# regfile_alu_pipe_flat

**regfile_alu_pipe_flat: routed clock nets over the placement**

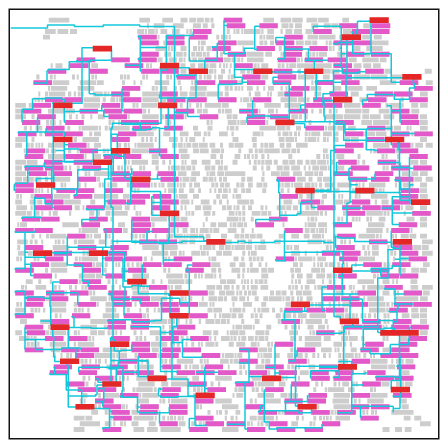

## src/rtl/regfile_alu_pipe_if.sv

```systemverilog
// Instruction/result bus of regfile_alu_pipe: one instruction channel in, one result channel out.
// Both channels: a beat transfers on a rising clk edge where valid & ready; a held beat stays stable.
interface regfile_alu_pipe_if #(
   parameter int WIDTH = 32,
   parameter int DEPTH = 8
);
   localparam int AW = $clog2(DEPTH);

   logic             in_valid;
   logic             in_ready;
   logic [2:0]       in_op;
   logic [AW-1:0]    in_rd;
   logic [AW-1:0]    in_rs1;
   logic [AW-1:0]    in_rs2;
   logic [WIDTH-1:0] in_imm;

   logic             out_valid;
   logic             out_ready;
   logic [AW-1:0]    out_rd;
   logic [WIDTH-1:0] out_data;
   logic             out_carry;

   modport master (
      output in_valid, in_op, in_rd, in_rs1, in_rs2, in_imm, out_ready,
      input  in_ready, out_valid, out_rd, out_data, out_carry
   );

   modport slave (
      input  in_valid, in_op, in_rd, in_rs1, in_rs2, in_imm, out_ready,
      output in_ready, out_valid, out_rd, out_data, out_carry
   );
endinterface

```

## src/rtl/regfile_alu_pipe.sv

```systemverilog
// Register file + two-operand ALU in a 2-stage (E, R) pipeline with a carry flag.
// Optional macro REGFILE_ALU_FWD_EN: bypass the E result into issue instead of stalling.
module regfile_alu_pipe #(
   parameter int WIDTH = 32,
   parameter int DEPTH = 8
) (
   input logic             clk,
   input logic             rst_n,
   regfile_alu_pipe_if.slave bus
);
   localparam int AW = $clog2(DEPTH);

   localparam logic [2:0] OP_ADD  = 3'b000;
   localparam logic [2:0] OP_SUB  = 3'b001;
   localparam logic [2:0] OP_AND  = 3'b010;
   localparam logic [2:0] OP_OR   = 3'b011;
   localparam logic [2:0] OP_XOR  = 3'b100;
   localparam logic [2:0] OP_LDI  = 3'b101;
   localparam logic [2:0] OP_ADDC = 3'b110;
   localparam logic [2:0] OP_NOP  = 3'b111;

   logic [WIDTH-1:0] rf [DEPTH];
   logic             c;

   logic             e_valid;
   logic [2:0]       e_op;
   logic [AW-1:0]    e_rd;
   logic [WIDTH-1:0] e_a;
   logic [WIDTH-1:0] e_b;
   logic [WIDTH-1:0] e_imm;
   logic             e_c;

   logic             r_valid;
   logic [AW-1:0]    r_rd;
   logic [WIDTH-1:0] r_data;
   logic             r_carry;

   logic [WIDTH:0]   sum;
   logic [WIDTH-1:0] add_b;
   logic             add_cin;
   logic [WIDTH-1:0] e_res;
   logic             e_res_c;
   logic             e_writes;
   logic             e_sets_c;
   logic             e_adv;
   logic             hazard_stall;
   logic             fire;
   logic [WIDTH-1:0] rd_a;
   logic [WIDTH-1:0] rd_b;
   logic             rd_c;

   // One shared WIDTH+1 adder: SUB is a + ~b + 1, ADDC injects the latched carry.
   always_comb begin
      add_b   = e_b;
      add_cin = 1'b0;
      if (e_op == OP_SUB) begin
         add_b   = ~e_b;
         add_cin = 1'b1;
      end else if (e_op == OP_ADDC) begin
         add_cin = e_c;
      end
      sum = {1'b0, e_a} + {1'b0, add_b} + {{WIDTH{1'b0}}, add_cin};
   end

   // Carry-preserving ops report the live flag: every older instruction has already
   // written back by the time this one sits in E, so c is architecturally current.
   always_comb begin
      e_res   = '0;
      e_res_c = c;
      case (e_op)
         OP_ADD, OP_SUB, OP_ADDC: begin
            e_res   = sum[WIDTH-1:0];
            e_res_c = sum[WIDTH];
         end
         OP_AND:  e_res = e_a & e_b;
         OP_OR:   e_res = e_a | e_b;
         OP_XOR:  e_res = e_a ^ e_b;
         OP_LDI:  e_res = e_imm;
         default: e_res = '0;
      endcase
   end

   assign e_writes = e_valid & (e_op != OP_NOP);
   assign e_sets_c = e_valid & ((e_op == OP_ADD) | (e_op == OP_SUB) | (e_op == OP_ADDC));
   assign e_adv    = e_valid & (~r_valid | bus.out_ready);

`ifdef REGFILE_ALU_FWD_EN
   // Issue only happens while E is empty or advancing, so the bypass is always the committed value.
   always_comb begin
      rd_a = rf[bus.in_rs1];
      rd_b = rf[bus.in_rs2];
      rd_c = c;
      if (e_writes && (bus.in_rs1 == e_rd)) rd_a = e_res;
      if (e_writes && (bus.in_rs2 == e_rd)) rd_b = e_res;
      if (e_sets_c) rd_c = e_res_c;
   end
   assign hazard_stall = 1'b0;
`else
   assign rd_a = rf[bus.in_rs1];
   assign rd_b = rf[bus.in_rs2];
   assign rd_c = c;
   assign hazard_stall = (e_writes & ((bus.in_rs1 == e_rd) | (bus.in_rs2 == e_rd)))
                       | ((bus.in_op == OP_ADDC) & e_sets_c);
`endif

   assign bus.in_ready = (~e_valid | e_adv) & ~hazard_stall;
   assign fire         = bus.in_valid & bus.in_ready;

   always_ff @(posedge clk or negedge rst_n) begin
      if (!rst_n) begin
         e_valid <= 1'b0;
         e_op    <= OP_NOP;
         e_rd    <= '0;
         e_a     <= '0;
         e_b     <= '0;
         e_imm   <= '0;
         e_c     <= 1'b0;
      end else if (fire) begin
         e_valid <= 1'b1;
         e_op    <= bus.in_op;
         e_rd    <= bus.in_rd;
         e_a     <= rd_a;
         e_b     <= rd_b;
         e_imm   <= bus.in_imm;
         e_c     <= rd_c;
      end else if (e_adv) begin
         e_valid <= 1'b0;
      end
   end

   always_ff @(posedge clk or negedge rst_n) begin
      if (!rst_n) begin
         r_valid <= 1'b0;
         r_rd    <= '0;
         r_data  <= '0;
         r_carry <= 1'b0;
      end else if (e_adv) begin
         r_valid <= 1'b1;
         r_rd    <= e_rd;
         r_data  <= e_res;
         r_carry <= e_res_c;
      end else if (bus.out_ready) begin
         r_valid <= 1'b0;
      end
   end

   always_ff @(posedge clk or negedge rst_n) begin
      if (!rst_n) begin
         for (int i = 0; i < DEPTH; i++) rf[i] <= '0;
         c <= 1'b0;
      end else begin
         if (e_adv && e_writes) rf[e_rd] <= e_res;
         if (e_adv && e_sets_c) c <= e_res_c;
      end
   end

   assign bus.out_valid = r_valid;
   assign bus.out_rd    = r_rd;
   assign bus.out_data  = r_data;
   assign bus.out_carry = r_carry;
endmodule

```

## src/flat_wrapper.sv

```systemverilog
// flat-port wrapper written by rule: the top's interface ports become plain ports
module regfile_alu_pipe_flat 
#(
   parameter int WIDTH = 32,
   parameter int DEPTH = 8
)
  (clk, rst_n, bus_in_valid, bus_in_op, bus_in_rd, bus_in_rs1, bus_in_rs2, bus_in_imm, bus_out_ready, bus_in_ready, bus_out_valid, bus_out_rd, bus_out_data, bus_out_carry);
  regfile_alu_pipe_if #(.WIDTH(WIDTH), .DEPTH(DEPTH)) bus_i ();
  input logic clk;
  input logic rst_n;
  input wire logic [$bits(bus_i.in_valid)-1:0] bus_in_valid;
  input wire logic [$bits(bus_i.in_op)-1:0] bus_in_op;
  input wire logic [$bits(bus_i.in_rd)-1:0] bus_in_rd;
  input wire logic [$bits(bus_i.in_rs1)-1:0] bus_in_rs1;
  input wire logic [$bits(bus_i.in_rs2)-1:0] bus_in_rs2;
  input wire logic [$bits(bus_i.in_imm)-1:0] bus_in_imm;
  input wire logic [$bits(bus_i.out_ready)-1:0] bus_out_ready;
  output wire logic [$bits(bus_i.in_ready)-1:0] bus_in_ready;
  output wire logic [$bits(bus_i.out_valid)-1:0] bus_out_valid;
  output wire logic [$bits(bus_i.out_rd)-1:0] bus_out_rd;
  output wire logic [$bits(bus_i.out_data)-1:0] bus_out_data;
  output wire logic [$bits(bus_i.out_carry)-1:0] bus_out_carry;
  assign bus_i.in_valid = bus_in_valid;
  assign bus_i.in_op = bus_in_op;
  assign bus_i.in_rd = bus_in_rd;
  assign bus_i.in_rs1 = bus_in_rs1;
  assign bus_i.in_rs2 = bus_in_rs2;
  assign bus_i.in_imm = bus_in_imm;
  assign bus_i.out_ready = bus_out_ready;
  assign bus_in_ready = bus_i.in_ready;
  assign bus_out_valid = bus_i.out_valid;
  assign bus_out_rd = bus_i.out_rd;
  assign bus_out_data = bus_i.out_data;
  assign bus_out_carry = bus_i.out_carry;
  regfile_alu_pipe #(.WIDTH(WIDTH), .DEPTH(DEPTH)) u_core (.clk(clk), .rst_n(rst_n), .bus(bus_i));
endmodule
```

## config.mk

```make
export PLATFORM = sky130hd
export DESIGN_NAME = regfile_alu_pipe_flat
export DESIGN_NICKNAME = d
export VERILOG_FILES = /design/src/rtl/regfile_alu_pipe_if.sv /design/src/rtl/regfile_alu_pipe.sv /design/src/flat_wrapper.sv
export SDC_FILE = /design/constraint.sdc
export NUM_CORES = 1
export LEC_CHECK = 0
export CAP_MARGIN = 40
export CORE_MARGIN = 2
export CORE_UTILIZATION = 55
export DETAILED_ROUTE_END_ITERATION = 10
export PLACE_DENSITY_LB_ADDON = 0.15
export SLEW_MARGIN = 5
export SYNTH_ARGS = -nofsm -noshare
export SYNTH_HDL_FRONTEND = slang
export SYNTH_SLANG_ARGS = --single-unit
```

## constraint.sdc

```tcl
create_clock -name clk -period 5.5 [get_ports clk]
set_input_delay 0.55 -clock clk [delete_from_list [all_inputs] [get_ports clk]]
set_output_delay 0.55 -clock clk [all_outputs]
set_load 0.1 [all_outputs]
```

# dff_bank_ctrl

`src/rtl/dff_bank_pkg.sv`:
```
// Shared types and default sizing for the dff_bank_ctrl register-bank write controller.
package dff_bank_pkg;

    typedef enum logic [1:0] {
        ST_IDLE  = 2'd0,
        ST_GRANT = 2'd1,
        ST_DONE  = 2'd2
    } state_e;

    localparam int DEF_NREQ  = 4;
    localparam int DEF_WIDTH = 8;
    localparam int DEF_DEPTH = 4;

    // A single-entry bank still needs a one-bit address bus.
    function automatic int addr_width(input int depth);
        return (depth > 1) ? $clog2(depth) : 1;
    endfunction

endpackage

```
`src/rtl/dff_bank_ctrl_rr_arbiter.sv`:
```
// Combinational round-robin picker: lowest request at or above ptr, else wrap to lowest overall.
module rr_arbiter
    import dff_bank_pkg::*;
#(
    parameter  int NREQ = DEF_NREQ,
    localparam int IW   = $clog2(NREQ)
) (
    input  logic [NREQ-1:0] req,
    input  logic [IW-1:0]   ptr,
    output logic [NREQ-1:0] grant,
    output logic [IW-1:0]   grant_idx
);

    logic [NREQ-1:0] mask_s;
    logic [NREQ-1:0] masked_s;

    function automatic logic [IW-1:0] lowest_idx(input logic [NREQ-1:0] vec);
        logic [IW-1:0] idx;
        idx = '0;
        for (int i = NREQ - 1; i >= 0; i--) begin
            idx = vec[i] ? IW'(i) : idx;
        end
        return idx;
    endfunction

    // Split requests into the upper (>= ptr) half and fall back to the full vector on wrap.
    always_comb begin
        for (int i = 0; i < NREQ; i++) begin
            mask_s[i] = (i >= int'(ptr));
        end
        masked_s  = req & mask_s;
        grant_idx = (masked_s != '0) ? lowest_idx(masked_s) : lowest_idx(req);
        grant     = (req != '0) ? (NREQ'(1'b1) << grant_idx) : '0;
    end

endmodule

```
`src/rtl/dff_bank_ctrl.sv`:
```
// Round-robin arbitrated write controller owning a small DFF register bank with a combinational read port.
// Optional feature: DFF_BANK_CTRL_SYNC_CLR_EN adds req_clr, which turns a commit into a clear-to-zero.
module dff_bank_ctrl
    import dff_bank_pkg::*;
#(
    parameter  int NREQ  = DEF_NREQ,
    parameter  int WIDTH = DEF_WIDTH,
    parameter  int DEPTH = DEF_DEPTH,
    localparam int AW    = addr_width(DEPTH),
    localparam int IW    = $clog2(NREQ)
) (
    input  logic                  clk,
    input  logic                  rst,
    input  logic [NREQ-1:0]       req_valid,
    output logic [NREQ-1:0]       req_ready,
    input  logic [NREQ*AW-1:0]    req_addr,
    input  logic [NREQ*WIDTH-1:0] req_data,
`ifdef DFF_BANK_CTRL_SYNC_CLR_EN
    input  logic [NREQ-1:0]       req_clr,
`endif
    input  logic [AW-1:0]         rd_addr,
    output logic [WIDTH-1:0]      rd_data,
    output logic [IW-1:0]         grant_id,
    output logic                  wr_done,
    output logic                  busy
);

    state_e           state_r;
    logic [IW-1:0]    rr_ptr_r;
    logic [WIDTH-1:0] bank_r [DEPTH];

    logic [NREQ-1:0]  arb_grant_s;
    logic [IW-1:0]    arb_idx_s;
    logic             any_valid_s;
    logic             commit_s;
    logic             addr_ok_s;
    logic [AW-1:0]    wr_addr_s;
    logic [WIDTH-1:0] wr_data_s;

    rr_arbiter #(.NREQ(NREQ)) u_arb (
        .req       (req_valid),
        .ptr       (rr_ptr_r),
        .grant     (arb_grant_s),
        .grant_idx (arb_idx_s)
    );

    // Select the granted requester's payload and decide whether this edge commits.
    always_comb begin
        any_valid_s = |req_valid;
        commit_s    = (state_r == ST_GRANT) && req_valid[grant_id];
        wr_addr_s   = req_addr[int'(grant_id)*AW +: AW];
        addr_ok_s   = ({1'b0, wr_addr_s} < (AW+1)'(DEPTH));
`ifdef DFF_BANK_CTRL_SYNC_CLR_EN
        wr_data_s   = req_clr[grant_id] ? '0 : req_data[int'(grant_id)*WIDTH +: WIDTH];
`else
        wr_data_s   = req_data[int'(grant_id)*WIDTH +: WIDTH];
`endif
    end

    // Transaction FSM; IDLE and DONE both arbitrate, so GRANT/DONE alternate under load.
    always_ff @(posedge clk or negedge rst) begin
        if (!rst) begin
            state_r   <= ST_IDLE;
            rr_ptr_r  <= '0;
            grant_id  <= '0;
            req_ready <= '0;
            wr_done   <= 1'b0;
            busy      <= 1'b0;
        end else begin
            case (state_r)
                ST_IDLE, ST_DONE: begin
                    wr_done <= 1'b0;
                    if (any_valid_s) begin
                        state_r   <= ST_GRANT;
                        grant_id  <= arb_idx_s;
                        req_ready <= arb_grant_s;
                        busy      <= 1'b1;
                    end else begin
                        state_r   <= ST_IDLE;
                        req_ready <= '0;
                        busy      <= 1'b0;
                    end
                end
                ST_GRANT: begin
                    req_ready <= '0;
                    if (commit_s) begin
                        state_r  <= ST_DONE;
                        rr_ptr_r <= (int'(grant_id) == NREQ - 1) ? '0 : grant_id + IW'(1'b1);
                        wr_done  <= 1'b1;
                        busy     <= 1'b1;
                    end else begin
                        // Requester withdrew before the handshake: abandon without touching the pointer.
                        state_r  <= ST_IDLE;
                        wr_done  <= 1'b0;
                        busy     <= 1'b0;
                    end
                end
                default: begin
                    state_r   <= ST_IDLE;
                    req_ready <= '0;
                    wr_done   <= 1'b0;
                    busy      <= 1'b0;
                end
            endcase
        end
    end

    // Register bank: only the addressed entry changes on a commit, out-of-range addresses are dropped.
    always_ff @(posedge clk or negedge rst) begin
        if (!rst) begin
            for (int i = 0; i < DEPTH; i++) begin
                bank_r[i] <= '0;
            end
        end else if (commit_s && addr_ok_s) begin
            bank_r[wr_addr_s] <= wr_data_s;
        end else begin
            for (int i = 0; i < DEPTH; i++) begin
                bank_r[i] <= bank_r[i];
            end
        end
    end

    // Combinational read with no write bypass; out-of-range reads return zero.
    always_comb begin
        rd_data = ({1'b0, rd_addr} < (AW+1)'(DEPTH)) ? bank_r[rd_addr] : '0;
    end

endmodule

```
`config.mk`:
```
export PLATFORM = sky130hd
export DESIGN_NAME = dff_bank_ctrl
export DESIGN_NICKNAME = d
export VERILOG_FILES = /design/src/rtl/dff_bank_pkg.sv /design/src/rtl/dff_bank_ctrl_rr_arbiter.sv /design/src/rtl/dff_bank_ctrl.sv
export SDC_FILE = /design/constraint.sdc
export NUM_CORES = 1
export LEC_CHECK = 0
export ABC_AREA = 1
export CORE_UTILIZATION = 40
export CTS_CLUSTER_DIAMETER = 120
export DETAILED_ROUTE_END_ITERATION = 8
export DONT_BUFFER_PORTS = 1
export GPL_ROUTABILITY_DRIVEN = 0
export PLACE_DENSITY_LB_ADDON = 0.3
export SLEW_MARGIN = 20
export SYNTH_ARGS = -nofsm -noshare
export SYNTH_HDL_FRONTEND = slang
export SYNTH_HIERARCHICAL = 1
export SYNTH_SLANG_ARGS = --single-unit
```
`constraint.sdc`:
```
create_clock -name clk -period 1.64 [get_ports clk]
set_input_delay 0.164 -clock clk [delete_from_list [all_inputs] [get_ports clk]]
set_output_delay 0.164 -clock clk [all_outputs]
set_load 0.01 [all_outputs]
```
# ahb_apb_bridge_p

**src/rtl/ahb_apb_pkg.sv**
```systemverilog
// Shared encodings, FSM states and parameter defaults for the AHB-to-APB bridge.
package ahb_apb_pkg;

   typedef enum logic [1:0] {
      HTRANS_IDLE   = 2'b00,
      HTRANS_BUSY   = 2'b01,
      HTRANS_NONSEQ = 2'b10,
      HTRANS_SEQ    = 2'b11
   } htrans_e;

   typedef enum logic [1:0] {
      HRESP_OKAY  = 2'b00,
      HRESP_ERROR = 2'b01
   } hresp_e;

   typedef enum logic [2:0] {
      ST_IDLE,
      ST_LATCH,
      ST_SETUP,
      ST_ACCESS,
      ST_DONE,
      ST_ERR1,
      ST_ERR2
   } state_e;

   localparam int unsigned DEF_ADDR_W      = 32;
   localparam int unsigned DEF_DATA_W      = 32;
   localparam int unsigned DEF_NUM_SLV     = 3;
   localparam logic [31:0] DEF_BASE_ADDR   = 32'h8000_0000;
   localparam int unsigned DEF_SLV_SPAN    = 12;
   localparam int unsigned DEF_TIMEOUT_CYC = 64;

endpackage

```
**src/rtl/apb_slv_decode.sv**
```systemverilog
// Combinational slave-index decode and transfer-size check for the bridge window.
module apb_slv_decode
   import ahb_apb_pkg::*;
#(
   parameter int unsigned       ADDR_W    = DEF_ADDR_W,
   parameter int unsigned       DATA_W    = DEF_DATA_W,
   parameter int unsigned       NUM_SLV   = DEF_NUM_SLV,
   parameter logic [ADDR_W-1:0] BASE_ADDR = ADDR_W'(DEF_BASE_ADDR),
   parameter int unsigned       SLV_SPAN  = DEF_SLV_SPAN,
   localparam int unsigned      IDX_W     = (NUM_SLV > 1) ? $clog2(NUM_SLV) : 1
) (
   input  logic [ADDR_W-1:0] haddr,
   input  logic [2:0]        hsize,
   output logic [IDX_W-1:0]  idx,
   output logic              bad
);

   localparam int unsigned LOG2B = $clog2(DATA_W / 8);

   logic [ADDR_W-1:0] offset;
   logic [ADDR_W-1:0] slot;
   logic              miss;
   logic              size_err;

   always_comb begin
      offset   = haddr - BASE_ADDR;
      slot     = offset >> SLV_SPAN;
      miss     = (haddr < BASE_ADDR) || (slot >= ADDR_W'(NUM_SLV));
      size_err = hsize > 3'(LOG2B);
      idx      = slot[IDX_W-1:0];
      bad      = miss || size_err;
   end

endmodule

```
**src/rtl/ahb_apb_bridge_p.sv**
```systemverilog
// AHB-Lite to APB bridge with one-hot slave select.
// Optional ACCESS watchdog enabled by defining BRIDGE_TIMEOUT_EN.
module ahb_apb_bridge_p
   import ahb_apb_pkg::*;
#(
   parameter int unsigned       ADDR_W      = DEF_ADDR_W,
   parameter int unsigned       DATA_W      = DEF_DATA_W,
   parameter int unsigned       NUM_SLV     = DEF_NUM_SLV,
   parameter logic [ADDR_W-1:0] BASE_ADDR   = ADDR_W'(DEF_BASE_ADDR),
   parameter int unsigned       SLV_SPAN    = DEF_SLV_SPAN,
   parameter int unsigned       TIMEOUT_CYC = DEF_TIMEOUT_CYC
) (
   input  logic                      hclk,
   input  logic                      hreset,
   input  logic                      hsel,
   input  logic [ADDR_W-1:0]         haddr,
   input  logic [1:0]                htrans,
   input  logic                      hwrite,
   input  logic [2:0]                hsize,
   input  logic [DATA_W-1:0]         hwdata,
   input  logic                      hready_in,
   output logic                      hreadyout,
   output logic [1:0]                hresp,
   output logic [DATA_W-1:0]         hrdata,
   output logic [NUM_SLV-1:0]        psel,
   output logic                      penable,
   output logic                      pwrite,
   output logic [ADDR_W-1:0]         paddr,
   output logic [DATA_W-1:0]         pwdata,
   output logic [DATA_W/8-1:0]       pstrb,
   input  logic [NUM_SLV*DATA_W-1:0] prdata,
   input  logic [NUM_SLV-1:0]        pready,
   input  logic [NUM_SLV-1:0]        pslverr
);

   localparam int unsigned STRB_W = DATA_W / 8;
   localparam int unsigned LOG2B  = $clog2(STRB_W);
   localparam int unsigned IDX_W  = (NUM_SLV > 1) ? $clog2(NUM_SLV) : 1;

   if (DATA_W != 32 && DATA_W != 64) begin : g_chk_data_w
      $error("DATA_W must be 32 or 64");
   end
   if (NUM_SLV < 1 || NUM_SLV > 16) begin : g_chk_num_slv
      $error("NUM_SLV must be in 1..16");
   end
   if (TIMEOUT_CYC < 1) begin : g_chk_timeout
      $error("TIMEOUT_CYC must be at least 1");
   end

   state_e            state, state_nx;
   logic [IDX_W-1:0]  idx_dec, idx_q;
   logic              bad_dec;
   logic              accept;
   logic              sel_ready, sel_err;
   logic [DATA_W-1:0] sel_rdata;
   logic [STRB_W-1:0] strb_nx;
   logic              timeout;
   int unsigned       lane, nbytes;

   apb_slv_decode #(
      .ADDR_W    (ADDR_W),
      .DATA_W    (DATA_W),
      .NUM_SLV   (NUM_SLV),
      .BASE_ADDR (BASE_ADDR),
      .SLV_SPAN  (SLV_SPAN)
   ) u_decode (
      .haddr (haddr),
      .hsize (hsize),
      .idx   (idx_dec),
      .bad   (bad_dec)
   );

   always_comb begin
      accept = hsel && hready_in
               && (htrans == HTRANS_NONSEQ || htrans == HTRANS_SEQ)
               && (state == ST_IDLE || state == ST_DONE || state == ST_ERR2);
      lane    = 32'(haddr[LOG2B-1:0]);
      nbytes  = 32'd1 << hsize;
      strb_nx = '0;
      for (int unsigned b = 0; b < STRB_W; b++) begin
         if (hwrite && b >= lane && b < lane + nbytes) strb_nx[b] = 1'b1;
      end
   end

   // Only the registered slave index steers the response and select lines.
   always_comb begin
      sel_ready = 1'b0;
      sel_err   = 1'b0;
      sel_rdata = '0;
      psel      = '0;
      for (int unsigned s = 0; s < NUM_SLV; s++) begin
         if (idx_q == IDX_W'(s)) begin
            sel_ready = pready[s];
            sel_err   = pslverr[s];
            sel_rdata = prdata[s*DATA_W +: DATA_W];
            psel[s]   = (state == ST_SETUP || state == ST_ACCESS);
         end
      end
   end

`ifdef BRIDGE_TIMEOUT_EN
   localparam int unsigned WD_W = $clog2(TIMEOUT_CYC + 1);
   logic [WD_W-1:0] wd_cnt;

   always_ff @(posedge hclk or posedge hreset) begin
      if (hreset)                  wd_cnt <= '0;
      else if (state == ST_ACCESS) wd_cnt <= wd_cnt + WD_W'(1);
      else                         wd_cnt <= '0;
   end

   always_comb timeout = (wd_cnt == WD_W'(TIMEOUT_CYC - 1)) && !sel_ready;
`else
   always_comb timeout = 1'b0;
`endif

   always_comb begin
      state_nx = state;
      unique case (state)
         ST_IDLE, ST_DONE, ST_ERR2:
            state_nx = accept ? (bad_dec ? ST_ERR1 : ST_LATCH) : ST_IDLE;
         ST_LATCH: state_nx = ST_SETUP;
         ST_SETUP: state_nx = ST_ACCESS;
         ST_ACCESS: begin
            if (sel_ready)    state_nx = sel_err ? ST_ERR1 : ST_DONE;
            else if (timeout) state_nx = ST_ERR1;
         end
         ST_ERR1:  state_nx = ST_ERR2;
         default:  state_nx = ST_IDLE;
      endcase
   end

   always_comb begin
      hreadyout = (state == ST_IDLE) || (state == ST_DONE) || (state == ST_ERR2);
      hresp     = (state == ST_ERR1 || state == ST_ERR2) ? HRESP_ERROR : HRESP_OKAY;
      penable   = (state == ST_ACCESS);
   end

   always_ff @(posedge hclk or posedge hreset) begin
      if (hreset) begin
         state  <= ST_IDLE;
         idx_q  <= '0;
         paddr  <= '0;
         pwrite <= 1'b0;
         pstrb  <= '0;
         pwdata <= '0;
         hrdata <= '0;
      end else begin
         state <= state_nx;
         if (accept) begin
            paddr  <= haddr;
            pwrite <= hwrite;
            pstrb  <= strb_nx;
            idx_q  <= idx_dec;
            hrdata <= '0;
         end
         if (state == ST_LATCH) pwdata <= hwdata;
         if (state == ST_ACCESS && sel_ready && !sel_err && !pwrite) hrdata <= sel_rdata;
      end
   end

endmodule
```
**config.mk**
```make
export PLATFORM = sky130hd
export DESIGN_NAME = ahb_apb_bridge_p
export DESIGN_NICKNAME = d
export VERILOG_FILES = /design/src/rtl/ahb_apb_pkg.sv /design/src/rtl/apb_slv_decode.sv /design/src/rtl/ahb_apb_bridge_p.sv
export SDC_FILE = /design/constraint.sdc
export NUM_CORES = 1
export LEC_CHECK = 0
export ABC_CLOCK_PERIOD_IN_PS = 8890
export CAP_MARGIN = 25
export CORE_MARGIN = 1.5
export CORE_UTILIZATION = 42
export CTS_CLUSTER_DIAMETER = 60
export DETAILED_ROUTE_END_ITERATION = 12
export PLACE_DENSITY_LB_ADDON = 0.15
export SETUP_SLACK_MARGIN = 0.05
export SYNTH_ARGS = -nofsm -noshare
export SYNTH_HDL_FRONTEND = slang
export SYNTH_SLANG_ARGS = --single-unit
```
**constraint.sdc**
```tcl
create_clock -name hclk -period 8.89 [get_ports hclk]
set_input_delay 1.778 -clock hclk [delete_from_list [all_inputs] [get_ports hclk]]
set_output_delay 1.778 -clock hclk [all_outputs]
set_load 0.02 [all_outputs]
```

==> notes/layouts.md <==
Pictures saved along the way, in no particular order.

Sequential cells grouped by signal name.
(a)
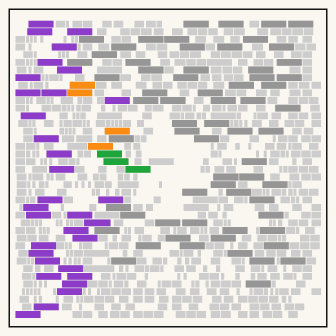
(b)
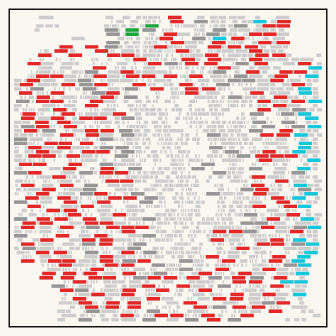
(c)
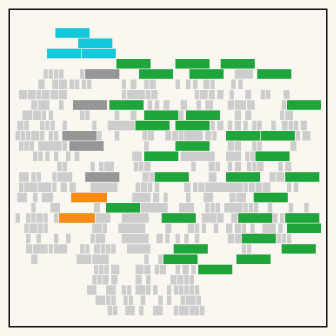
- regfile_alu_pipe_flat = (b)
- ahb_apb_bridge_p = (a)
- dff_bank_ctrl = (c)

Key to (c):
| color | signal | placed flops |
|---|---|---|
| green | `bank_r` | 32 |
| orange | `grant_id` | 2 |
| cyan | `req_ready` | 4 |

**dff_bank_ctrl: routed clock nets over the placement**

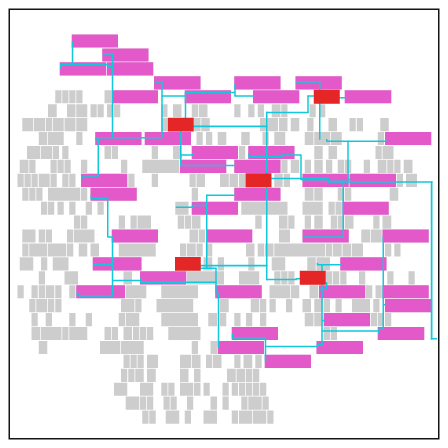
[cyan] clock wires | length: 548 microns
[red] clock-net drivers | count: 5
[magenta] flip-flops | count: 43
routed clock nets: 6

==> qor.csv, dff_bank_ctrl <==
stage,metric,value,unit
power,ir_worst_vdd,0.926,mV
critical_path,critPathArrivalTime,1800,ps
critical_path,cp_slowest_cell,dfrtp_2,
die,die_h,83.6,microns
global_route,grt_first_pass_wirelength,10.7,mm
timing,setup_viol,0,
global_route,busiest_layer,met2,
run,warnings,26,
status,status,finished clean,
drt,drc,0,
clock_tree,ctsResizeCount,1,
place,port_buffers,0,
synth,aoi_share,11.7,%
power,powerSeq,1.85,mW
finish,layout-drive-gt1-share,15.0,%
finish,fin_nets,415,
min_path,worst_hold_path.endpoint,req_ready[3]$_DFF_PN0_,
min_path,hp-class,primary input to register,
critical_path,crit_fanout,14,
critical_path,cp.buffers_inverters,3,
synth,adder_share,0.470,%
critical_path,max_stage_delay,440,ps
drt,wire_per_inst,14.6,microns
global_route,grt_pass1_vias,2235,
drt,drt-met1-wl,2.94,mm
finish,top_register,bank_r,
synth,ys_sh_mux,0,%
finish,stdcell_count,444,
clock_tree,cts-buffers-inserted,5,
power,p_clk_share,12.6,%
global_route,grt_max_degree,44,
synth,logic_family,simple AND/OR/NAND/NOR gates,
finish,sh_comb_area,47.7,%
clock_tree,clkTransAtPathRegs,90,ps
power,power_leader,combinational logic,
finish,nonClkBufAreaFrac,5.06,%
drt,dr.pass1.iters,4,
die,die_w,83.6,microns
critical_path,critPathLaunch,grant_id[0]$_DFFE_PN0P_,
clock_tree,cts_htree_levels,2,
finish,inv_count,28,
power,seqPwrFrac,32.9,%
place,placed_cells,430,
synth,ys_seq_share,40.4,%
min_path,min_from,req_valid[0],
**ahb_apb_bridge_p: routed clock nets over the placement**

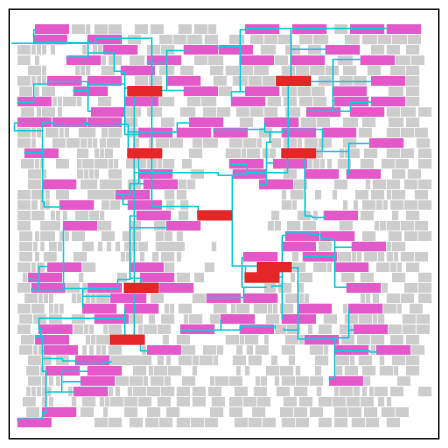
[cyan] clock wires | length: 1,240 microns
[magenta] flip-flops | count: 104
[red] clock-net drivers | count: 9
routed clock nets: 10
flops lie: all over the die
Latency at later pin: 340 ps
clock power share: 14.3%

**ahb_apb_bridge_p: routing congestion map**

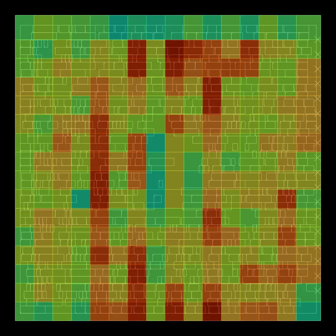
global route hottest layer: met2
met3 global-route usage: 5.35%

==> qor.csv, ahb_apb_bridge_p <==
stage,metric,value,unit
synth,synth_top_area_share,51.7,%
synth,synthTopCellsByArea,"dfrtp_1 52%, mux2i_1 13%, nand2_1 9.8%",
synth,ys_sh_xor,0,%
finish,area_delta_synth_final,62.7,%
finish,nClkBuffers,9,
synth,synth_area,5030,sq um
status,status,finished with violations,
finish,n_antenna_cell,0,
drt,drc,18,
synth,synth_nets,669,
drt,via_count,4527,
finish,n_fill_cell,897,
finish,sh_comb_area,27.1,%
critical_path,worstReg2RegEnd,hrdata[21]$_DFFE_PP0P_,
synth,ys_seq_share,51.7,%
clock_tree,cts_hold_buf,0,
critical_path,start_kind,register,
power,ir_worst_vdd,0.182,mV
timing,fin_ws,4810,ps
status,failed_checks,DRC,
drt,dr.pass1.iters,9,
**regfile_alu_pipe_flat: supply network**

Pins as bars on the die edge. Tap cells in gray.
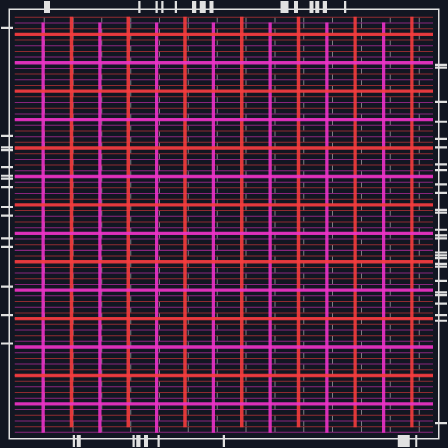
| color | net |
|---|---|
| red | VDD |
| magenta | VSS |
signal pins: 86
met4 straps: 14
die width: 205 microns
Core ar.: 39,700 sq um
Max VDD drop: 0.339 mV

**regfile_alu_pipe_flat: placed cells, one color a class**

The bar under the picture is 50 microns long.
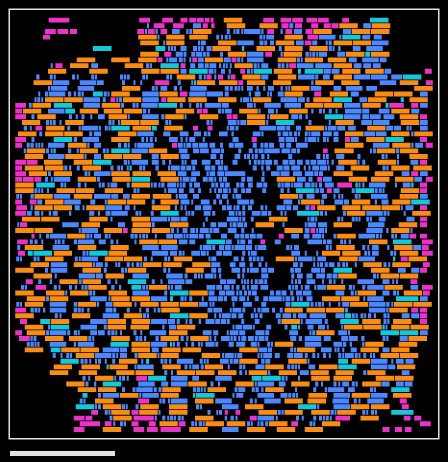
| color | class | cells |
|---|---|---|
| blue | remaining logic cells | 1,535 |
| cyan | clock drivers and dummy loads | 81 |
| orange | registers | 398 |
| magenta | remaining buffers and delay cells | 157 |

About 'routed clock nets over the placement' of regfile_alu_pipe_flat:
[red] clock-net drivers | count: 45
[cyan] clock wires | length: 5,160 microns
[magenta] flip-flops | count: 398
flops lie: all over the die

==> qor.csv, regfile_alu_pipe_flat <==
stage,metric,value,unit
status,status,finished clean,
drt,dr.pass1.iters,5,
finish,nonClkBufAreaFrac,6.90,%
clock_tree,ctsResizeCount,0,
clock_tree,cts_sinks,398,
place,dpl.hpwl,39.1,mm
critical_path,critPathArrivalTime,4880,ps
clock_tree,cts_htree_levels,2,
synth,logic_family,multiplexers,
critical_path,critPathKind,register to register,
clock_tree,insertion_delay,580,ps
finish,nClkBuffers,67,
power,p_sw,6.86,mW
global_route,grt.met1_usage,42.7,%
synth,aoi_share,14.1,%
clock_tree,tritoncts,built,
place,place_area,24000,sq um
clock_tree,clkTransAtPathRegs,60,ps
critical_path,r2r_start,u_core.e_op[0]$_DFFE_PN1P_,
timing,fin_skew,17.4,ps
clock_tree,cts_hold_buf,0,
finish,n_fill_cell,3101,
critical_path,cp_common_cell,fa_1,
drt,drt_wl_total,59.0,mm
power,intPower,8.91,mW
finish,ff_latch_area,9960,sq um
timing,setup_viol,0,
critical_path,crit_fanout,15,
timing,relSlewSlack,37.3,%
clock_tree,postCtsSetupBuffers,0,
finish,logic_gate_count,1466,
global_route,grt_overflow_total,0,
synth,yosys_area,22200,sq um
synth,yosysWarnings,0,
global_route,antenna_found_initial,1,
synth,synthTopCellsByArea,"dfrtp_1 45%, mux4_2 13%, o21ai_0 7.2%",
power,seqPwrFrac,32.9,%
min_path,hp-class,primary input to asynchronous set/reset pin,
clock_tree,cts-buffers-inserted,45,
global_route,gr-usage-met3,4.30,%
drt,via_count,16345,
synth,adder_share,5.54,%

# sys_trap_seq_flat

**sys_trap_seq_flat: routing congestion map**

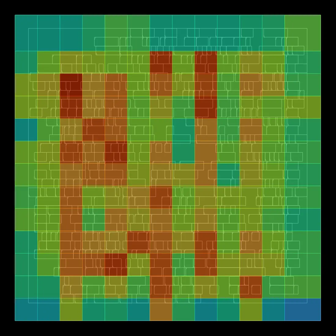

===== src/rtl/sys_trap_seq_if.sv =====
// Pipeline-side signals of the trap sequencer: decode-stage flags and hazard-unit
// inputs in one direction, stall/flush strobes back to the hazard unit in the other.
interface sys_trap_seq_if;
   logic        EcallD;
   logic        EbreakD;
   logic [31:0] PCD;
   logic        StallD_ext;
   logic        PCSrcE;
   logic        TrapStallF;
   logic        TrapStallD;
   logic        TrapFlushD;
   logic        TrapFlushE;

   // Pipeline/hazard-unit side
   modport master (
      output EcallD, EbreakD, PCD, StallD_ext, PCSrcE,
      input  TrapStallF, TrapStallD, TrapFlushD, TrapFlushE
   );

   // Sequencer side
   modport slave (
      input  EcallD, EbreakD, PCD, StallD_ext, PCSrcE,
      output TrapStallF, TrapStallD, TrapFlushD, TrapFlushE
   );
endinterface


===== src/rtl/sys_trap_seq.sv =====
// ECALL/EBREAK trap sequencer: freezes F/D, drains M/W, halts until resume,
// then squashes the system instruction in D. Keeps trap capture and event counters.
module sys_trap_seq #(
   parameter int DRAIN_CYCLES = 2,
   parameter int CNT_W        = 16
) (
   input  logic             clk,
   input  logic             rst_n,
   sys_trap_seq_if.slave    bus,
   input  logic             resume,
   output logic             Halted,
   output logic [1:0]       TrapCause,
   output logic [31:0]      TrapPC,
   output logic [CNT_W-1:0] EcallCount,
   output logic [CNT_W-1:0] EbreakCount
);

   typedef enum logic [1:0] {
      RUN    = 2'd0,
      DRAIN  = 2'd1,
      HALT   = 2'd2,
      RESUME = 2'd3
   } state_t;

   localparam logic [2:0]       DRAIN_INIT = 3'(DRAIN_CYCLES);
   localparam logic [CNT_W-1:0] CNT_ONE    = CNT_W'(1);

   state_t     state;
   state_t     next_state;
   logic [2:0] drain_cnt;
   logic       acc;
   logic       stall_f;
   logic       stall_d;
   logic       flush_d;
   logic       flush_e;

   // A wrong-path instruction (PCSrcE) or one held by load-use must not trap
   assign acc = (state == RUN) & (bus.EcallD | bus.EbreakD) & ~bus.PCSrcE & ~bus.StallD_ext;

   always_comb begin
      next_state = state;
      stall_f    = 1'b0;
      stall_d    = 1'b0;
      flush_d    = 1'b0;
      flush_e    = 1'b0;
      case (state)
         RUN: begin
            if (acc) begin
               stall_f    = 1'b1;
               stall_d    = 1'b1;
               flush_e    = 1'b1;
               next_state = DRAIN;
            end
         end
         DRAIN: begin
            stall_f = 1'b1;
            stall_d = 1'b1;
            flush_e = 1'b1;
            if (drain_cnt == 3'd1) begin
               next_state = HALT;
            end
         end
         HALT: begin
            stall_f = 1'b1;
            stall_d = 1'b1;
            flush_e = 1'b1;
            if (resume) begin
               next_state = RESUME;
            end
         end
         RESUME: begin
            // F steps past the trap while D takes a bubble, discarding the trap
            flush_d    = 1'b1;
            next_state = RUN;
         end
         default: begin
            next_state = RUN;
         end
      endcase
   end

   always_ff @(posedge clk) begin
      if (!rst_n) begin
         state     <= RUN;
         drain_cnt <= 3'd0;
      end else begin
         state <= next_state;
         if (acc) begin
            drain_cnt <= DRAIN_INIT;
         end else if (state == DRAIN) begin
            drain_cnt <= drain_cnt - 3'd1;
         end
      end
   end

   // EBREAK takes priority when both flags decode in the same instruction
   always_ff @(posedge clk) begin
      if (!rst_n) begin
         TrapPC      <= 32'd0;
         TrapCause   <= 2'b00;
         EcallCount  <= '0;
         EbreakCount <= '0;
      end else if (acc) begin
         TrapPC <= bus.PCD;
         if (bus.EbreakD) begin
            TrapCause <= 2'b10;
            if (EbreakCount != '1) begin
               EbreakCount <= EbreakCount + CNT_ONE;
            end
         end else begin
            TrapCause <= 2'b01;
            if (EcallCount != '1) begin
               EcallCount <= EcallCount + CNT_ONE;
            end
         end
      end
   end

   assign bus.TrapStallF = stall_f;
   assign bus.TrapStallD = stall_d;
   assign bus.TrapFlushD = flush_d;
   assign bus.TrapFlushE = flush_e;
   assign Halted         = (state == HALT);

endmodule


===== src/flat_wrapper.sv =====
// flat-port wrapper written by rule: the top's interface ports become plain ports
module sys_trap_seq_flat 
#(
   parameter int DRAIN_CYCLES = 2,
   parameter int CNT_W        = 16
)
  (clk, rst_n, resume, Halted, TrapCause, TrapPC, EcallCount, EbreakCount, bus_EcallD, bus_EbreakD, bus_PCD, bus_StallD_ext, bus_PCSrcE, bus_TrapStallF, bus_TrapStallD, bus_TrapFlushD, bus_TrapFlushE);
  sys_trap_seq_if bus_i ();
  input  logic clk;
  input  logic rst_n;
  input  logic resume;
  output logic Halted;
  output logic [1:0] TrapCause;
  output logic [31:0] TrapPC;
  output logic [CNT_W-1:0] EcallCount;
  output logic [CNT_W-1:0] EbreakCount;
  input wire logic [$bits(bus_i.EcallD)-1:0] bus_EcallD;
  input wire logic [$bits(bus_i.EbreakD)-1:0] bus_EbreakD;
  input wire logic [$bits(bus_i.PCD)-1:0] bus_PCD;
  input wire logic [$bits(bus_i.StallD_ext)-1:0] bus_StallD_ext;
  input wire logic [$bits(bus_i.PCSrcE)-1:0] bus_PCSrcE;
  output wire logic [$bits(bus_i.TrapStallF)-1:0] bus_TrapStallF;
  output wire logic [$bits(bus_i.TrapStallD)-1:0] bus_TrapStallD;
  output wire logic [$bits(bus_i.TrapFlushD)-1:0] bus_TrapFlushD;
  output wire logic [$bits(bus_i.TrapFlushE)-1:0] bus_TrapFlushE;
  assign bus_i.EcallD = bus_EcallD;
  assign bus_i.EbreakD = bus_EbreakD;
  assign bus_i.PCD = bus_PCD;
  assign bus_i.StallD_ext = bus_StallD_ext;
  assign bus_i.PCSrcE = bus_PCSrcE;
  assign bus_TrapStallF = bus_i.TrapStallF;
  assign bus_TrapStallD = bus_i.TrapStallD;
  assign bus_TrapFlushD = bus_i.TrapFlushD;
  assign bus_TrapFlushE = bus_i.TrapFlushE;
  sys_trap_seq #(.DRAIN_CYCLES(DRAIN_CYCLES), .CNT_W(CNT_W)) u_core (.clk(clk), .rst_n(rst_n), .bus(bus_i), .resume(resume), .Halted(Halted), .TrapCause(TrapCause), .TrapPC(TrapPC), .EcallCount(EcallCount), .EbreakCount(EbreakCount));
endmodule

===== config.mk =====
export PLATFORM = sky130hd
export DESIGN_NAME = sys_trap_seq_flat
export DESIGN_NICKNAME = d
export VERILOG_FILES = /design/src/rtl/sys_trap_seq_if.sv /design/src/rtl/sys_trap_seq.sv /design/src/flat_wrapper.sv
export SDC_FILE = /design/constraint.sdc
export NUM_CORES = 1
export LEC_CHECK = 0
export CAP_MARGIN = 20
export CORE_MARGIN = 4
export CORE_UTILIZATION = 45
export DETAILED_ROUTE_END_ITERATION = 8
export PLACE_DENSITY = 0.79
export SETUP_SLACK_MARGIN = 0.1
export SYNTH_ARGS = -nofsm -noshare
export SYNTH_HDL_FRONTEND = slang
export SYNTH_SLANG_ARGS = --single-unit

===== constraint.sdc =====
create_clock -name clk -period 2.4 [get_ports clk]
set_clock_uncertainty 0.15 [all_clocks]
set_input_delay 0.48 -clock clk [delete_from_list [all_inputs] [get_ports clk]]
set_output_delay 0.48 -clock clk [all_outputs]
set_load 0.01 [all_outputs]

# mand_frame_scheduler

## config.mk

```make
export PLATFORM = sky130hd
export DESIGN_NAME = mand_frame_scheduler
export DESIGN_NICKNAME = d
export VERILOG_FILES = /design/src/rtl/mand_frame_scheduler.sv
export SDC_FILE = /design/constraint.sdc
export NUM_CORES = 2
export LEC_CHECK = 0
export CORE_MARGIN = 2
export CORE_UTILIZATION = 58
export CTS_CLUSTER_DIAMETER = 200
export DETAILED_ROUTE_END_ITERATION = 10
export DONT_BUFFER_PORTS = 1
export PLACE_DENSITY = 0.79
export SLEW_MARGIN = 20
export SYNTH_ARGS = -nofsm -noshare
export SYNTH_HDL_FRONTEND = slang
export SYNTH_SLANG_ARGS = --single-unit
```

## constraint.sdc

```tcl
create_clock -name clock -period 4.9 [get_ports clock]
set_clock_uncertainty 0.15 [all_clocks]
set_input_delay 0.735 -clock clock [delete_from_list [all_inputs] [get_ports clock]]
set_output_delay 0.735 -clock clock [all_outputs]
set_load 0.02 [all_outputs]
```

## src/rtl/mand_frame_scheduler.sv

```systemverilog
// Multi-channel Mandelbrot frame scheduler. It scans a frame, hands pixels to external
// solvers, colour-maps the returned iteration counts and streams one byte per pixel to SRAM.
module mand_frame_scheduler #(
  parameter int                 H_RES       = 640,
  parameter int                 V_RES       = 480,
  parameter int                 NUM_SOLVERS = 4,
  parameter int                 COORD_W     = 27,
  parameter int                 ITER_W      = 32,
  parameter int                 ZOOM_SHIFT  = 6,
  parameter logic [COORD_W-1:0] INIT_STEP   = COORD_W'(4096),
  parameter logic [31:0]        BASE_ADDR   = 32'h0
) (
  input  logic                             clock,
  input  logic                             reset,
  input  logic                             run,
  input  logic                             zoom_en,
  input  logic [COORD_W-1:0]               center_re,
  input  logic [COORD_W-1:0]               center_im,
  output logic [NUM_SOLVERS-1:0]           solver_start,
  output logic [NUM_SOLVERS*COORD_W-1:0]   solver_c_re,
  output logic [NUM_SOLVERS*COORD_W-1:0]   solver_c_im,
  input  logic [NUM_SOLVERS-1:0]           solver_done,
  input  logic [NUM_SOLVERS*ITER_W-1:0]    solver_iter,
  output logic                             sram_write,
  input  logic                             sram_ready,
  output logic [31:0]                      sram_address,
  output logic [7:0]                       sram_writedata,
  output logic                             frame_done,
  output logic                             busy,
  output logic [COORD_W-1:0]               step,
  output logic [15:0]                      frame_count
);

  localparam int XW = (H_RES > 1) ? $clog2(H_RES) : 1;
  localparam int YW = (V_RES > 1) ? $clog2(V_RES) : 1;
  localparam int NW = (NUM_SOLVERS > 1) ? $clog2(NUM_SOLVERS) : 1;
  localparam logic [XW-1:0]      X_LAST   = XW'(H_RES - 1);
  localparam logic [YW-1:0]      Y_LAST   = YW'(V_RES - 1);
  localparam logic [COORD_W-1:0] HALF_W   = COORD_W'(H_RES / 2);
  localparam logic [COORD_W-1:0] HALF_H   = COORD_W'(V_RES / 2);
  localparam logic [COORD_W-1:0] STEP_MIN = COORD_W'(1);
  localparam logic [NW:0]        N_CH     = (NW+1)'(NUM_SOLVERS);

  typedef enum logic [2:0] {
    S_IDLE     = 3'd0,
    S_SETUP    = 3'd1,
    S_DISPATCH = 3'd2,
    S_DRAIN    = 3'd3,
    S_ZOOM     = 3'd4
  } state_e;

  typedef enum logic [1:0] {
    CH_IDLE   = 2'd0,
    CH_BUSY   = 2'd1,
    CH_RESULT = 2'd2
  } ch_e;

  state_e                        state_q, state_d;
  logic [XW-1:0]                 x_q, x_d;
  logic [YW-1:0]                 y_q, y_d;
  logic [COORD_W-1:0]            cur_re_q, cur_re_d;
  logic [COORD_W-1:0]            cur_im_q, cur_im_d;
  logic [COORD_W-1:0]            row_re0_q, row_re0_d;
  logic [COORD_W-1:0]            step_q, step_d;
  logic [15:0]                   frame_count_q, frame_count_d;
  logic                          frame_done_q, frame_done_d;
  logic                          busy_q, busy_d;
  logic [NUM_SOLVERS-1:0]        start_q, start_d;
  logic [NUM_SOLVERS*COORD_W-1:0] c_re_q, c_re_d;
  logic [NUM_SOLVERS*COORD_W-1:0] c_im_q, c_im_d;
  ch_e                           ch_state_q [NUM_SOLVERS];
  ch_e                           ch_state_d [NUM_SOLVERS];
  logic [ITER_W-1:0]             ch_iter_q  [NUM_SOLVERS];
  logic [ITER_W-1:0]             ch_iter_d  [NUM_SOLVERS];
  logic [XW-1:0]                 ch_x_q     [NUM_SOLVERS];
  logic [XW-1:0]                 ch_x_d     [NUM_SOLVERS];
  logic [YW-1:0]                 ch_y_q     [NUM_SOLVERS];
  logic [YW-1:0]                 ch_y_d     [NUM_SOLVERS];
  logic                          wr_valid_q, wr_valid_d;
  logic [NW-1:0]                 wr_ch_q, wr_ch_d;
  logic [31:0]                   wr_addr_q, wr_addr_d;
  logic [7:0]                    wr_data_q, wr_data_d;
  logic [NW-1:0]                 last_gnt_q, last_gnt_d;

  logic                          dispatch_hit_s;
  logic [NW-1:0]                 dispatch_idx_s;
  logic                          all_idle_s;
  logic                          gnt_hit_s;
  logic [NW-1:0]                 gnt_idx_s;
  logic [NW:0]                   cand_sum_s;
  logic [NW:0]                   cand_s;
  logic                          accept_s;
  logic [COORD_W-1:0]            zoom_step_s;

  // all-ones means the point never escaped; otherwise the colour grows with log2(iter)
  function automatic logic [7:0] colour_map(input logic [ITER_W-1:0] iter);
    logic [2:0] k;
    logic [7:0] c;
    k = 3'd0;
    if (&iter) begin
      c = 8'hFF;
    end else if (iter <= ITER_W'(1)) begin
      c = 8'h00;
    end else begin
      for (int b = 1; b < ITER_W; b++) begin
        k = iter[b] ? ((b >= 7) ? 3'd7 : 3'(b)) : k;
      end
      c = {3'b000, k, 2'b00};
    end
    return c;
  endfunction

  // Channel search: lowest free channel for dispatch, round-robin result for the SRAM port
  always_comb begin
    dispatch_hit_s = 1'b0;
    dispatch_idx_s = '0;
    all_idle_s     = 1'b1;
    gnt_hit_s      = 1'b0;
    gnt_idx_s      = '0;
    cand_sum_s     = '0;
    cand_s         = '0;
    for (int i = NUM_SOLVERS - 1; i >= 0; i--) begin
      if (ch_state_q[i] == CH_IDLE) begin
        dispatch_hit_s = 1'b1;
        dispatch_idx_s = NW'(i);
      end else begin
        all_idle_s = 1'b0;
      end
    end
    for (int off = 1; off <= NUM_SOLVERS; off++) begin
      cand_sum_s = {1'b0, last_gnt_q} + (NW+1)'(off);
      cand_s     = (cand_sum_s >= N_CH) ? (cand_sum_s - N_CH) : cand_sum_s;
      // the channel already presenting on the bus stays RESULT until accepted; skip it
      if (!gnt_hit_s && (ch_state_q[cand_s[NW-1:0]] == CH_RESULT) &&
          !(wr_valid_q && (wr_ch_q == cand_s[NW-1:0]))) begin
        gnt_hit_s = 1'b1;
        gnt_idx_s = cand_s[NW-1:0];
      end else begin
        gnt_hit_s = gnt_hit_s;
      end
    end
  end

  // Next-state logic for the frame FSM, channels and write port
  always_comb begin
    state_d       = state_q;
    x_d           = x_q;
    y_d           = y_q;
    cur_re_d      = cur_re_q;
    cur_im_d      = cur_im_q;
    row_re0_d     = row_re0_q;
    step_d        = step_q;
    frame_count_d = frame_count_q;
    frame_done_d  = 1'b0;
    start_d       = '0;
    c_re_d        = c_re_q;
    c_im_d        = c_im_q;
    ch_state_d    = ch_state_q;
    ch_iter_d     = ch_iter_q;
    ch_x_d        = ch_x_q;
    ch_y_d        = ch_y_q;
    wr_valid_d    = wr_valid_q;
    wr_ch_d       = wr_ch_q;
    wr_addr_d     = wr_addr_q;
    wr_data_d     = wr_data_q;
    last_gnt_d    = last_gnt_q;
    accept_s      = wr_valid_q && sram_ready;
    zoom_step_s   = step_q - COORD_W'($signed(step_q) >>> ZOOM_SHIFT);

    for (int i = 0; i < NUM_SOLVERS; i++) begin
      case (ch_state_q[i])
        CH_BUSY: begin
          if (solver_done[i]) begin
            ch_state_d[i] = CH_RESULT;
            ch_iter_d[i]  = solver_iter[i*ITER_W +: ITER_W];
          end else begin
            ch_state_d[i] = CH_BUSY;
          end
        end
        CH_RESULT: begin
          if (accept_s && (wr_ch_q == NW'(i))) begin
            ch_state_d[i] = CH_IDLE;
          end else begin
            ch_state_d[i] = CH_RESULT;
          end
        end
        CH_IDLE: ch_state_d[i] = CH_IDLE;
        default: ch_state_d[i] = CH_IDLE;
      endcase
    end

    if (gnt_hit_s && (!wr_valid_q || sram_ready)) begin
      wr_valid_d = 1'b1;
      wr_ch_d    = gnt_idx_s;
      last_gnt_d = gnt_idx_s;
      wr_addr_d  = BASE_ADDR + (32'(ch_y_q[gnt_idx_s]) * 32'(H_RES)) + 32'(ch_x_q[gnt_idx_s]);
      wr_data_d  = colour_map(ch_iter_q[gnt_idx_s]);
    end else if (accept_s) begin
      wr_valid_d = 1'b0;
    end else begin
      wr_valid_d = wr_valid_q;
    end

    case (state_q)
      S_IDLE: begin
        if (run) begin
          state_d = S_SETUP;
        end else begin
          state_d = S_IDLE;
        end
      end
      S_SETUP: begin
        row_re0_d = center_re - HALF_W * step_q;
        cur_re_d  = center_re - HALF_W * step_q;
        cur_im_d  = center_im - HALF_H * step_q;
        x_d       = '0;
        y_d       = '0;
        state_d   = S_DISPATCH;
      end
      S_DISPATCH: begin
        if (dispatch_hit_s) begin
          start_d[dispatch_idx_s]                      = 1'b1;
          c_re_d[dispatch_idx_s*COORD_W +: COORD_W]    = cur_re_q;
          c_im_d[dispatch_idx_s*COORD_W +: COORD_W]    = cur_im_q;
          ch_state_d[dispatch_idx_s]                   = CH_BUSY;
          ch_x_d[dispatch_idx_s]                       = x_q;
          ch_y_d[dispatch_idx_s]                       = y_q;
          // incremental stepping: no per-pixel multiply
          if (x_q == X_LAST) begin
            x_d      = '0;
            cur_re_d = row_re0_q;
            if (y_q == Y_LAST) begin
              y_d     = '0;
              state_d = S_DRAIN;
            end else begin
              y_d      = y_q + YW'(1);
              cur_im_d = cur_im_q + step_q;
            end
          end else begin
            x_d      = x_q + XW'(1);
            cur_re_d = cur_re_q + step_q;
          end
        end else begin
          state_d = S_DISPATCH;
        end
      end
      S_DRAIN: begin
        if (all_idle_s && !wr_valid_q) begin
          state_d       = S_ZOOM;
          frame_done_d  = 1'b1;
          frame_count_d = frame_count_q + 16'd1;
          if (zoom_en) begin
            step_d = ($signed(zoom_step_s) < $signed(STEP_MIN)) ? STEP_MIN : zoom_step_s;
          end else begin
            step_d = step_q;
          end
        end else begin
          state_d = S_DRAIN;
        end
      end
      S_ZOOM: begin
        if (run) begin
          state_d = S_SETUP;
        end else begin
          state_d = S_IDLE;
        end
      end
      default: state_d = S_IDLE;
    endcase

    busy_d = (state_d != S_IDLE);
  end

  // State register; reset has priority over everything
  always_ff @(posedge clock) begin
    if (reset) begin
      state_q       <= S_IDLE;
      x_q           <= '0;
      y_q           <= '0;
      cur_re_q      <= '0;
      cur_im_q      <= '0;
      row_re0_q     <= '0;
      step_q        <= INIT_STEP;
      frame_count_q <= 16'd0;
      frame_done_q  <= 1'b0;
      busy_q        <= 1'b0;
      start_q       <= '0;
      c_re_q        <= '0;
      c_im_q        <= '0;
      wr_valid_q    <= 1'b0;
      wr_ch_q       <= '0;
      wr_addr_q     <= 32'h0;
      wr_data_q     <= 8'h00;
      last_gnt_q    <= NW'(NUM_SOLVERS - 1);
      for (int i = 0; i < NUM_SOLVERS; i++) begin
        ch_state_q[i] <= CH_IDLE;
        ch_iter_q[i]  <= '0;
        ch_x_q[i]     <= '0;
        ch_y_q[i]     <= '0;
      end
    end else begin
      state_q       <= state_d;
      x_q           <= x_d;
      y_q           <= y_d;
      cur_re_q      <= cur_re_d;
      cur_im_q      <= cur_im_d;
      row_re0_q     <= row_re0_d;
      step_q        <= step_d;
      frame_count_q <= frame_count_d;
      frame_done_q  <= frame_done_d;
      busy_q        <= busy_d;
      start_q       <= start_d;
      c_re_q        <= c_re_d;
      c_im_q        <= c_im_d;
      wr_valid_q    <= wr_valid_d;
      wr_ch_q       <= wr_ch_d;
      wr_addr_q     <= wr_addr_d;
      wr_data_q     <= wr_data_d;
      last_gnt_q    <= last_gnt_d;
      for (int i = 0; i < NUM_SOLVERS; i++) begin
        ch_state_q[i] <= ch_state_d[i];
        ch_iter_q[i]  <= ch_iter_d[i];
        ch_x_q[i]     <= ch_x_d[i];
        ch_y_q[i]     <= ch_y_d[i];
      end
    end
  end

  assign solver_start   = start_q;
  assign solver_c_re    = c_re_q;
  assign solver_c_im    = c_im_q;
  assign sram_write     = wr_valid_q;
  assign sram_address   = wr_addr_q;
  assign sram_writedata = wr_data_q;
  assign frame_done     = frame_done_q;
  assign busy           = busy_q;
  assign step           = step_q;
  assign frame_count    = frame_count_q;

endmodule

```


==> screenshots <==
Supply network.
Pins as bars on the die edge. Tap cells in gray.
picture 1
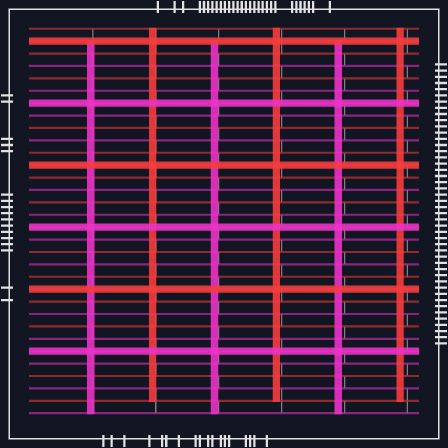
picture 2
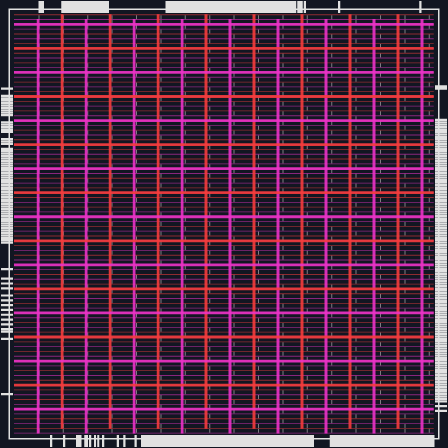
| from | picture |
|---|---|
| mand_frame_scheduler | picture 2 |
| sys_trap_seq_flat | picture 1 |

Key to picture 2:
| color | net |
|---|---|
| red | VDD |
| magenta | VSS |
tap cells: 756
signal pins: 497
met1 rails: 88

**mand_frame_scheduler: sequential cells grouped by signal name**

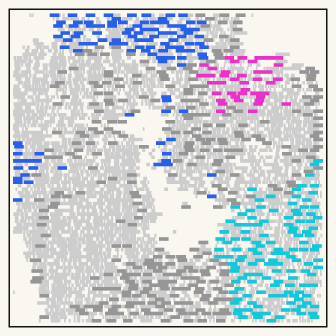
| color | signal | placed flops |
|---|---|---|
| magenta | `ch_x_q` | 40 |
| blue | `solver_c_re` | 108 |
| cyan | `ch_iter_q` | 128 |
not colored: 333
P_seq: 5.19 mW
final core utilization: 67.3%

**mand_frame_scheduler: placed cells, one color a class**

The bar under the picture is 50 microns long.
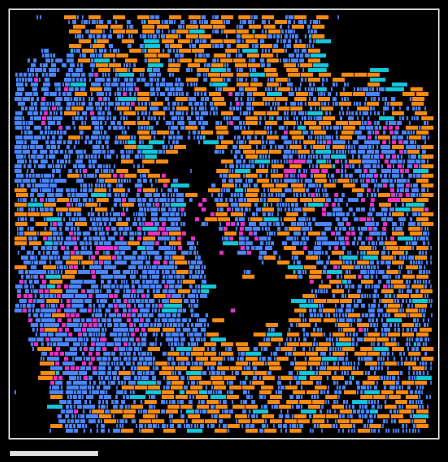
| color | class | cells |
|---|---|---|
| magenta | remaining buffers and delay cells | 241 |
| blue | remaining logic cells | 3,173 |
| cyan | clock drivers and dummy loads | 117 |
| orange | registers | 609 |

==> qor.csv, mand_frame_scheduler <==
stage,metric,value,unit
status,failed_checks,setup timing,
drt,dr_wl_met3,11.2,mm
synth,syn_area_per_cell,8.17,sq um
global_route,grt_first_pass_wirelength,159,mm
die,floorplan.core_util,58.5,%
critical_path,cp_slowest_cell,fa_2,
critical_path,worstReg2RegEnd,cur_im_q[26]$_SDFFE_PP0P_,
timing,hold_violations,0,
clock_tree,cts-root-buf,clkbuf_16,
timing,relSlewSlack,28.6,%
synth,async_flop_share,0,%
die,rows,87,
timing,fin_ws,-379,ps
timing,setup_viol,35,
critical_path,critPathArrivalTime,5610,ps
critical_path,critPathTopFamily,AND-OR/OR-AND gates,
critical_path,cp-endpoint,cur_im_q[26]$_SDFFE_PP0P_,
power,p_sw,2.85,mW
finish,signal_buffers,241,
status,status,finished with violations,
die,die_h,242,microns
power,seqPwrFrac,45.4,%
synth,ys_sh_simple,20.2,%
power,intPower,8.58,mW
power,p_per_area,302,nW/um^2
**sys_trap_seq_flat: placed cells, one color a class**

The bar under the picture is 20 microns long.
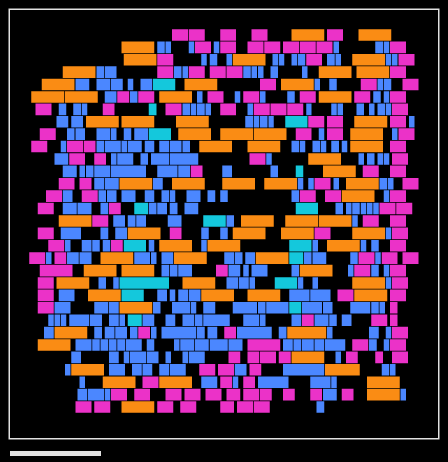
| color | class | cells |
|---|---|---|
| cyan | clock drivers and dummy loads | 16 |
| magenta | remaining buffers and delay cells | 136 |
| orange | registers | 71 |
| blue | remaining logic cells | 298 |
final core utilization: 67.8%
Core ar.: 7210 sq um
Final Cell Area: 4890 sq um

About 'routing congestion map' of sys_trap_seq_flat:
post-DR wirelength/cell: 14.7 microns
global route hottest layer: met2
met3 global-route usage: 4.49%
GR Util met1: 24.7%
met2 Track Usage GR: 36.3%

==> qor.csv, sys_trap_seq_flat <==
stage,metric,value,unit
critical_path,max_stage_delay,330,ps
finish,stdcell_count,620,
timing,rsz0062_at_grt,true,
critical_path,critPathArrivalTime,1600,ps
die,ioPinCount,110,
clock_tree,cts-root-buf,clkbuf_8,
critical_path,r2r_start,u_core.EcallCount[0]$_SDFFE_PN0P_,
critical_path,cp-end-kind,output pin,
synth,adder_share,3.39,%
power,p_per_area,642,nW/um^2
global_route,grt_max_degree,58,
power,powerClk,0.945,mW
finish,largest_reg_flops,32,
die,n_tap_cell,99,
finish,mostFrequentLayoutCells,"104 x clkdlybuf4s50_1, 89 x nand2_1, 69 x dfxtp_1",
drt,drc,0,
die,dieArea,8810,sq um
synth,ys_sh_xor,0.528,%
synth,ys_seq_share,42.8,%
finish,signal_buffers,136,
status,status,finished clean,
timing,fin_ws,173,ps
power,p_leak,1.74,nW
power,powerSeq,1.33,mW
timing,tightest_slew,610,ps
min_path,min_from,u_core.TrapPC[18]$_SDFFE_PN0P_,
synth,aoi_share,17.7,%
timing,hold_violations,0,
critical_path,ff2ff_path_depth,5,
drt,wl_met2,4.39,mm
synth,synthTopCellsByArea,"dfxtp_1 43%, nand2_1 10%, a21oi_1 8.4%",
critical_path,critPathLaunch,u_core.state[0]$_SDFFE_PN0P_,
place,placed_cells,598,

# cpu_control_unit

**cpu_control_unit: routing congestion map**

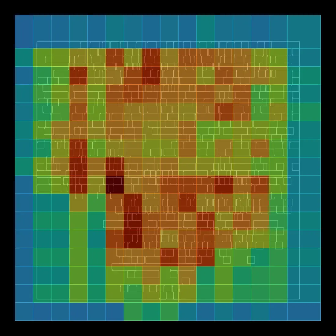

===== config.mk =====
export PLATFORM = sky130hd
export DESIGN_NAME = cpu_control_unit
export DESIGN_NICKNAME = d
export VERILOG_FILES = /design/src/rtl/cpu_control_unit.sv
export SDC_FILE = /design/constraint.sdc
export NUM_CORES = 1
export LEC_CHECK = 0
export CAP_MARGIN = 20
export CORE_MARGIN = 8
export CORE_UTILIZATION = 43
export DETAILED_ROUTE_END_ITERATION = 10
export HOLD_SLACK_MARGIN = 0.15
export MAX_ROUTING_LAYER = met4
export PLACE_DENSITY = 0.76
export SYNTH_ARGS = -nofsm -noshare
export SYNTH_HDL_FRONTEND = slang
export SYNTH_SLANG_ARGS = --single-unit

===== constraint.sdc =====
create_clock -name i_clk -period 2.5 [get_ports i_clk]
set_input_delay 0.5 -clock i_clk [delete_from_list [all_inputs] [get_ports i_clk]]
set_output_delay 0.5 -clock i_clk [all_outputs]
set_load 0.1 [all_outputs]

===== src/rtl/cpu_control_unit.sv =====
// cpu_control_unit: multicycle fetch/decode/execute sequencer for the 16-bit
// von Neumann CPU. Owns the shared memory port (REQ/ACK) and the PC, IR, DR
// and AC registers. It feeds the external ALU from AC/DR/IR[14:13] and
// captures the ALU result back into AC.
//
// Ports:
//   i_clk, i_rst             clock, asynchronous active-high reset
//   o_mem_req/o_mem_we       memory request and write enable (registered)
//   o_mem_addr/o_mem_wdata   word address and write data (write data is AC)
//   i_mem_rdata/i_mem_ack    read data and transfer-complete strobe
//   o_alu_a/o_alu_b/o_alu_fun  ALU operands (AC, DR) and function (IR[14:13])
//   i_alu_z                  combinational ALU result
//   o_pc_out/o_ac_out        debug views of PC and AC
//   o_ac_zero                high while AC == 0
//   o_halted                 high while in HALT
module cpu_control_unit #(
    parameter logic [11:0] RESET_PC = 12'h000
) (
    input  logic        i_clk,
    input  logic        i_rst,
    output logic        o_mem_req,
    output logic        o_mem_we,
    output logic [11:0] o_mem_addr,
    output logic [15:0] o_mem_wdata,
    input  logic [15:0] i_mem_rdata,
    input  logic        i_mem_ack,
    output logic [15:0] o_alu_a,
    output logic [15:0] o_alu_b,
    output logic [1:0]  o_alu_fun,
    input  logic [15:0] i_alu_z,
    output logic [11:0] o_pc_out,
    output logic [15:0] o_ac_out,
    output logic        o_ac_zero,
    output logic        o_halted
);

    localparam int unsigned DATA_W = 16;
    localparam int unsigned ADDR_W = 12;

    localparam logic [2:0] OP_ADD = 3'b000;
    localparam logic [2:0] OP_AND = 3'b001;
    localparam logic [2:0] OP_NOT = 3'b010;
    localparam logic [2:0] OP_SHR = 3'b011;
    localparam logic [2:0] OP_LDA = 3'b100;
    localparam logic [2:0] OP_STA = 3'b101;
    localparam logic [2:0] OP_JMP = 3'b110;
    localparam logic [2:0] OP_HLT = 3'b111;

    typedef enum logic [2:0] {
        S_FETCH,
        S_DECODE,
        S_READ,
        S_EXEC,
        S_WRITE,
        S_HALT
    } state_t;

    state_t              r_state;
    logic [ADDR_W-1:0]   r_pc;
    logic [DATA_W-1:0]   r_ir;
    logic [DATA_W-1:0]   r_dr;
    logic [DATA_W-1:0]   r_ac;
    logic                r_ac_zero;
    logic                r_mem_req;
    logic                r_mem_we;
    logic [ADDR_W-1:0]   r_mem_addr;
    logic                r_halted;

    logic [2:0]          w_opcode;
    logic [ADDR_W-1:0]   w_ir_addr;
    logic [ADDR_W-1:0]   w_pc_inc;
    logic                w_jmp_take;
    logic [DATA_W-1:0]   w_exec_res;
    logic                w_xfer_done;

    assign w_opcode    = r_ir[15:13];
    assign w_ir_addr   = r_ir[ADDR_W-1:0];
    assign w_pc_inc    = r_pc + ADDR_W'(1);
    assign w_jmp_take  = ~r_ir[12] | r_ac_zero;
    assign w_exec_res  = (w_opcode == OP_LDA) ? r_dr : i_alu_z;
    // ACK only counts while a request is actually outstanding
    assign w_xfer_done = r_mem_req & i_mem_ack;

    // Sequencer: state, architectural registers and registered memory port.
    // The memory port registers are loaded with the values the next state
    // needs, so REQ/ADDR/WE are already valid on entry to a memory state.
    always_ff @(posedge i_clk or posedge i_rst) begin
        if (i_rst) begin
            r_state    <= S_FETCH;
            r_pc       <= RESET_PC;
            r_ir       <= '0;
            r_dr       <= '0;
            r_ac       <= '0;
            r_ac_zero  <= 1'b1;
            r_mem_req  <= 1'b0;
            r_mem_we   <= 1'b0;
            r_mem_addr <= RESET_PC;
            r_halted   <= 1'b0;
        end else begin
            case (r_state)
                S_FETCH: begin
                    if (w_xfer_done) begin
                        r_ir       <= i_mem_rdata;
                        r_pc       <= w_pc_inc;
                        r_mem_req  <= 1'b0;
                        r_mem_addr <= w_pc_inc;
                        r_state    <= S_DECODE;
                    end else begin
                        // first cycle after reset raises the fetch request
                        r_mem_req <= 1'b1;
                    end
                end
                S_DECODE: begin
                    case (w_opcode)
                        OP_ADD, OP_AND, OP_LDA: begin
                            r_mem_req  <= 1'b1;
                            r_mem_we   <= 1'b0;
                            r_mem_addr <= w_ir_addr;
                            r_state    <= S_READ;
                        end
                        OP_NOT, OP_SHR: begin
                            r_state <= S_EXEC;
                        end
                        OP_STA: begin
                            r_mem_req  <= 1'b1;
                            r_mem_we   <= 1'b1;
                            r_mem_addr <= w_ir_addr;
                            r_state    <= S_WRITE;
                        end
                        OP_JMP: begin
                            if (w_jmp_take) begin
                                r_pc       <= w_ir_addr;
                                r_mem_addr <= w_ir_addr;
                            end
                            r_mem_req <= 1'b1;
                            r_state   <= S_FETCH;
                        end
                        OP_HLT: begin
                            r_halted <= 1'b1;
                            r_state  <= S_HALT;
                        end
                        default: begin
                            r_state <= S_DECODE;
                        end
                    endcase
                end
                S_READ: begin
                    if (w_xfer_done) begin
                        r_dr       <= i_mem_rdata;
                        r_mem_req  <= 1'b0;
                        r_mem_addr <= r_pc;
                        r_state    <= S_EXEC;
                    end
                end
                S_EXEC: begin
                    r_ac      <= w_exec_res;
                    r_ac_zero <= (w_exec_res == DATA_W'(0));
                    r_mem_req <= 1'b1;
                    r_state   <= S_FETCH;
                end
                S_WRITE: begin
                    // REQ stays high: the next fetch starts immediately
                    if (w_xfer_done) begin
                        r_mem_we   <= 1'b0;
                        r_mem_addr <= r_pc;
                        r_state    <= S_FETCH;
                    end
                end
                S_HALT: begin
                    r_mem_req <= 1'b0;
                    r_halted  <= 1'b1;
                end
                default: begin
                    r_state <= S_HALT;
                end
            endcase
        end
    end

    assign o_mem_req   = r_mem_req;
    assign o_mem_we    = r_mem_we;
    assign o_mem_addr  = r_mem_addr;
    assign o_mem_wdata = r_ac;
    assign o_alu_a     = r_ac;
    assign o_alu_b     = r_dr;
    assign o_alu_fun   = r_ir[14:13];
    assign o_pc_out    = r_pc;
    assign o_ac_out    = r_ac;
    assign o_ac_zero   = r_ac_zero;
    assign o_halted    = r_halted;

endmodule


# lvt_nwmr_param_flat

### config.mk
export PLATFORM = sky130hd
export DESIGN_NAME = lvt_nwmr_param_flat
export DESIGN_NICKNAME = d
export VERILOG_FILES = /design/src/rtl/lvt_nwmr_param_if.sv /design/src/rtl/lvt_nwmr_param.sv /design/src/flat_wrapper.sv
export SDC_FILE = /design/constraint.sdc
export NUM_CORES = 1
export LEC_CHECK = 0
export ABC_AREA = 1
export CORE_MARGIN = 1
export CORE_UTILIZATION = 49
export DETAILED_ROUTE_END_ITERATION = 7
export PLACE_DENSITY_LB_ADDON = 0.25
export SYNTH_ARGS = -nofsm -noshare
export SYNTH_HDL_FRONTEND = slang
export SYNTH_SLANG_ARGS = --single-unit
### constraint.sdc
create_clock -name clock -period 1.35 [get_ports clock]
set_input_delay 0.2025 -clock clock [delete_from_list [all_inputs] [get_ports clock]]
set_output_delay 0.2025 -clock clock [all_outputs]
set_load 0.02 [all_outputs]
### src/rtl/lvt_nwmr_param_if.sv
// Bus bundle for lvt_nwmr_param: write-port enables/addresses, read addresses,
// and the registered live-bank / status outputs. The master drives the
// requests, and the slave (the LVT) drives the results.
interface lvt_nwmr_param_if #(
  parameter int NW     = 2,
  parameter int NR     = 4,
  parameter int ADDR_W = 4,
  parameter int BANK_W = 1
);
  logic [NW-1:0]        we;
  logic [NW*ADDR_W-1:0] write_addr;
  logic [NR*ADDR_W-1:0] read_addr;
  logic [NR*BANK_W-1:0] read_bank;
  logic                 ready;
  logic                 conflict;

  modport master (
    output we, write_addr, read_addr,
    input  read_bank, ready, conflict
  );

  modport slave (
    input  we, write_addr, read_addr,
    output read_bank, ready, conflict
  );
endinterface

### src/rtl/lvt_nwmr_param.sv
// Parametrised live value table for an NW-write / NR-read register file built
// from banked 1W/nR memories. Each entry records which write port last wrote
// that address; the registered read outputs steer the bank-select muxes.
// After reset, an INIT pass clears every entry before ready rises.
// When two or more enabled ports write the same in-range address, the
// highest-numbered port wins, and conflict pulses on the next cycle.
// Writes to addresses >= DEPTH are dropped. Reads of addresses >= DEPTH
// return 0.
// Optional macro LVT_BYPASS_EN: when it is defined, a read that hits a
// same-cycle write returns the winning write port instead of the stored entry.
module lvt_nwmr_param #(
  parameter int NW     = 2,
  parameter int NR     = 4,
  parameter int DEPTH  = 16,
  parameter int ADDR_W = 4,
  parameter int BANK_W = 1
) (
  input  logic               clock,
  input  logic               reset_n,
  lvt_nwmr_param_if.slave    bus
);

  typedef enum logic {INIT = 1'b0, RUN = 1'b1} state_t;

  // Address comparisons are one bit wider so that DEPTH == 2^ADDR_W still fits.
  localparam logic [ADDR_W:0]   DEPTH_X  = (ADDR_W + 1)'(DEPTH);
  localparam logic [ADDR_W-1:0] LAST_PTR = ADDR_W'(DEPTH - 1);

  state_t              state_q, state_d;
  logic [ADDR_W-1:0]   init_ptr_q, init_ptr_d;
  logic                ready_q, ready_d;
  logic                conflict_q, conflict_d;
  logic [NR*BANK_W-1:0] read_bank_q, read_bank_d;
  logic [BANK_W-1:0]   entry_q [DEPTH];

  logic [NW-1:0]       wr_valid;
  logic                wr_conflict;
  logic                hit [DEPTH];
  logic [BANK_W-1:0]   win_idx [DEPTH];

  // A write port only counts when it is enabled and its address is in range.
  generate
    for (genvar gi = 0; gi < NW; gi++) begin : g_wr_valid
      assign wr_valid[gi] = bus.we[gi] &&
                            ({1'b0, bus.write_addr[gi*ADDR_W +: ADDR_W]} < DEPTH_X);
    end
  endgenerate

  // Per-entry write resolution. An ascending scan lets the highest enabled port win.
  generate
    for (genvar gi = 0; gi < DEPTH; gi++) begin : g_win
      always_comb begin
        hit[gi]     = 1'b0;
        win_idx[gi] = '0;
        for (int i = 0; i < NW; i++) begin
          if (wr_valid[i] && (bus.write_addr[i*ADDR_W +: ADDR_W] == ADDR_W'(gi))) begin
            hit[gi]     = 1'b1;
            win_idx[gi] = BANK_W'(i);
          end
        end
      end
    end
  endgenerate

  // Detect any pair of valid write ports that target the same address.
  always_comb begin
    wr_conflict = 1'b0;
    for (int i = 0; i < NW; i++) begin
      for (int k = i + 1; k < NW; k++) begin
        if (wr_valid[i] && wr_valid[k] &&
            (bus.write_addr[i*ADDR_W +: ADDR_W] == bus.write_addr[k*ADDR_W +: ADDR_W])) begin
          wr_conflict = 1'b1;
        end
      end
    end
  end

  // State register: reset restarts the INIT sweep from entry 0.
  always_ff @(posedge clock) begin
    if (!reset_n) begin
      state_q    <= INIT;
      init_ptr_q <= '0;
    end else begin
      state_q    <= state_d;
      init_ptr_q <= init_ptr_d;
    end
  end

  // Next state: sweep every entry once, then move to RUN after the last entry.
  always_comb begin
    state_d    = state_q;
    init_ptr_d = init_ptr_q;
    case (state_q)
      INIT: begin
        if (init_ptr_q == LAST_PTR) begin
          state_d = RUN;
        end else begin
          init_ptr_d = init_ptr_q + 1'b1;
        end
      end
      RUN:     state_d = RUN;
      default: state_d = INIT;
    endcase
  end

  // Output next-values: reads and conflict are live only in RUN; ready follows the state.
  always_comb begin
    logic [ADDR_W-1:0] ra;
    logic [BANK_W-1:0] val;
    ready_d     = (state_d == RUN);
    conflict_d  = (state_q == RUN) && wr_conflict;
    read_bank_d = '0;
    for (int j = 0; j < NR; j++) begin
      ra  = bus.read_addr[j*ADDR_W +: ADDR_W];
      val = '0;
      for (int e = 0; e < DEPTH; e++) begin
        if (ra == ADDR_W'(e)) begin
`ifdef LVT_BYPASS_EN
          val = hit[e] ? win_idx[e] : entry_q[e];
`else
          val = entry_q[e];
`endif
        end
      end
      if (state_q == RUN) begin
        read_bank_d[j*BANK_W +: BANK_W] = val;
      end
    end
  end

  // Registered outputs: cleared by reset, then loaded every edge.
  always_ff @(posedge clock) begin
    if (!reset_n) begin
      ready_q     <= 1'b0;
      conflict_q  <= 1'b0;
      read_bank_q <= '0;
    end else begin
      ready_q     <= ready_d;
      conflict_q  <= conflict_d;
      read_bank_q <= read_bank_d;
    end
  end

  // Table entries: INIT clears one entry per cycle, and RUN stores the winning port.
  generate
    for (genvar gi = 0; gi < DEPTH; gi++) begin : g_entry
      always_ff @(posedge clock) begin
        if (reset_n) begin
          if ((state_q == INIT) && (init_ptr_q == ADDR_W'(gi))) begin
            entry_q[gi] <= '0;
          end else if ((state_q == RUN) && hit[gi]) begin
            entry_q[gi] <= win_idx[gi];
          end
        end
      end
    end
  endgenerate

  assign bus.ready     = ready_q;
  assign bus.conflict  = conflict_q;
  assign bus.read_bank = read_bank_q;

endmodule

### src/flat_wrapper.sv
// flat-port wrapper written by rule: the top's interface ports become plain ports
module lvt_nwmr_param_flat 
#(
  parameter int NW     = 2,
  parameter int NR     = 4,
  parameter int DEPTH  = 16,
  parameter int ADDR_W = 4,
  parameter int BANK_W = 1
)
  (clock, reset_n, bus_we, bus_write_addr, bus_read_addr, bus_read_bank, bus_ready, bus_conflict);
  lvt_nwmr_param_if #(.NW(NW), .NR(NR), .ADDR_W(ADDR_W), .BANK_W(BANK_W)) bus_i ();
  input  logic clock;
  input  logic reset_n;
  input wire logic [$bits(bus_i.we)-1:0] bus_we;
  input wire logic [$bits(bus_i.write_addr)-1:0] bus_write_addr;
  input wire logic [$bits(bus_i.read_addr)-1:0] bus_read_addr;
  output wire logic [$bits(bus_i.read_bank)-1:0] bus_read_bank;
  output wire logic [$bits(bus_i.ready)-1:0] bus_ready;
  output wire logic [$bits(bus_i.conflict)-1:0] bus_conflict;
  assign bus_i.we = bus_we;
  assign bus_i.write_addr = bus_write_addr;
  assign bus_i.read_addr = bus_read_addr;
  assign bus_read_bank = bus_i.read_bank;
  assign bus_ready = bus_i.ready;
  assign bus_conflict = bus_i.conflict;
  lvt_nwmr_param #(.NW(NW), .NR(NR), .DEPTH(DEPTH), .ADDR_W(ADDR_W), .BANK_W(BANK_W)) u_core (.clock(clock), .reset_n(reset_n), .bus(bus_i));
endmodule
# fir_mac_engine

## src/rtl/dsp_pkg.sv

```systemverilog
// Shared widths, state encoding and the signed tap-product helper
// for the 8-tap time-multiplexed FIR MAC engine.
package dsp_pkg;
    localparam int DATA_W = 9;
    localparam int COEF_W = 9;
    localparam int ACC_W  = DATA_W + COEF_W + 3;
    localparam int PROD_W = DATA_W + COEF_W;
    localparam int NTAPS  = 8;
    localparam int IDX_W  = 3;

    typedef enum logic {
        ST_IDLE = 1'b0,
        ST_MAC  = 1'b1
    } mac_state_t;

    // Full-precision signed product, sign-extended to accumulator width.
    function automatic logic signed [ACC_W-1:0] mac_product(
        input logic signed [DATA_W-1:0] x,
        input logic signed [COEF_W-1:0] c
    );
        logic signed [PROD_W-1:0] p;
        p = PROD_W'(x) * PROD_W'(c);
        return ACC_W'(p);
    endfunction
endpackage

```

## src/rtl/fir_coef_bank.sv

```systemverilog
// Double-buffered coefficient store: writes land in the shadow bank,
// commit copies the shadow (with any same-cycle write) into the active bank.
module fir_coef_bank
    import dsp_pkg::*;
(
    input  logic                     clk,
    input  logic                     rst,
    input  logic                     we,
    input  logic [IDX_W-1:0]         waddr,
    input  logic signed [COEF_W-1:0] wdata,
    input  logic                     commit,
    input  logic [IDX_W-1:0]         ridx,
    output logic signed [COEF_W-1:0] rdata
);
    logic signed [COEF_W-1:0] shadow [NTAPS];
    logic signed [COEF_W-1:0] active [NTAPS];

    always_ff @(posedge clk) begin
        if (rst) begin
            for (int i = 0; i < NTAPS; i++) begin
                shadow[i] <= '0;
                active[i] <= '0;
            end
        end else begin
            if (we)
                shadow[waddr] <= wdata;
            // Forward a write that coincides with the commit so it is not lost.
            if (commit) begin
                for (int i = 0; i < NTAPS; i++)
                    active[i] <= (we && (waddr == IDX_W'(i))) ? wdata : shadow[i];
            end
        end
    end

    assign rdata = active[ridx];
endmodule

```

## src/rtl/fir_mac_engine.sv

```systemverilog
// 8-tap FIR: captures a parallel snapshot on frame_strobe and computes
// sum(x[i]*c[i]) over 8 MAC cycles, one result per 8 enabled cycles.
//
//  state   | meaning
//  --------+-----------------------------------------------------------
//  ST_IDLE | waiting for a frame strobe
//  ST_MAC  | accumulating tap idx; at idx 7 emit y, reload if strobed
module fir_mac_engine
    import dsp_pkg::*;
(
    input  logic                     clk,
    input  logic                     rst,
    input  logic                     en,
    input  logic                     frame_strobe,
    input  logic signed [DATA_W-1:0] x0,
    input  logic signed [DATA_W-1:0] x1,
    input  logic signed [DATA_W-1:0] x2,
    input  logic signed [DATA_W-1:0] x3,
    input  logic signed [DATA_W-1:0] x4,
    input  logic signed [DATA_W-1:0] x5,
    input  logic signed [DATA_W-1:0] x6,
    input  logic signed [DATA_W-1:0] x7,
    input  logic                     coef_we,
    input  logic [IDX_W-1:0]         coef_addr,
    input  logic signed [COEF_W-1:0] coef_wdata,
    input  logic                     overrun_clr,
    output logic signed [ACC_W-1:0]  y,
    output logic                     y_valid,
    output logic                     busy,
    output logic                     overrun
);
    mac_state_t               state, state_nxt;
    logic [IDX_W-1:0]         idx;
    logic signed [ACC_W-1:0]  acc;
    logic signed [ACC_W-1:0]  prod;
    logic signed [ACC_W-1:0]  acc_sum;
    logic signed [DATA_W-1:0] snap [NTAPS];
    logic signed [DATA_W-1:0] x_in [NTAPS];
    logic signed [COEF_W-1:0] coef_rd;
    logic                     last_tap;
    logic                     accept;
    logic                     reject;

    always_comb begin
        x_in[0] = x0;
        x_in[1] = x1;
        x_in[2] = x2;
        x_in[3] = x3;
        x_in[4] = x4;
        x_in[5] = x5;
        x_in[6] = x6;
        x_in[7] = x7;
    end

    fir_coef_bank u_coef_bank (
        .clk    (clk),
        .rst    (rst),
        .we     (coef_we),
        .waddr  (coef_addr),
        .wdata  (coef_wdata),
        .commit (accept),
        .ridx   (idx),
        .rdata  (coef_rd)
    );

    always_comb begin
        last_tap  = (idx == IDX_W'(NTAPS - 1));
        accept    = en && frame_strobe &&
                    ((state == ST_IDLE) || ((state == ST_MAC) && last_tap));
        reject    = en && frame_strobe && (state == ST_MAC) && !last_tap;
        state_nxt = state;
        case (state)
            ST_IDLE: if (accept) state_nxt = ST_MAC;
            ST_MAC:  if (en && last_tap && !accept) state_nxt = ST_IDLE;
            default: state_nxt = ST_IDLE;
        endcase
    end

    always_ff @(posedge clk) begin
        if (rst)
            state <= ST_IDLE;
        else
            state <= state_nxt;
    end

    always_comb begin
        prod    = mac_product(snap[idx], coef_rd);
        acc_sum = acc + prod;
    end

    always_ff @(posedge clk) begin
        if (rst) begin
            idx     <= '0;
            acc     <= '0;
            y       <= '0;
            y_valid <= 1'b0;
            busy    <= 1'b0;
            overrun <= 1'b0;
            for (int i = 0; i < NTAPS; i++)
                snap[i] <= '0;
        end else begin
            y_valid <= 1'b0;
            busy    <= (state_nxt == ST_MAC);

            // A rejected strobe outranks a clear in the same cycle.
            if (reject)
                overrun <= 1'b1;
            else if (en && overrun_clr)
                overrun <= 1'b0;

            if (en && (state == ST_MAC)) begin
                acc <= acc_sum;
                idx <= idx + IDX_W'(1);
                if (last_tap) begin
                    y       <= acc_sum;
                    y_valid <= 1'b1;
                end
            end

            // Placed after the MAC update so a back-to-back reload wins.
            if (accept) begin
                idx <= '0;
                acc <= '0;
                for (int i = 0; i < NTAPS; i++)
                    snap[i] <= x_in[i];
            end
        end
    end
endmodule

```

## config.mk

```make
export PLATFORM = sky130hd
export DESIGN_NAME = fir_mac_engine
export DESIGN_NICKNAME = d
export VERILOG_FILES = /design/src/rtl/dsp_pkg.sv /design/src/rtl/fir_coef_bank.sv /design/src/rtl/fir_mac_engine.sv
export SDC_FILE = /design/constraint.sdc
export NUM_CORES = 1
export LEC_CHECK = 0
export ABC_AREA = 1
export ABC_CLOCK_PERIOD_IN_PS = 12700
export CAP_MARGIN = 15
export CORE_MARGIN = 5
export CORE_UTILIZATION = 50
export DETAILED_ROUTE_END_ITERATION = 16
export PLACE_DENSITY = 0.73
export SYNTH_ARGS = -nofsm -noshare
export SYNTH_HDL_FRONTEND = slang
export SYNTH_SLANG_ARGS = --single-unit
```

## constraint.sdc

```tcl
create_clock -name clk -period 12.7 [get_ports clk]
set_input_delay 3.175 -clock clk [delete_from_list [all_inputs] [get_ports clk]]
set_output_delay 3.175 -clock clk [all_outputs]
set_load 0.02 [all_outputs]
```

**lvt_nwmr_param_flat: supply network**

Pins as bars on the die edge. Tap cells in gray.
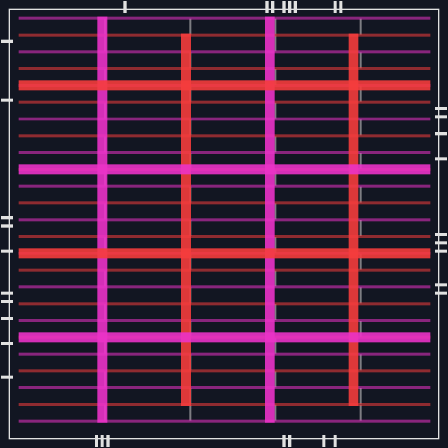
| color | net |
|---|---|
| red | VDD |
| magenta | VSS |
rows: 24
met1 rails: 25
tap cells: 52

==> qor.csv, lvt_nwmr_param_flat <==
stage,metric,value,unit
status,failed_checks,setup timing,
global_route,busiest_layer,met2,
die,rows,24,
synth,ys_sh_xor,0,%
die,floorplan.core_util,51.0,%
synth,async_flop_share,0,%
timing,setup_tns,-39.5,ps
finish,fin_nets,479,
power,powerSeq,0.859,mW
finish,inv_count,57,
critical_path,ff2ff_path_depth,6,
status,status,finished with violations,
min_path,hp-class,primary input to register,
global_route,met2_usage,55.7,%
min_path,worst_hold_path.endpoint,u_core.bus.conflict$_SDFF_PN0_,
finish,nonClkBufAreaFrac,26.8,%
finish,post-route-util,79.0,%
critical_path,cp-endpoint,u_core.entry_q[0][4]$_DFFE_PP_,
timing,tightest_slew,323,ps
finish,nClkBuffers,4,
synth,adder_share,2.25,%
synth,synth_top_cell_by_area,edfxtp_1,
die,n_tap_cell,52,
finish,combGateArea,1480,sq um
finish,ff_latch_area,688,sq um
power,p_comb_share,29.2,%
finish,stdcell_count,498,
timing,fin_ws,-39.5,ps
synth,common_cells,"79 x nand2_1, 55 x nand3_1, 47 x nor2_1",
critical_path,crit_chain,inv_2 > ha_1 > nand2_2 > nor2_1 > nor2_1 > o31ai_2,
global_route,grt_overflow_total,0,
synth,syn_area_per_cell,6.52,sq um
die,coreArea,4350,sq um
power,intPower,1.45,mW
synth,synth_top_area_share,21.6,%
finish,seq_area_share,20.0,%
timing,setup_viol,1,
drt,drt_wl_total,7.31,mm
synth,yosys_area,2220,sq um
finish,area_delta_synth_final,54.8,%
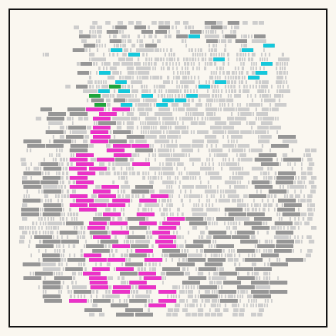
**Above:** fir_mac_engine (sequential cells grouped by signal name).
| color | signal | placed flops |
|---|---|---|
| cyan | `acc` | 21 |
| magenta | `u_coef_bank.active` | 72 |
| green | `idx` | 3 |
not colored: 171
P_seq: 1.02 mW
Seq area share: 41.0%
final core utilization: 58.2%
Register Area: 7510 sq um

==> qor.csv, fir_mac_engine <==
stage,metric,value,unit
status,status,finished clean,
drt,drt-met1-wl,16.0,mm
finish,logic_gate_count,1072,
finish,stdcell_area,18300,sq um
clock_tree,clockBufferDepth,3,
global_route,grt_util_all_layers,22.0,%
power,p_sw,1.07,mW
synth,ff_type,edfxtp_1,
global_route,antenna_found_initial,0,
critical_path,cp.buffers_inverters,8,
global_route,grt_first_pass_wirelength,63.5,mm
finish,n_antenna_cell,0,
place,dpl.hpwl,28.0,mm
critical_path,ff2ff_path_depth,25,
finish,n_fill_cell,2683,
synth,ys_sh_xor,0.440,%
drt,wl_met2,19.0,mm
drt,top_layer,met4,
synth,logic_family,adder cells,
synth,yosysWarnings,0,
clock_tree,ctsResizeCount,0,
timing,tightest_slew,1070,ps
power,p_comb_share,36.1,%
synth,synthDistinctLibCells,34,
synth,ys_sh_mux,0.942,%
global_route,grt_pass1_vias,12223,
finish,flops,267,
timing,fin_skew,15.2,ps
power,seqPwrFrac,34.6,%
timing,setup_tns,0,ps
die,die_w,189,microns
clock_tree,clkTransAtPathRegs,60,ps
critical_path,cp-end-kind,register,
clock_tree,cts_hold_buf,0,
finish,mostFrequentLayoutCells,"336 x nor2_1, 303 x inv_1, 244 x nand2_1",
global_route,grt_overflow_total,0,
clock_tree,insertion_delay,570,ps
timing,relSlewSlack,28.5,%
critical_path,critPathTopFamily,adder cells,
synth,synth_nets,1973,
synth,adder_share,16.0,%
timing,fin_ws,5990,ps
finish,fin_nets,2063,
**cpu_control_unit: placed cells, one color a class**

The bar under the picture is 20 microns long.
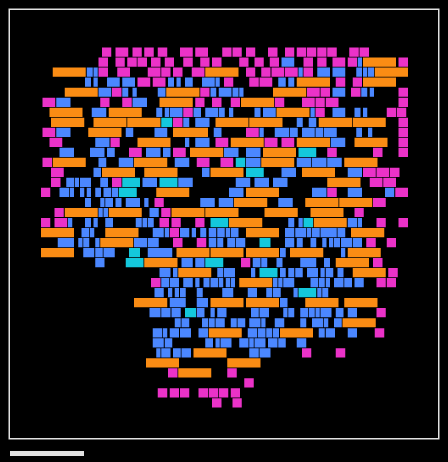
| color | class | cells |
|---|---|---|
| blue | remaining logic cells | 282 |
| magenta | remaining buffers and delay cells | 143 |
| cyan | clock drivers and dummy loads | 16 |
| orange | registers | 79 |
final core utilization: 55.3%
# rows: 36
Seq area share: 36.6%
Final Cell Area: 5400 sq um

**cpu_control_unit: sequential cells grouped by signal name**

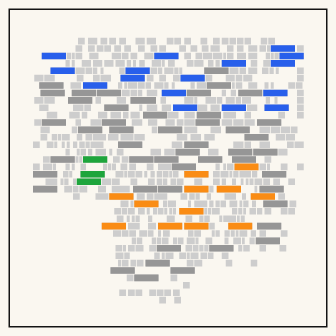
| color | signal | placed flops |
|---|---|---|
| orange | `o_pc_out` | 12 |
| blue | `o_ac_out` | 16 |
| green | `r_state` | 3 |
not colored: 48
P_seq: 1.28 mW
Register Area: 1980 sq um

Notes on 'routing congestion map' of cpu_control_unit above:
GRT Resource Usage Total: 18.4%
met3 global-route usage: 3.93%
met2 Track Usage GR: 30.6%
post-DR wirelength/cell: 18.5 microns
global route hottest layer: met2

==> qor.csv, cpu_control_unit <==
stage,metric,value,unit
timing,fin_ws,496,ps
power,p_per_area,422,nW/um^2
power,netSwitchingFraction,23.9,%
synth,adder_share,0.290,%
synth,numSynthFlops,79,
critical_path,max_stage_delay,780,ps
status,status,finished clean,
finish,stdcell_count,653,
clock_tree,clkTransAtPathRegs,90,ps
synth,ys_sh_mux,12.3,%
synth,edf_count,0,
critical_path,crit_fanout,34,
clock_tree,insertion_delay,350,ps
critical_path,crit_cells,4,
timing,period_used_share,80.1,%
power,p_clk_share,39.6,%
global_route,antenna_found_initial,0,
synth,ys_sh_xor,0.203,%
timing,max_freq,499,MHz
clock_tree,tritoncts,built,

# framebuf_scheduler

**framebuf_scheduler: sequential cells grouped by signal name**

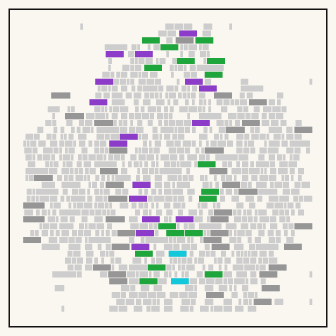

### src/rtl/framebuf_scheduler.sv
// Burst scheduler for a three-port SDRAM frame buffer: arbitrates refresh, one
// write FIFO and two read FIFOs, and walks each port's address window.
module framebuf_scheduler #(
  parameter int unsigned ADDR_W     = 23,
  parameter int unsigned BURST_LEN  = 128,
  parameter int unsigned FIFO_DEPTH = 512,
  parameter int unsigned WR_BASE    = 0,
  parameter int unsigned WR_MAX     = 640 * 506,
  parameter int unsigned RD1_BASE   = 640 * 13,
  parameter int unsigned RD1_MAX    = 640 * 253,
  parameter int unsigned RD2_BASE   = 640 * 266,
  parameter int unsigned RD2_MAX    = 640 * 506
) (
  input  logic              clock,
  input  logic              reset,
  input  logic              load,
  input  logic [9:0]        wr_level,
  input  logic [9:0]        rd1_level,
  input  logic [9:0]        rd2_level,
  input  logic              refresh_req,
  output logic              cmd_valid,
  input  logic              cmd_ready,
  output logic [1:0]        cmd_port,
  output logic [ADDR_W-1:0] cmd_addr,
  output logic [8:0]        cmd_len,
  input  logic              cmd_done,
  output logic              busy
);

  localparam int unsigned LEN_W     = 9;
  localparam int unsigned EXT_W     = ADDR_W + 1;
  localparam int unsigned RD_THRESH = FIFO_DEPTH - BURST_LEN;

  localparam logic [1:0] PORT_WR  = 2'd0;
  localparam logic [1:0] PORT_RD1 = 2'd1;
  localparam logic [1:0] PORT_RD2 = 2'd2;
  localparam logic [1:0] PORT_REF = 2'd3;

  typedef enum logic [1:0] {
    ST_IDLE  = 2'd0,
    ST_ISSUE = 2'd1,
    ST_BUSY  = 2'd2
  } state_e;

  state_e              state_q, state_d;
  logic                cmd_valid_q, cmd_valid_d;
  logic [1:0]          cmd_port_q, cmd_port_d;
  logic [ADDR_W-1:0]   cmd_addr_q, cmd_addr_d;
  logic [LEN_W-1:0]    cmd_len_q, cmd_len_d;
  logic                busy_q, busy_d;
  logic [ADDR_W-1:0]   wr_ptr_q, wr_ptr_d;
  logic [ADDR_W-1:0]   rd1_ptr_q, rd1_ptr_d;
  logic [ADDR_W-1:0]   rd2_ptr_q, rd2_ptr_d;
  logic                last_rd2_q, last_rd2_d;
  logic                load_pend_q, load_pend_d;

  logic                wr_rq, rd1_rq, rd2_rq, pick_rd2;

  // Step one burst forward, or back to base when the following burst would not fit.
  function automatic logic [ADDR_W-1:0] next_ptr(input logic [ADDR_W-1:0] ptr,
                                                 input logic [ADDR_W-1:0] base,
                                                 input logic [EXT_W-1:0]  max);
    logic [EXT_W-1:0] step_ptr;
    logic [EXT_W-1:0] look_ptr;
    step_ptr = EXT_W'(ptr) + EXT_W'(BURST_LEN);
    look_ptr = step_ptr + EXT_W'(BURST_LEN);
    next_ptr = (look_ptr > max) ? base : step_ptr[ADDR_W-1:0];
  endfunction

  assign wr_rq    = 32'(wr_level) >= BURST_LEN;
  assign rd1_rq   = 32'(rd1_level) <= RD_THRESH;
  assign rd2_rq   = 32'(rd2_level) <= RD_THRESH;
  assign pick_rd2 = (rd1_rq && rd2_rq) ? ~last_rd2_q : rd2_rq;

  always_comb begin
    state_d     = state_q;
    cmd_valid_d = cmd_valid_q;
    cmd_port_d  = cmd_port_q;
    cmd_addr_d  = cmd_addr_q;
    cmd_len_d   = cmd_len_q;
    wr_ptr_d    = wr_ptr_q;
    rd1_ptr_d   = rd1_ptr_q;
    rd2_ptr_d   = rd2_ptr_q;
    last_rd2_d  = last_rd2_q;
    load_pend_d = load_pend_q;

    case (state_q)
      ST_IDLE: begin
        if (load) begin
          wr_ptr_d  = ADDR_W'(WR_BASE);
          rd1_ptr_d = ADDR_W'(RD1_BASE);
          rd2_ptr_d = ADDR_W'(RD2_BASE);
        end else if (refresh_req || wr_rq || rd1_rq || rd2_rq) begin
          state_d     = ST_ISSUE;
          cmd_valid_d = 1'b1;
          cmd_len_d   = LEN_W'(BURST_LEN);
          if (refresh_req) begin
            cmd_port_d = PORT_REF;
            cmd_addr_d = '0;
            cmd_len_d  = '0;
          end else if (wr_rq) begin
            cmd_port_d = PORT_WR;
            cmd_addr_d = wr_ptr_q;
          end else begin
            last_rd2_d = pick_rd2;
            cmd_port_d = pick_rd2 ? PORT_RD2 : PORT_RD1;
            cmd_addr_d = pick_rd2 ? rd2_ptr_q : rd1_ptr_q;
          end
        end
      end

      ST_ISSUE: begin
        if (load) load_pend_d = 1'b1;
        if (cmd_ready) begin
          state_d     = ST_BUSY;
          cmd_valid_d = 1'b0;
        end
      end

      ST_BUSY: begin
        if (load) load_pend_d = 1'b1;
        if (cmd_done) begin
          state_d     = ST_IDLE;
          load_pend_d = 1'b0;
          // A reload requested during the burst wins over that burst's advance.
          if (load_pend_q || load) begin
            wr_ptr_d  = ADDR_W'(WR_BASE);
            rd1_ptr_d = ADDR_W'(RD1_BASE);
            rd2_ptr_d = ADDR_W'(RD2_BASE);
          end else begin
            case (cmd_port_q)
              PORT_WR:  wr_ptr_d  = next_ptr(wr_ptr_q,  ADDR_W'(WR_BASE),  EXT_W'(WR_MAX));
              PORT_RD1: rd1_ptr_d = next_ptr(rd1_ptr_q, ADDR_W'(RD1_BASE), EXT_W'(RD1_MAX));
              PORT_RD2: rd2_ptr_d = next_ptr(rd2_ptr_q, ADDR_W'(RD2_BASE), EXT_W'(RD2_MAX));
              default:  ;
            endcase
          end
        end
      end

      default: state_d = ST_IDLE;
    endcase

    busy_d = (state_d != ST_IDLE);
  end

  always_ff @(posedge clock) begin
    if (reset) begin
      state_q     <= ST_IDLE;
      cmd_valid_q <= 1'b0;
      cmd_port_q  <= '0;
      cmd_addr_q  <= '0;
      cmd_len_q   <= '0;
      busy_q      <= 1'b0;
      wr_ptr_q    <= ADDR_W'(WR_BASE);
      rd1_ptr_q   <= ADDR_W'(RD1_BASE);
      rd2_ptr_q   <= ADDR_W'(RD2_BASE);
      last_rd2_q  <= 1'b1;
      load_pend_q <= 1'b0;
    end else begin
      state_q     <= state_d;
      cmd_valid_q <= cmd_valid_d;
      cmd_port_q  <= cmd_port_d;
      cmd_addr_q  <= cmd_addr_d;
      cmd_len_q   <= cmd_len_d;
      busy_q      <= busy_d;
      wr_ptr_q    <= wr_ptr_d;
      rd1_ptr_q   <= rd1_ptr_d;
      rd2_ptr_q   <= rd2_ptr_d;
      last_rd2_q  <= last_rd2_d;
      load_pend_q <= load_pend_d;
    end
  end

  assign cmd_valid = cmd_valid_q;
  assign cmd_port  = cmd_port_q;
  assign cmd_addr  = cmd_addr_q;
  assign cmd_len   = cmd_len_q;
  assign busy      = busy_q;

endmodule

### config.mk
export PLATFORM = sky130hd
export DESIGN_NAME = framebuf_scheduler
export DESIGN_NICKNAME = d
export VERILOG_FILES = /design/src/rtl/framebuf_scheduler.sv
export SDC_FILE = /design/constraint.sdc
export NUM_CORES = 1
export LEC_CHECK = 0
export CORE_MARGIN = 5
export CORE_UTILIZATION = 45
export CTS_CLUSTER_SIZE = 14
export DETAILED_ROUTE_END_ITERATION = 8
export PLACE_DENSITY = 0.78
export SYNTH_ARGS = -nofsm -noshare
export SYNTH_HDL_FRONTEND = slang
export SYNTH_SLANG_ARGS = --single-unit
### constraint.sdc
create_clock -name clock -period 3.1 [get_ports clock]
set_input_delay 0.62 -clock clock [delete_from_list [all_inputs] [get_ports clock]]
set_output_delay 0.62 -clock clock [all_outputs]
set_load 0.005 [all_outputs]
# mux_rezultati_pipe

===== config.mk =====
export PLATFORM = sky130hd
export DESIGN_NAME = mux_rezultati_pipe
export DESIGN_NICKNAME = d
export VERILOG_FILES = /design/src/rtl/mux_rezultati_pipe.sv
export SDC_FILE = /design/constraint.sdc
export NUM_CORES = 1
export LEC_CHECK = 0
export ABC_AREA = 1
export CORE_ASPECT_RATIO = 0.6
export CORE_MARGIN = 3
export CORE_UTILIZATION = 39
export DETAILED_ROUTE_END_ITERATION = 7
export PLACE_DENSITY = 0.82
export RECOVER_POWER = 100
export REMOVE_ABC_BUFFERS = 1
export SLEW_MARGIN = 15
export SYNTH_ARGS = -nofsm -noshare
export SYNTH_HDL_FRONTEND = slang
export SYNTH_SLANG_ARGS = --single-unit
export TNS_END_PERCENT = 20

===== constraint.sdc =====
create_clock -name Clock -period 1.9 [get_ports Clock]
set_clock_uncertainty 0.15 [all_clocks]
set_input_delay 0.475 -clock Clock [delete_from_list [all_inputs] [get_ports Clock]]
set_output_delay 0.475 -clock Clock [all_outputs]
set_load 0.005 [all_outputs]

===== src/rtl/mux_rezultati_pipe.sv =====
// Registered N:1 ALU result selector with a valid/ready handshake and a 2-entry skid buffer.
// Define MUX_FLAGS_EN to add the stored Zero/Neg result flags and their output ports.
module mux_rezultati_pipe #(
  parameter  int W  = 16,
  parameter  int N  = 8,
  localparam int SW = $clog2(N)
) (
  input  logic            Clock,
  input  logic            Reset,
  input  logic            In_valid,
  output logic            In_ready,
  input  logic [N*W-1:0]  A,
  input  logic [SW-1:0]   S,
  output logic            Out_valid,
  input  logic            Out_ready,
  output logic [W-1:0]    Dalja
`ifdef MUX_FLAGS_EN
  ,
  output logic            Zero,
  output logic            Neg
`endif
);

`ifdef MUX_FLAGS_EN
  localparam int FW = 2;
`else
  localparam int FW = 0;
`endif
  localparam int DW = W + FW;

  typedef enum logic [1:0] {ST_EMPTY, ST_ONE, ST_FULL} state_t;

  state_t          r_state, w_state_next;
  logic            r_out_valid, r_in_ready;
  logic [DW-1:0]   r_main, r_skid;
  logic [W-1:0]    w_sel;
  logic [DW-1:0]   w_word;
  logic            w_accept;
  logic            w_main_from_in, w_main_from_skid, w_skid_from_in;

  // Flags travel with the word, so they are computed once here and never re-derived from A.
  always_comb begin
    // NOTE: every always_comb output gets a default first so no path can infer a latch.
    w_sel = '0;
    for (int k = 0; k < N; k++) begin
      if (32'(S) == k) w_sel = A[k*W +: W];
    end
`ifdef MUX_FLAGS_EN
    w_word = {w_sel[W-1], (w_sel == '0), w_sel};
`else
    w_word = w_sel;
`endif
  end

  assign w_accept = In_valid && r_in_ready;

  always_comb begin
    w_state_next     = r_state;
    w_main_from_in   = 1'b0;
    w_main_from_skid = 1'b0;
    w_skid_from_in   = 1'b0;
    case (r_state)
      ST_EMPTY: begin
        if (w_accept) begin
          w_main_from_in = 1'b1;
          w_state_next   = ST_ONE;
        end
      end
      ST_ONE: begin
        if (w_accept && Out_ready) begin
          w_main_from_in = 1'b1;
        end else if (w_accept) begin
          w_skid_from_in = 1'b1;
          w_state_next   = ST_FULL;
        end else if (Out_ready) begin
          w_state_next   = ST_EMPTY;
        end
      end
      ST_FULL: begin
        if (Out_ready) begin
          w_main_from_skid = 1'b1;
          w_state_next     = ST_ONE;
        end
      end
      default: w_state_next = ST_EMPTY;
    endcase
  end

  // NOTE: sequential state uses non-blocking assignments so every register samples pre-edge values.
  always_ff @(posedge Clock or posedge Reset) begin
    if (Reset) begin
      r_state     <= ST_EMPTY;
      r_out_valid <= 1'b0;
      r_in_ready  <= 1'b1;
      // NOTE: both data registers are cleared so no stale result survives a reset.
      r_main      <= '0;
      r_skid      <= '0;
    end else begin
      r_state     <= w_state_next;
      r_out_valid <= (w_state_next != ST_EMPTY);
      r_in_ready  <= (w_state_next != ST_FULL);
      if (w_main_from_in)        r_main <= w_word;
      else if (w_main_from_skid) r_main <= r_skid;
      if (w_skid_from_in)        r_skid <= w_word;
    end
  end

  assign In_ready  = r_in_ready;
  assign Out_valid = r_out_valid;
  assign Dalja     = r_main[W-1:0];
`ifdef MUX_FLAGS_EN
  assign Zero      = r_main[W];
  assign Neg       = r_main[W+1];
`endif

endmodule



==> gallery <==
Supply network.
Pins as bars on the die edge. Tap cells in gray.
shot_01.png
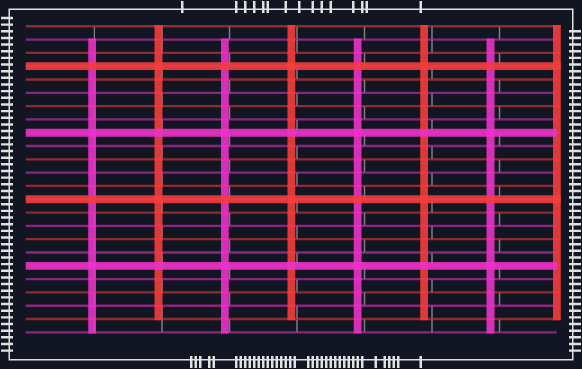
shot_02.png
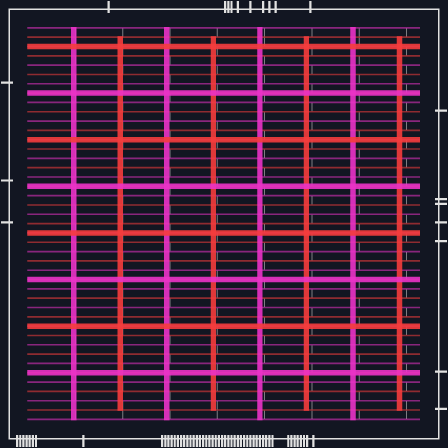
The one with the largest die is shot_02.png.
mux_rezultati_pipe is shot_01.png.
framebuf_scheduler is shot_02.png.

Key to shot_02.png:
| color | net |
|---|---|
| magenta | VSS |
| red | VDD |
met4 straps: 8
met5 straps: 8

**mux_rezultati_pipe: sequential cells grouped by signal name**

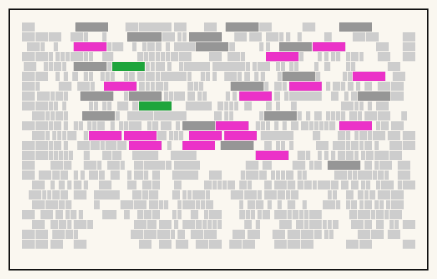
| color | signal | placed flops |
|---|---|---|
| green | `r_state` | 2 |
| magenta | `r_skid` | 16 |
not colored: 18

**mux_rezultati_pipe: placed cells, one color a class**

The bar under the picture is 20 microns long.
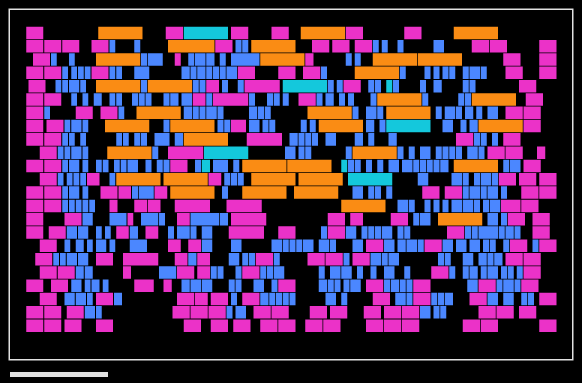
| color | class | cells |
|---|---|---|
| orange | registers | 36 |
| cyan | clock drivers and dummy loads | 8 |
| blue | remaining logic cells | 383 |
| magenta | remaining buffers and delay cells | 185 |

==> qor.csv, mux_rezultati_pipe <==
stage,metric,value,unit
place,port_buffers,152,
run,warnings,25,
power,comb_cell_power,1.87,mW
synth,synth_top_area_share,31.6,%
drt,dr.pass1.iters,5,
power,seqPwrFrac,33.8,%
status,status,finished clean,
critical_path,rrSetupSlack,280,ps
die,n_tap_cell,87,
global_route,grt_pass1_vias,3624,
global_route,met2_usage,43.7,%
place,placed_cells,687,
synth,ys_seq_share,32.5,%
clock_tree,insertion_delay,280,ps
drt,drt_iter0_markers,471,
die,die_w,115,microns
critical_path,crit_cells,1,
synth,numSynthFlops,36,
finish,combGateArea,1590,sq um
drt,wire_per_inst,15.8,microns
clock_tree,cts-buffers-inserted,5,
synth,async_flop_share,100,%
finish,sh_comb_area,33.2,%
finish,n_antenna_cell,0,
timing,fin_ws,28.8,ps
timing,max_freq,534,MHz
clock_tree,cts_htree_levels,2,
drt,via_count,3725,
global_route,gr-usage-met3,8.19,%
power,netSwitchingFraction,34.8,%
synth,ff_type,dfrtp_1,
finish,nClkBuffers,7,
finish,fin_nets,746,
drt,drt_wl_total,11.0,mm
synth,yosysWarnings,0,
finish,flops,36,
global_route,grt_first_pass_wirelength,17.3,mm
**framebuf_scheduler: routing congestion map**

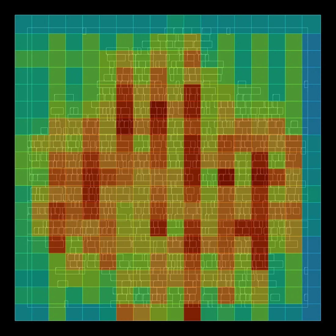
final core utilization: 58.4%
post-DR wirelength/cell: 16.3 microns
GR Util met1: 26.6%
GRT Resource Usage Total: 20.9%

**framebuf_scheduler: routed clock nets over the placement**

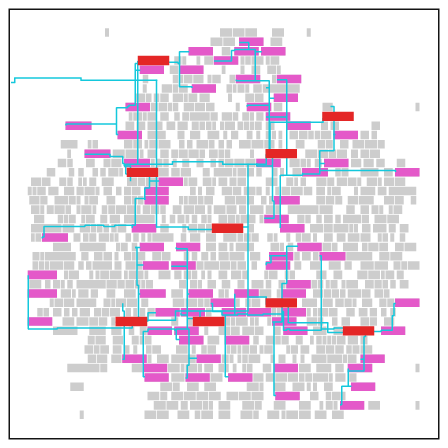
[magenta] flip-flops | count: 74
[red] clock-net drivers | count: 9
[cyan] clock wires | length: 1,120 microns
routed clock nets: 10
Clk power: 1.08 mW
clock power share: 47.3%
Latency at later pin: 350 ps
clk_skew: 7.64 ps

About 'sequential cells grouped by signal name' of framebuf_scheduler:
| color | signal | placed flops |
|---|---|---|
| cyan | `cmd_port` | 2 |
| green | `cmd_addr` | 17 |
| purple | `rd1_ptr_q` | 16 |
not colored: 39
P_seq: 0.968 mW
Register Area: 1500 sq um
Seq area share: 19.6%

==> qor.csv, framebuf_scheduler <==
stage,metric,value,unit
finish,stdcell_area,7650,sq um
synth,adder_share,2.11,%
die,n_tap_cell,176,
critical_path,cp-end-kind,register,
critical_path,crit_fanout,14,
power,intPower,1.69,mW
timing,setup_viol,0,
status,status,finished clean,
global_route,grt_first_pass_wirelength,27.5,mm
global_route,antenna_found_initial,0,
die,rows,42,
drt,via_count,6356,
power,comb_cell_power,0.240,mW
die,die_h,125,microns
die,coreArea,13100,sq um

# axis_rr_arbiter

**axis_rr_arbiter: placed cells, one color a class**

The bar under the picture is 20 microns long.
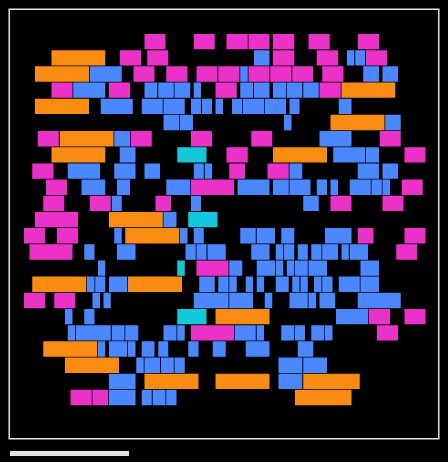
**axis_rr_arbiter: routed clock nets over the placement**

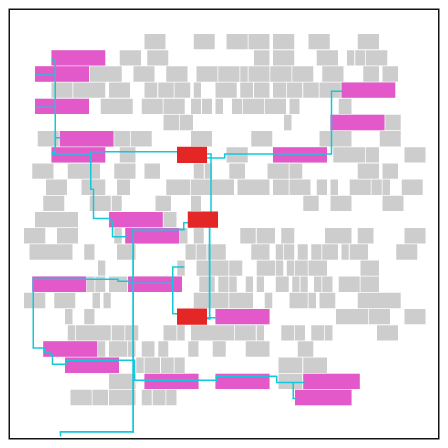
[src/rtl/axis_rr_arbiter.sv]
// Round-robin merge of NUM_INPUTS valid/ready streams into one registered output stream.
// A winner keeps the grant for up to BURST_MAX beats; each output beat carries its source index.
module axis_rr_arbiter #(
  parameter int unsigned NUM_INPUTS = 4,
  parameter int unsigned DATA_WIDTH = 8,
  parameter int unsigned BURST_MAX  = 4,
  parameter int unsigned IDX_WIDTH  = 2
) (
  input  logic                             clock,
  input  logic                             resetn,
  input  logic [NUM_INPUTS*DATA_WIDTH-1:0] idata,
  input  logic [NUM_INPUTS-1:0]            ivalid,
  output logic [NUM_INPUTS-1:0]            iready,
  output logic [DATA_WIDTH-1:0]            odata,
  output logic [IDX_WIDTH-1:0]             osrc,
  output logic                             ovalid,
  input  logic                             oready
);

  localparam int unsigned CNT_W = $clog2(BURST_MAX + 1);

  localparam logic [0:0] S_IDLE  = 1'b0;
  localparam logic [0:0] S_BURST = 1'b1;

  logic [0:0]            r_state;
  logic [IDX_WIDTH-1:0]  r_last;
  logic [IDX_WIDTH-1:0]  r_grant;
  logic [CNT_W-1:0]      r_count;

  logic [0:0]            w_state_nxt;
  logic [IDX_WIDTH-1:0]  w_last_nxt;
  logic [IDX_WIDTH-1:0]  w_grant_nxt;
  logic [CNT_W-1:0]      w_count_nxt;

  logic                  w_load;
  logic                  w_found;
  logic [IDX_WIDTH-1:0]  w_search;
  logic [IDX_WIDTH-1:0]  w_cur;
  logic                  w_cur_ok;
  logic                  w_xfer;
  logic [DATA_WIDTH-1:0] w_cur_data;

  // Output register may take a new beat when empty or being drained this cycle.
  assign w_load = resetn && (!ovalid || oready);

  // Rotating priority search starting just after the last released grant.
  always_comb begin
    w_found  = 1'b0;
    w_search = '0;
    for (int k = NUM_INPUTS; k >= 1; k--) begin
      if (ivalid[IDX_WIDTH'((int'(r_last) + k) % int'(NUM_INPUTS))]) begin
        w_found  = 1'b1;
        w_search = IDX_WIDTH'((int'(r_last) + k) % int'(NUM_INPUTS));
      end
    end
  end

  assign w_cur    = (r_state == S_BURST) ? r_grant : w_search;
  assign w_cur_ok = (r_state == S_BURST) ? 1'b1 : w_found;
  assign w_xfer   = w_load && w_cur_ok && ivalid[w_cur];

  always_comb begin
    iready     = '0;
    w_cur_data = '0;
    for (int i = 0; i < int'(NUM_INPUTS); i++) begin
      if (w_cur == IDX_WIDTH'(i)) begin
        iready[i]  = w_load && w_cur_ok;
        w_cur_data = idata[i*DATA_WIDTH +: DATA_WIDTH];
      end
    end
  end

  // Output beat register; holds while downstream stalls.
  always_ff @(posedge clock or negedge resetn) begin
    if (!resetn) begin
      ovalid <= 1'b0;
      odata  <= '0;
      osrc   <= '0;
    end else if (w_load) begin
      ovalid <= w_xfer;
      if (w_xfer) begin
        odata <= w_cur_data;
        osrc  <= w_cur;
      end
    end
  end

  always_ff @(posedge clock or negedge resetn) begin
    if (!resetn) begin
      r_state <= S_IDLE;
      r_last  <= IDX_WIDTH'(NUM_INPUTS - 1);
      r_grant <= '0;
      r_count <= '0;
    end else begin
      r_state <= w_state_nxt;
      r_last  <= w_last_nxt;
      r_grant <= w_grant_nxt;
      r_count <= w_count_nxt;
    end
  end

  // Grant tracking: a burst ends on BURST_MAX beats or when the holder goes idle.
  always_comb begin
    w_state_nxt = r_state;
    w_last_nxt  = r_last;
    w_grant_nxt = r_grant;
    w_count_nxt = r_count;
    case (r_state)
      S_IDLE: begin
        if (w_xfer) begin
          if (BURST_MAX == 1) begin
            w_last_nxt = w_cur;
          end else begin
            w_grant_nxt = w_cur;
            w_count_nxt = CNT_W'(1);
            w_state_nxt = S_BURST;
          end
        end
      end
      S_BURST: begin
        if (w_load) begin
          if (w_xfer && (r_count + CNT_W'(1) != CNT_W'(BURST_MAX))) begin
            w_count_nxt = r_count + CNT_W'(1);
          end else begin
            w_last_nxt  = r_grant;
            w_count_nxt = '0;
            w_state_nxt = S_IDLE;
          end
        end
      end
      default: begin
        w_state_nxt = S_IDLE;
        w_count_nxt = '0;
      end
    endcase
  end

endmodule

[config.mk]
export PLATFORM = sky130hd
export DESIGN_NAME = axis_rr_arbiter
export DESIGN_NICKNAME = d
export VERILOG_FILES = /design/src/rtl/axis_rr_arbiter.sv
export SDC_FILE = /design/constraint.sdc
export NUM_CORES = 1
export LEC_CHECK = 0
export CAP_MARGIN = 20
export CORE_MARGIN = 2
export CORE_UTILIZATION = 35
export DETAILED_ROUTE_END_ITERATION = 12
export PLACE_DENSITY = 0.6
export SYNTH_ARGS = -nofsm -noshare
export SYNTH_HDL_FRONTEND = slang
export SYNTH_SLANG_ARGS = --single-unit
[constraint.sdc]
create_clock -name clock -period 4.7 [get_ports clock]
set_clock_uncertainty 0.1 [all_clocks]
set_input_delay 0.94 -clock clock [delete_from_list [all_inputs] [get_ports clock]]
set_output_delay 0.94 -clock clock [all_outputs]
set_load 0.05 [all_outputs]
==> qor.csv <==
stage,metric,value,unit
status,status,finished clean,
global_route,grt_max_degree,36,
global_route,antenna_found_initial,0,
timing,setup_viol,0,
global_route,grt.met1_usage,27.6,%
power,comb_cell_power,1.11,mW
clock_tree,cts_sinks,19,
global_route,busiest_layer,met2,
min_path,worst_hold_path.endpoint,osrc[0]$_DFFE_PN0P_,
timing,relSlewSlack,54.5,%
drt,drt-met1-wl,2.25,mm
die,n_tap_cell,52,
clock_tree,cts-buffers-inserted,3,
critical_path,max_stage_delay,530,ps
min_path,hold_depth,1,
power,powerClk,0.117,mW
About 'placed cells, one color a class' of axis_rr_arbiter:
| color | class | cells |
|---|---|---|
| orange | registers | 19 |
| magenta | remaining buffers and delay cells | 58 |
| blue | remaining logic cells | 148 |
| cyan | clock drivers and dummy loads | 4 |

About 'routed clock nets over the placement' of axis_rr_arbiter:
[red] clock-net drivers | count: 3
[magenta] flip-flops | count: 19
[cyan] clock wires | length: 313 microns
routed clock nets: 4
flops lie: all over the die



==> notes/layouts.md <==
Pictures saved along the way, in no particular order.

Routed clock nets over the placement.
image #1
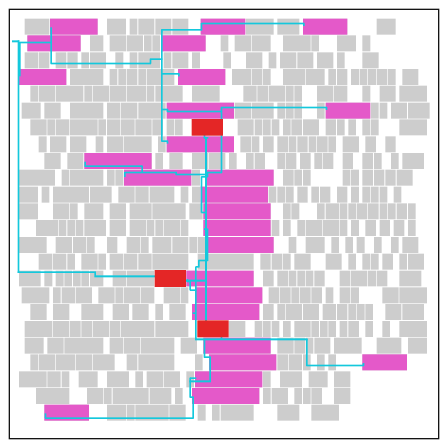
image #2
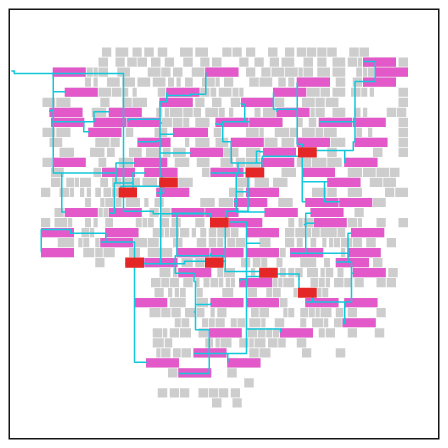
image #3
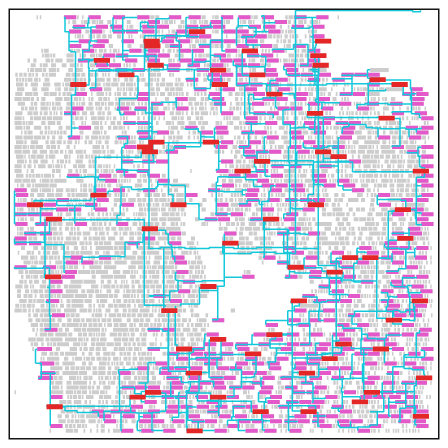
image #4
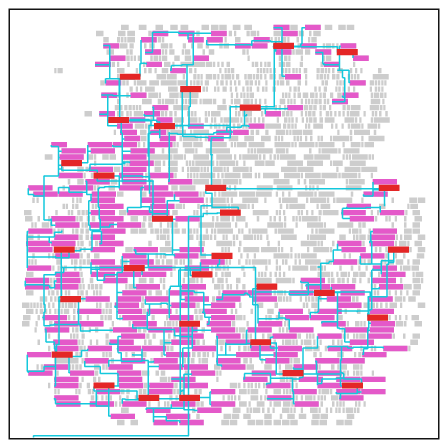
image #5
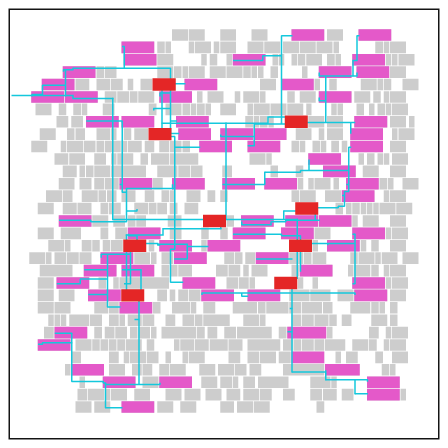
image #6
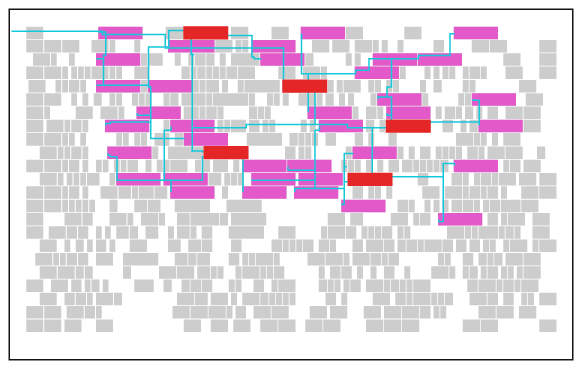
image #4 -> fir_mac_engine
image #6 -> mux_rezultati_pipe
image #1 -> lvt_nwmr_param_flat
image #5 -> sys_trap_seq_flat
image #2 -> cpu_control_unit
image #3 -> mand_frame_scheduler
The one with the most sequential cells is image #3.
The one with the fewest sequential cells is image #1.

Key to image #4:
[magenta] flip-flops | count: 267
[red] clock-net drivers | count: 30
[cyan] clock wires | length: 3,380 microns
flops lie: all over the die
routed clock nets: 31


==> notes/layouts.md <==
Pictures saved along the way, in no particular order.

Routing congestion map.
Plate I
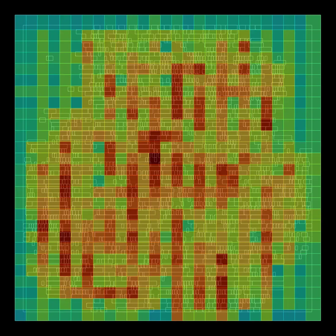
Plate II
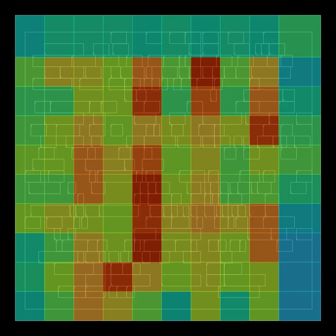
Plate III
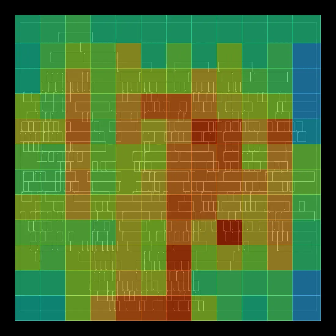
Plate IV
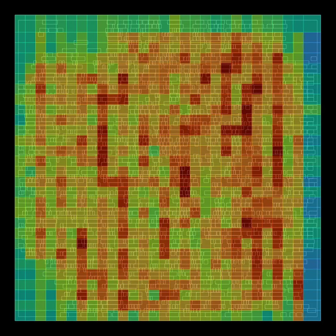
Plate V
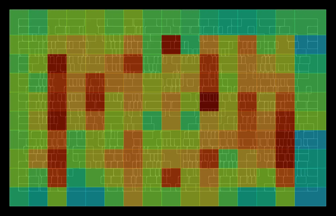
Plate VI
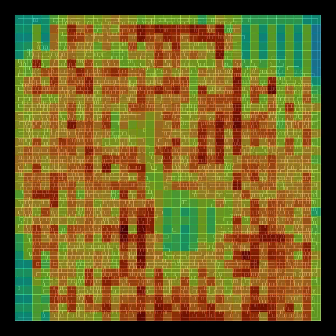
Of these, highest track usage: Plate VI
Plate III -> dff_bank_ctrl
Plate IV -> regfile_alu_pipe_flat
Plate V -> mux_rezultati_pipe
Plate I -> fir_mac_engine
Plate II -> axis_rr_arbiter
Plate VI -> mand_frame_scheduler

No activity file was given, so power comes from the tool's default toggle rates.
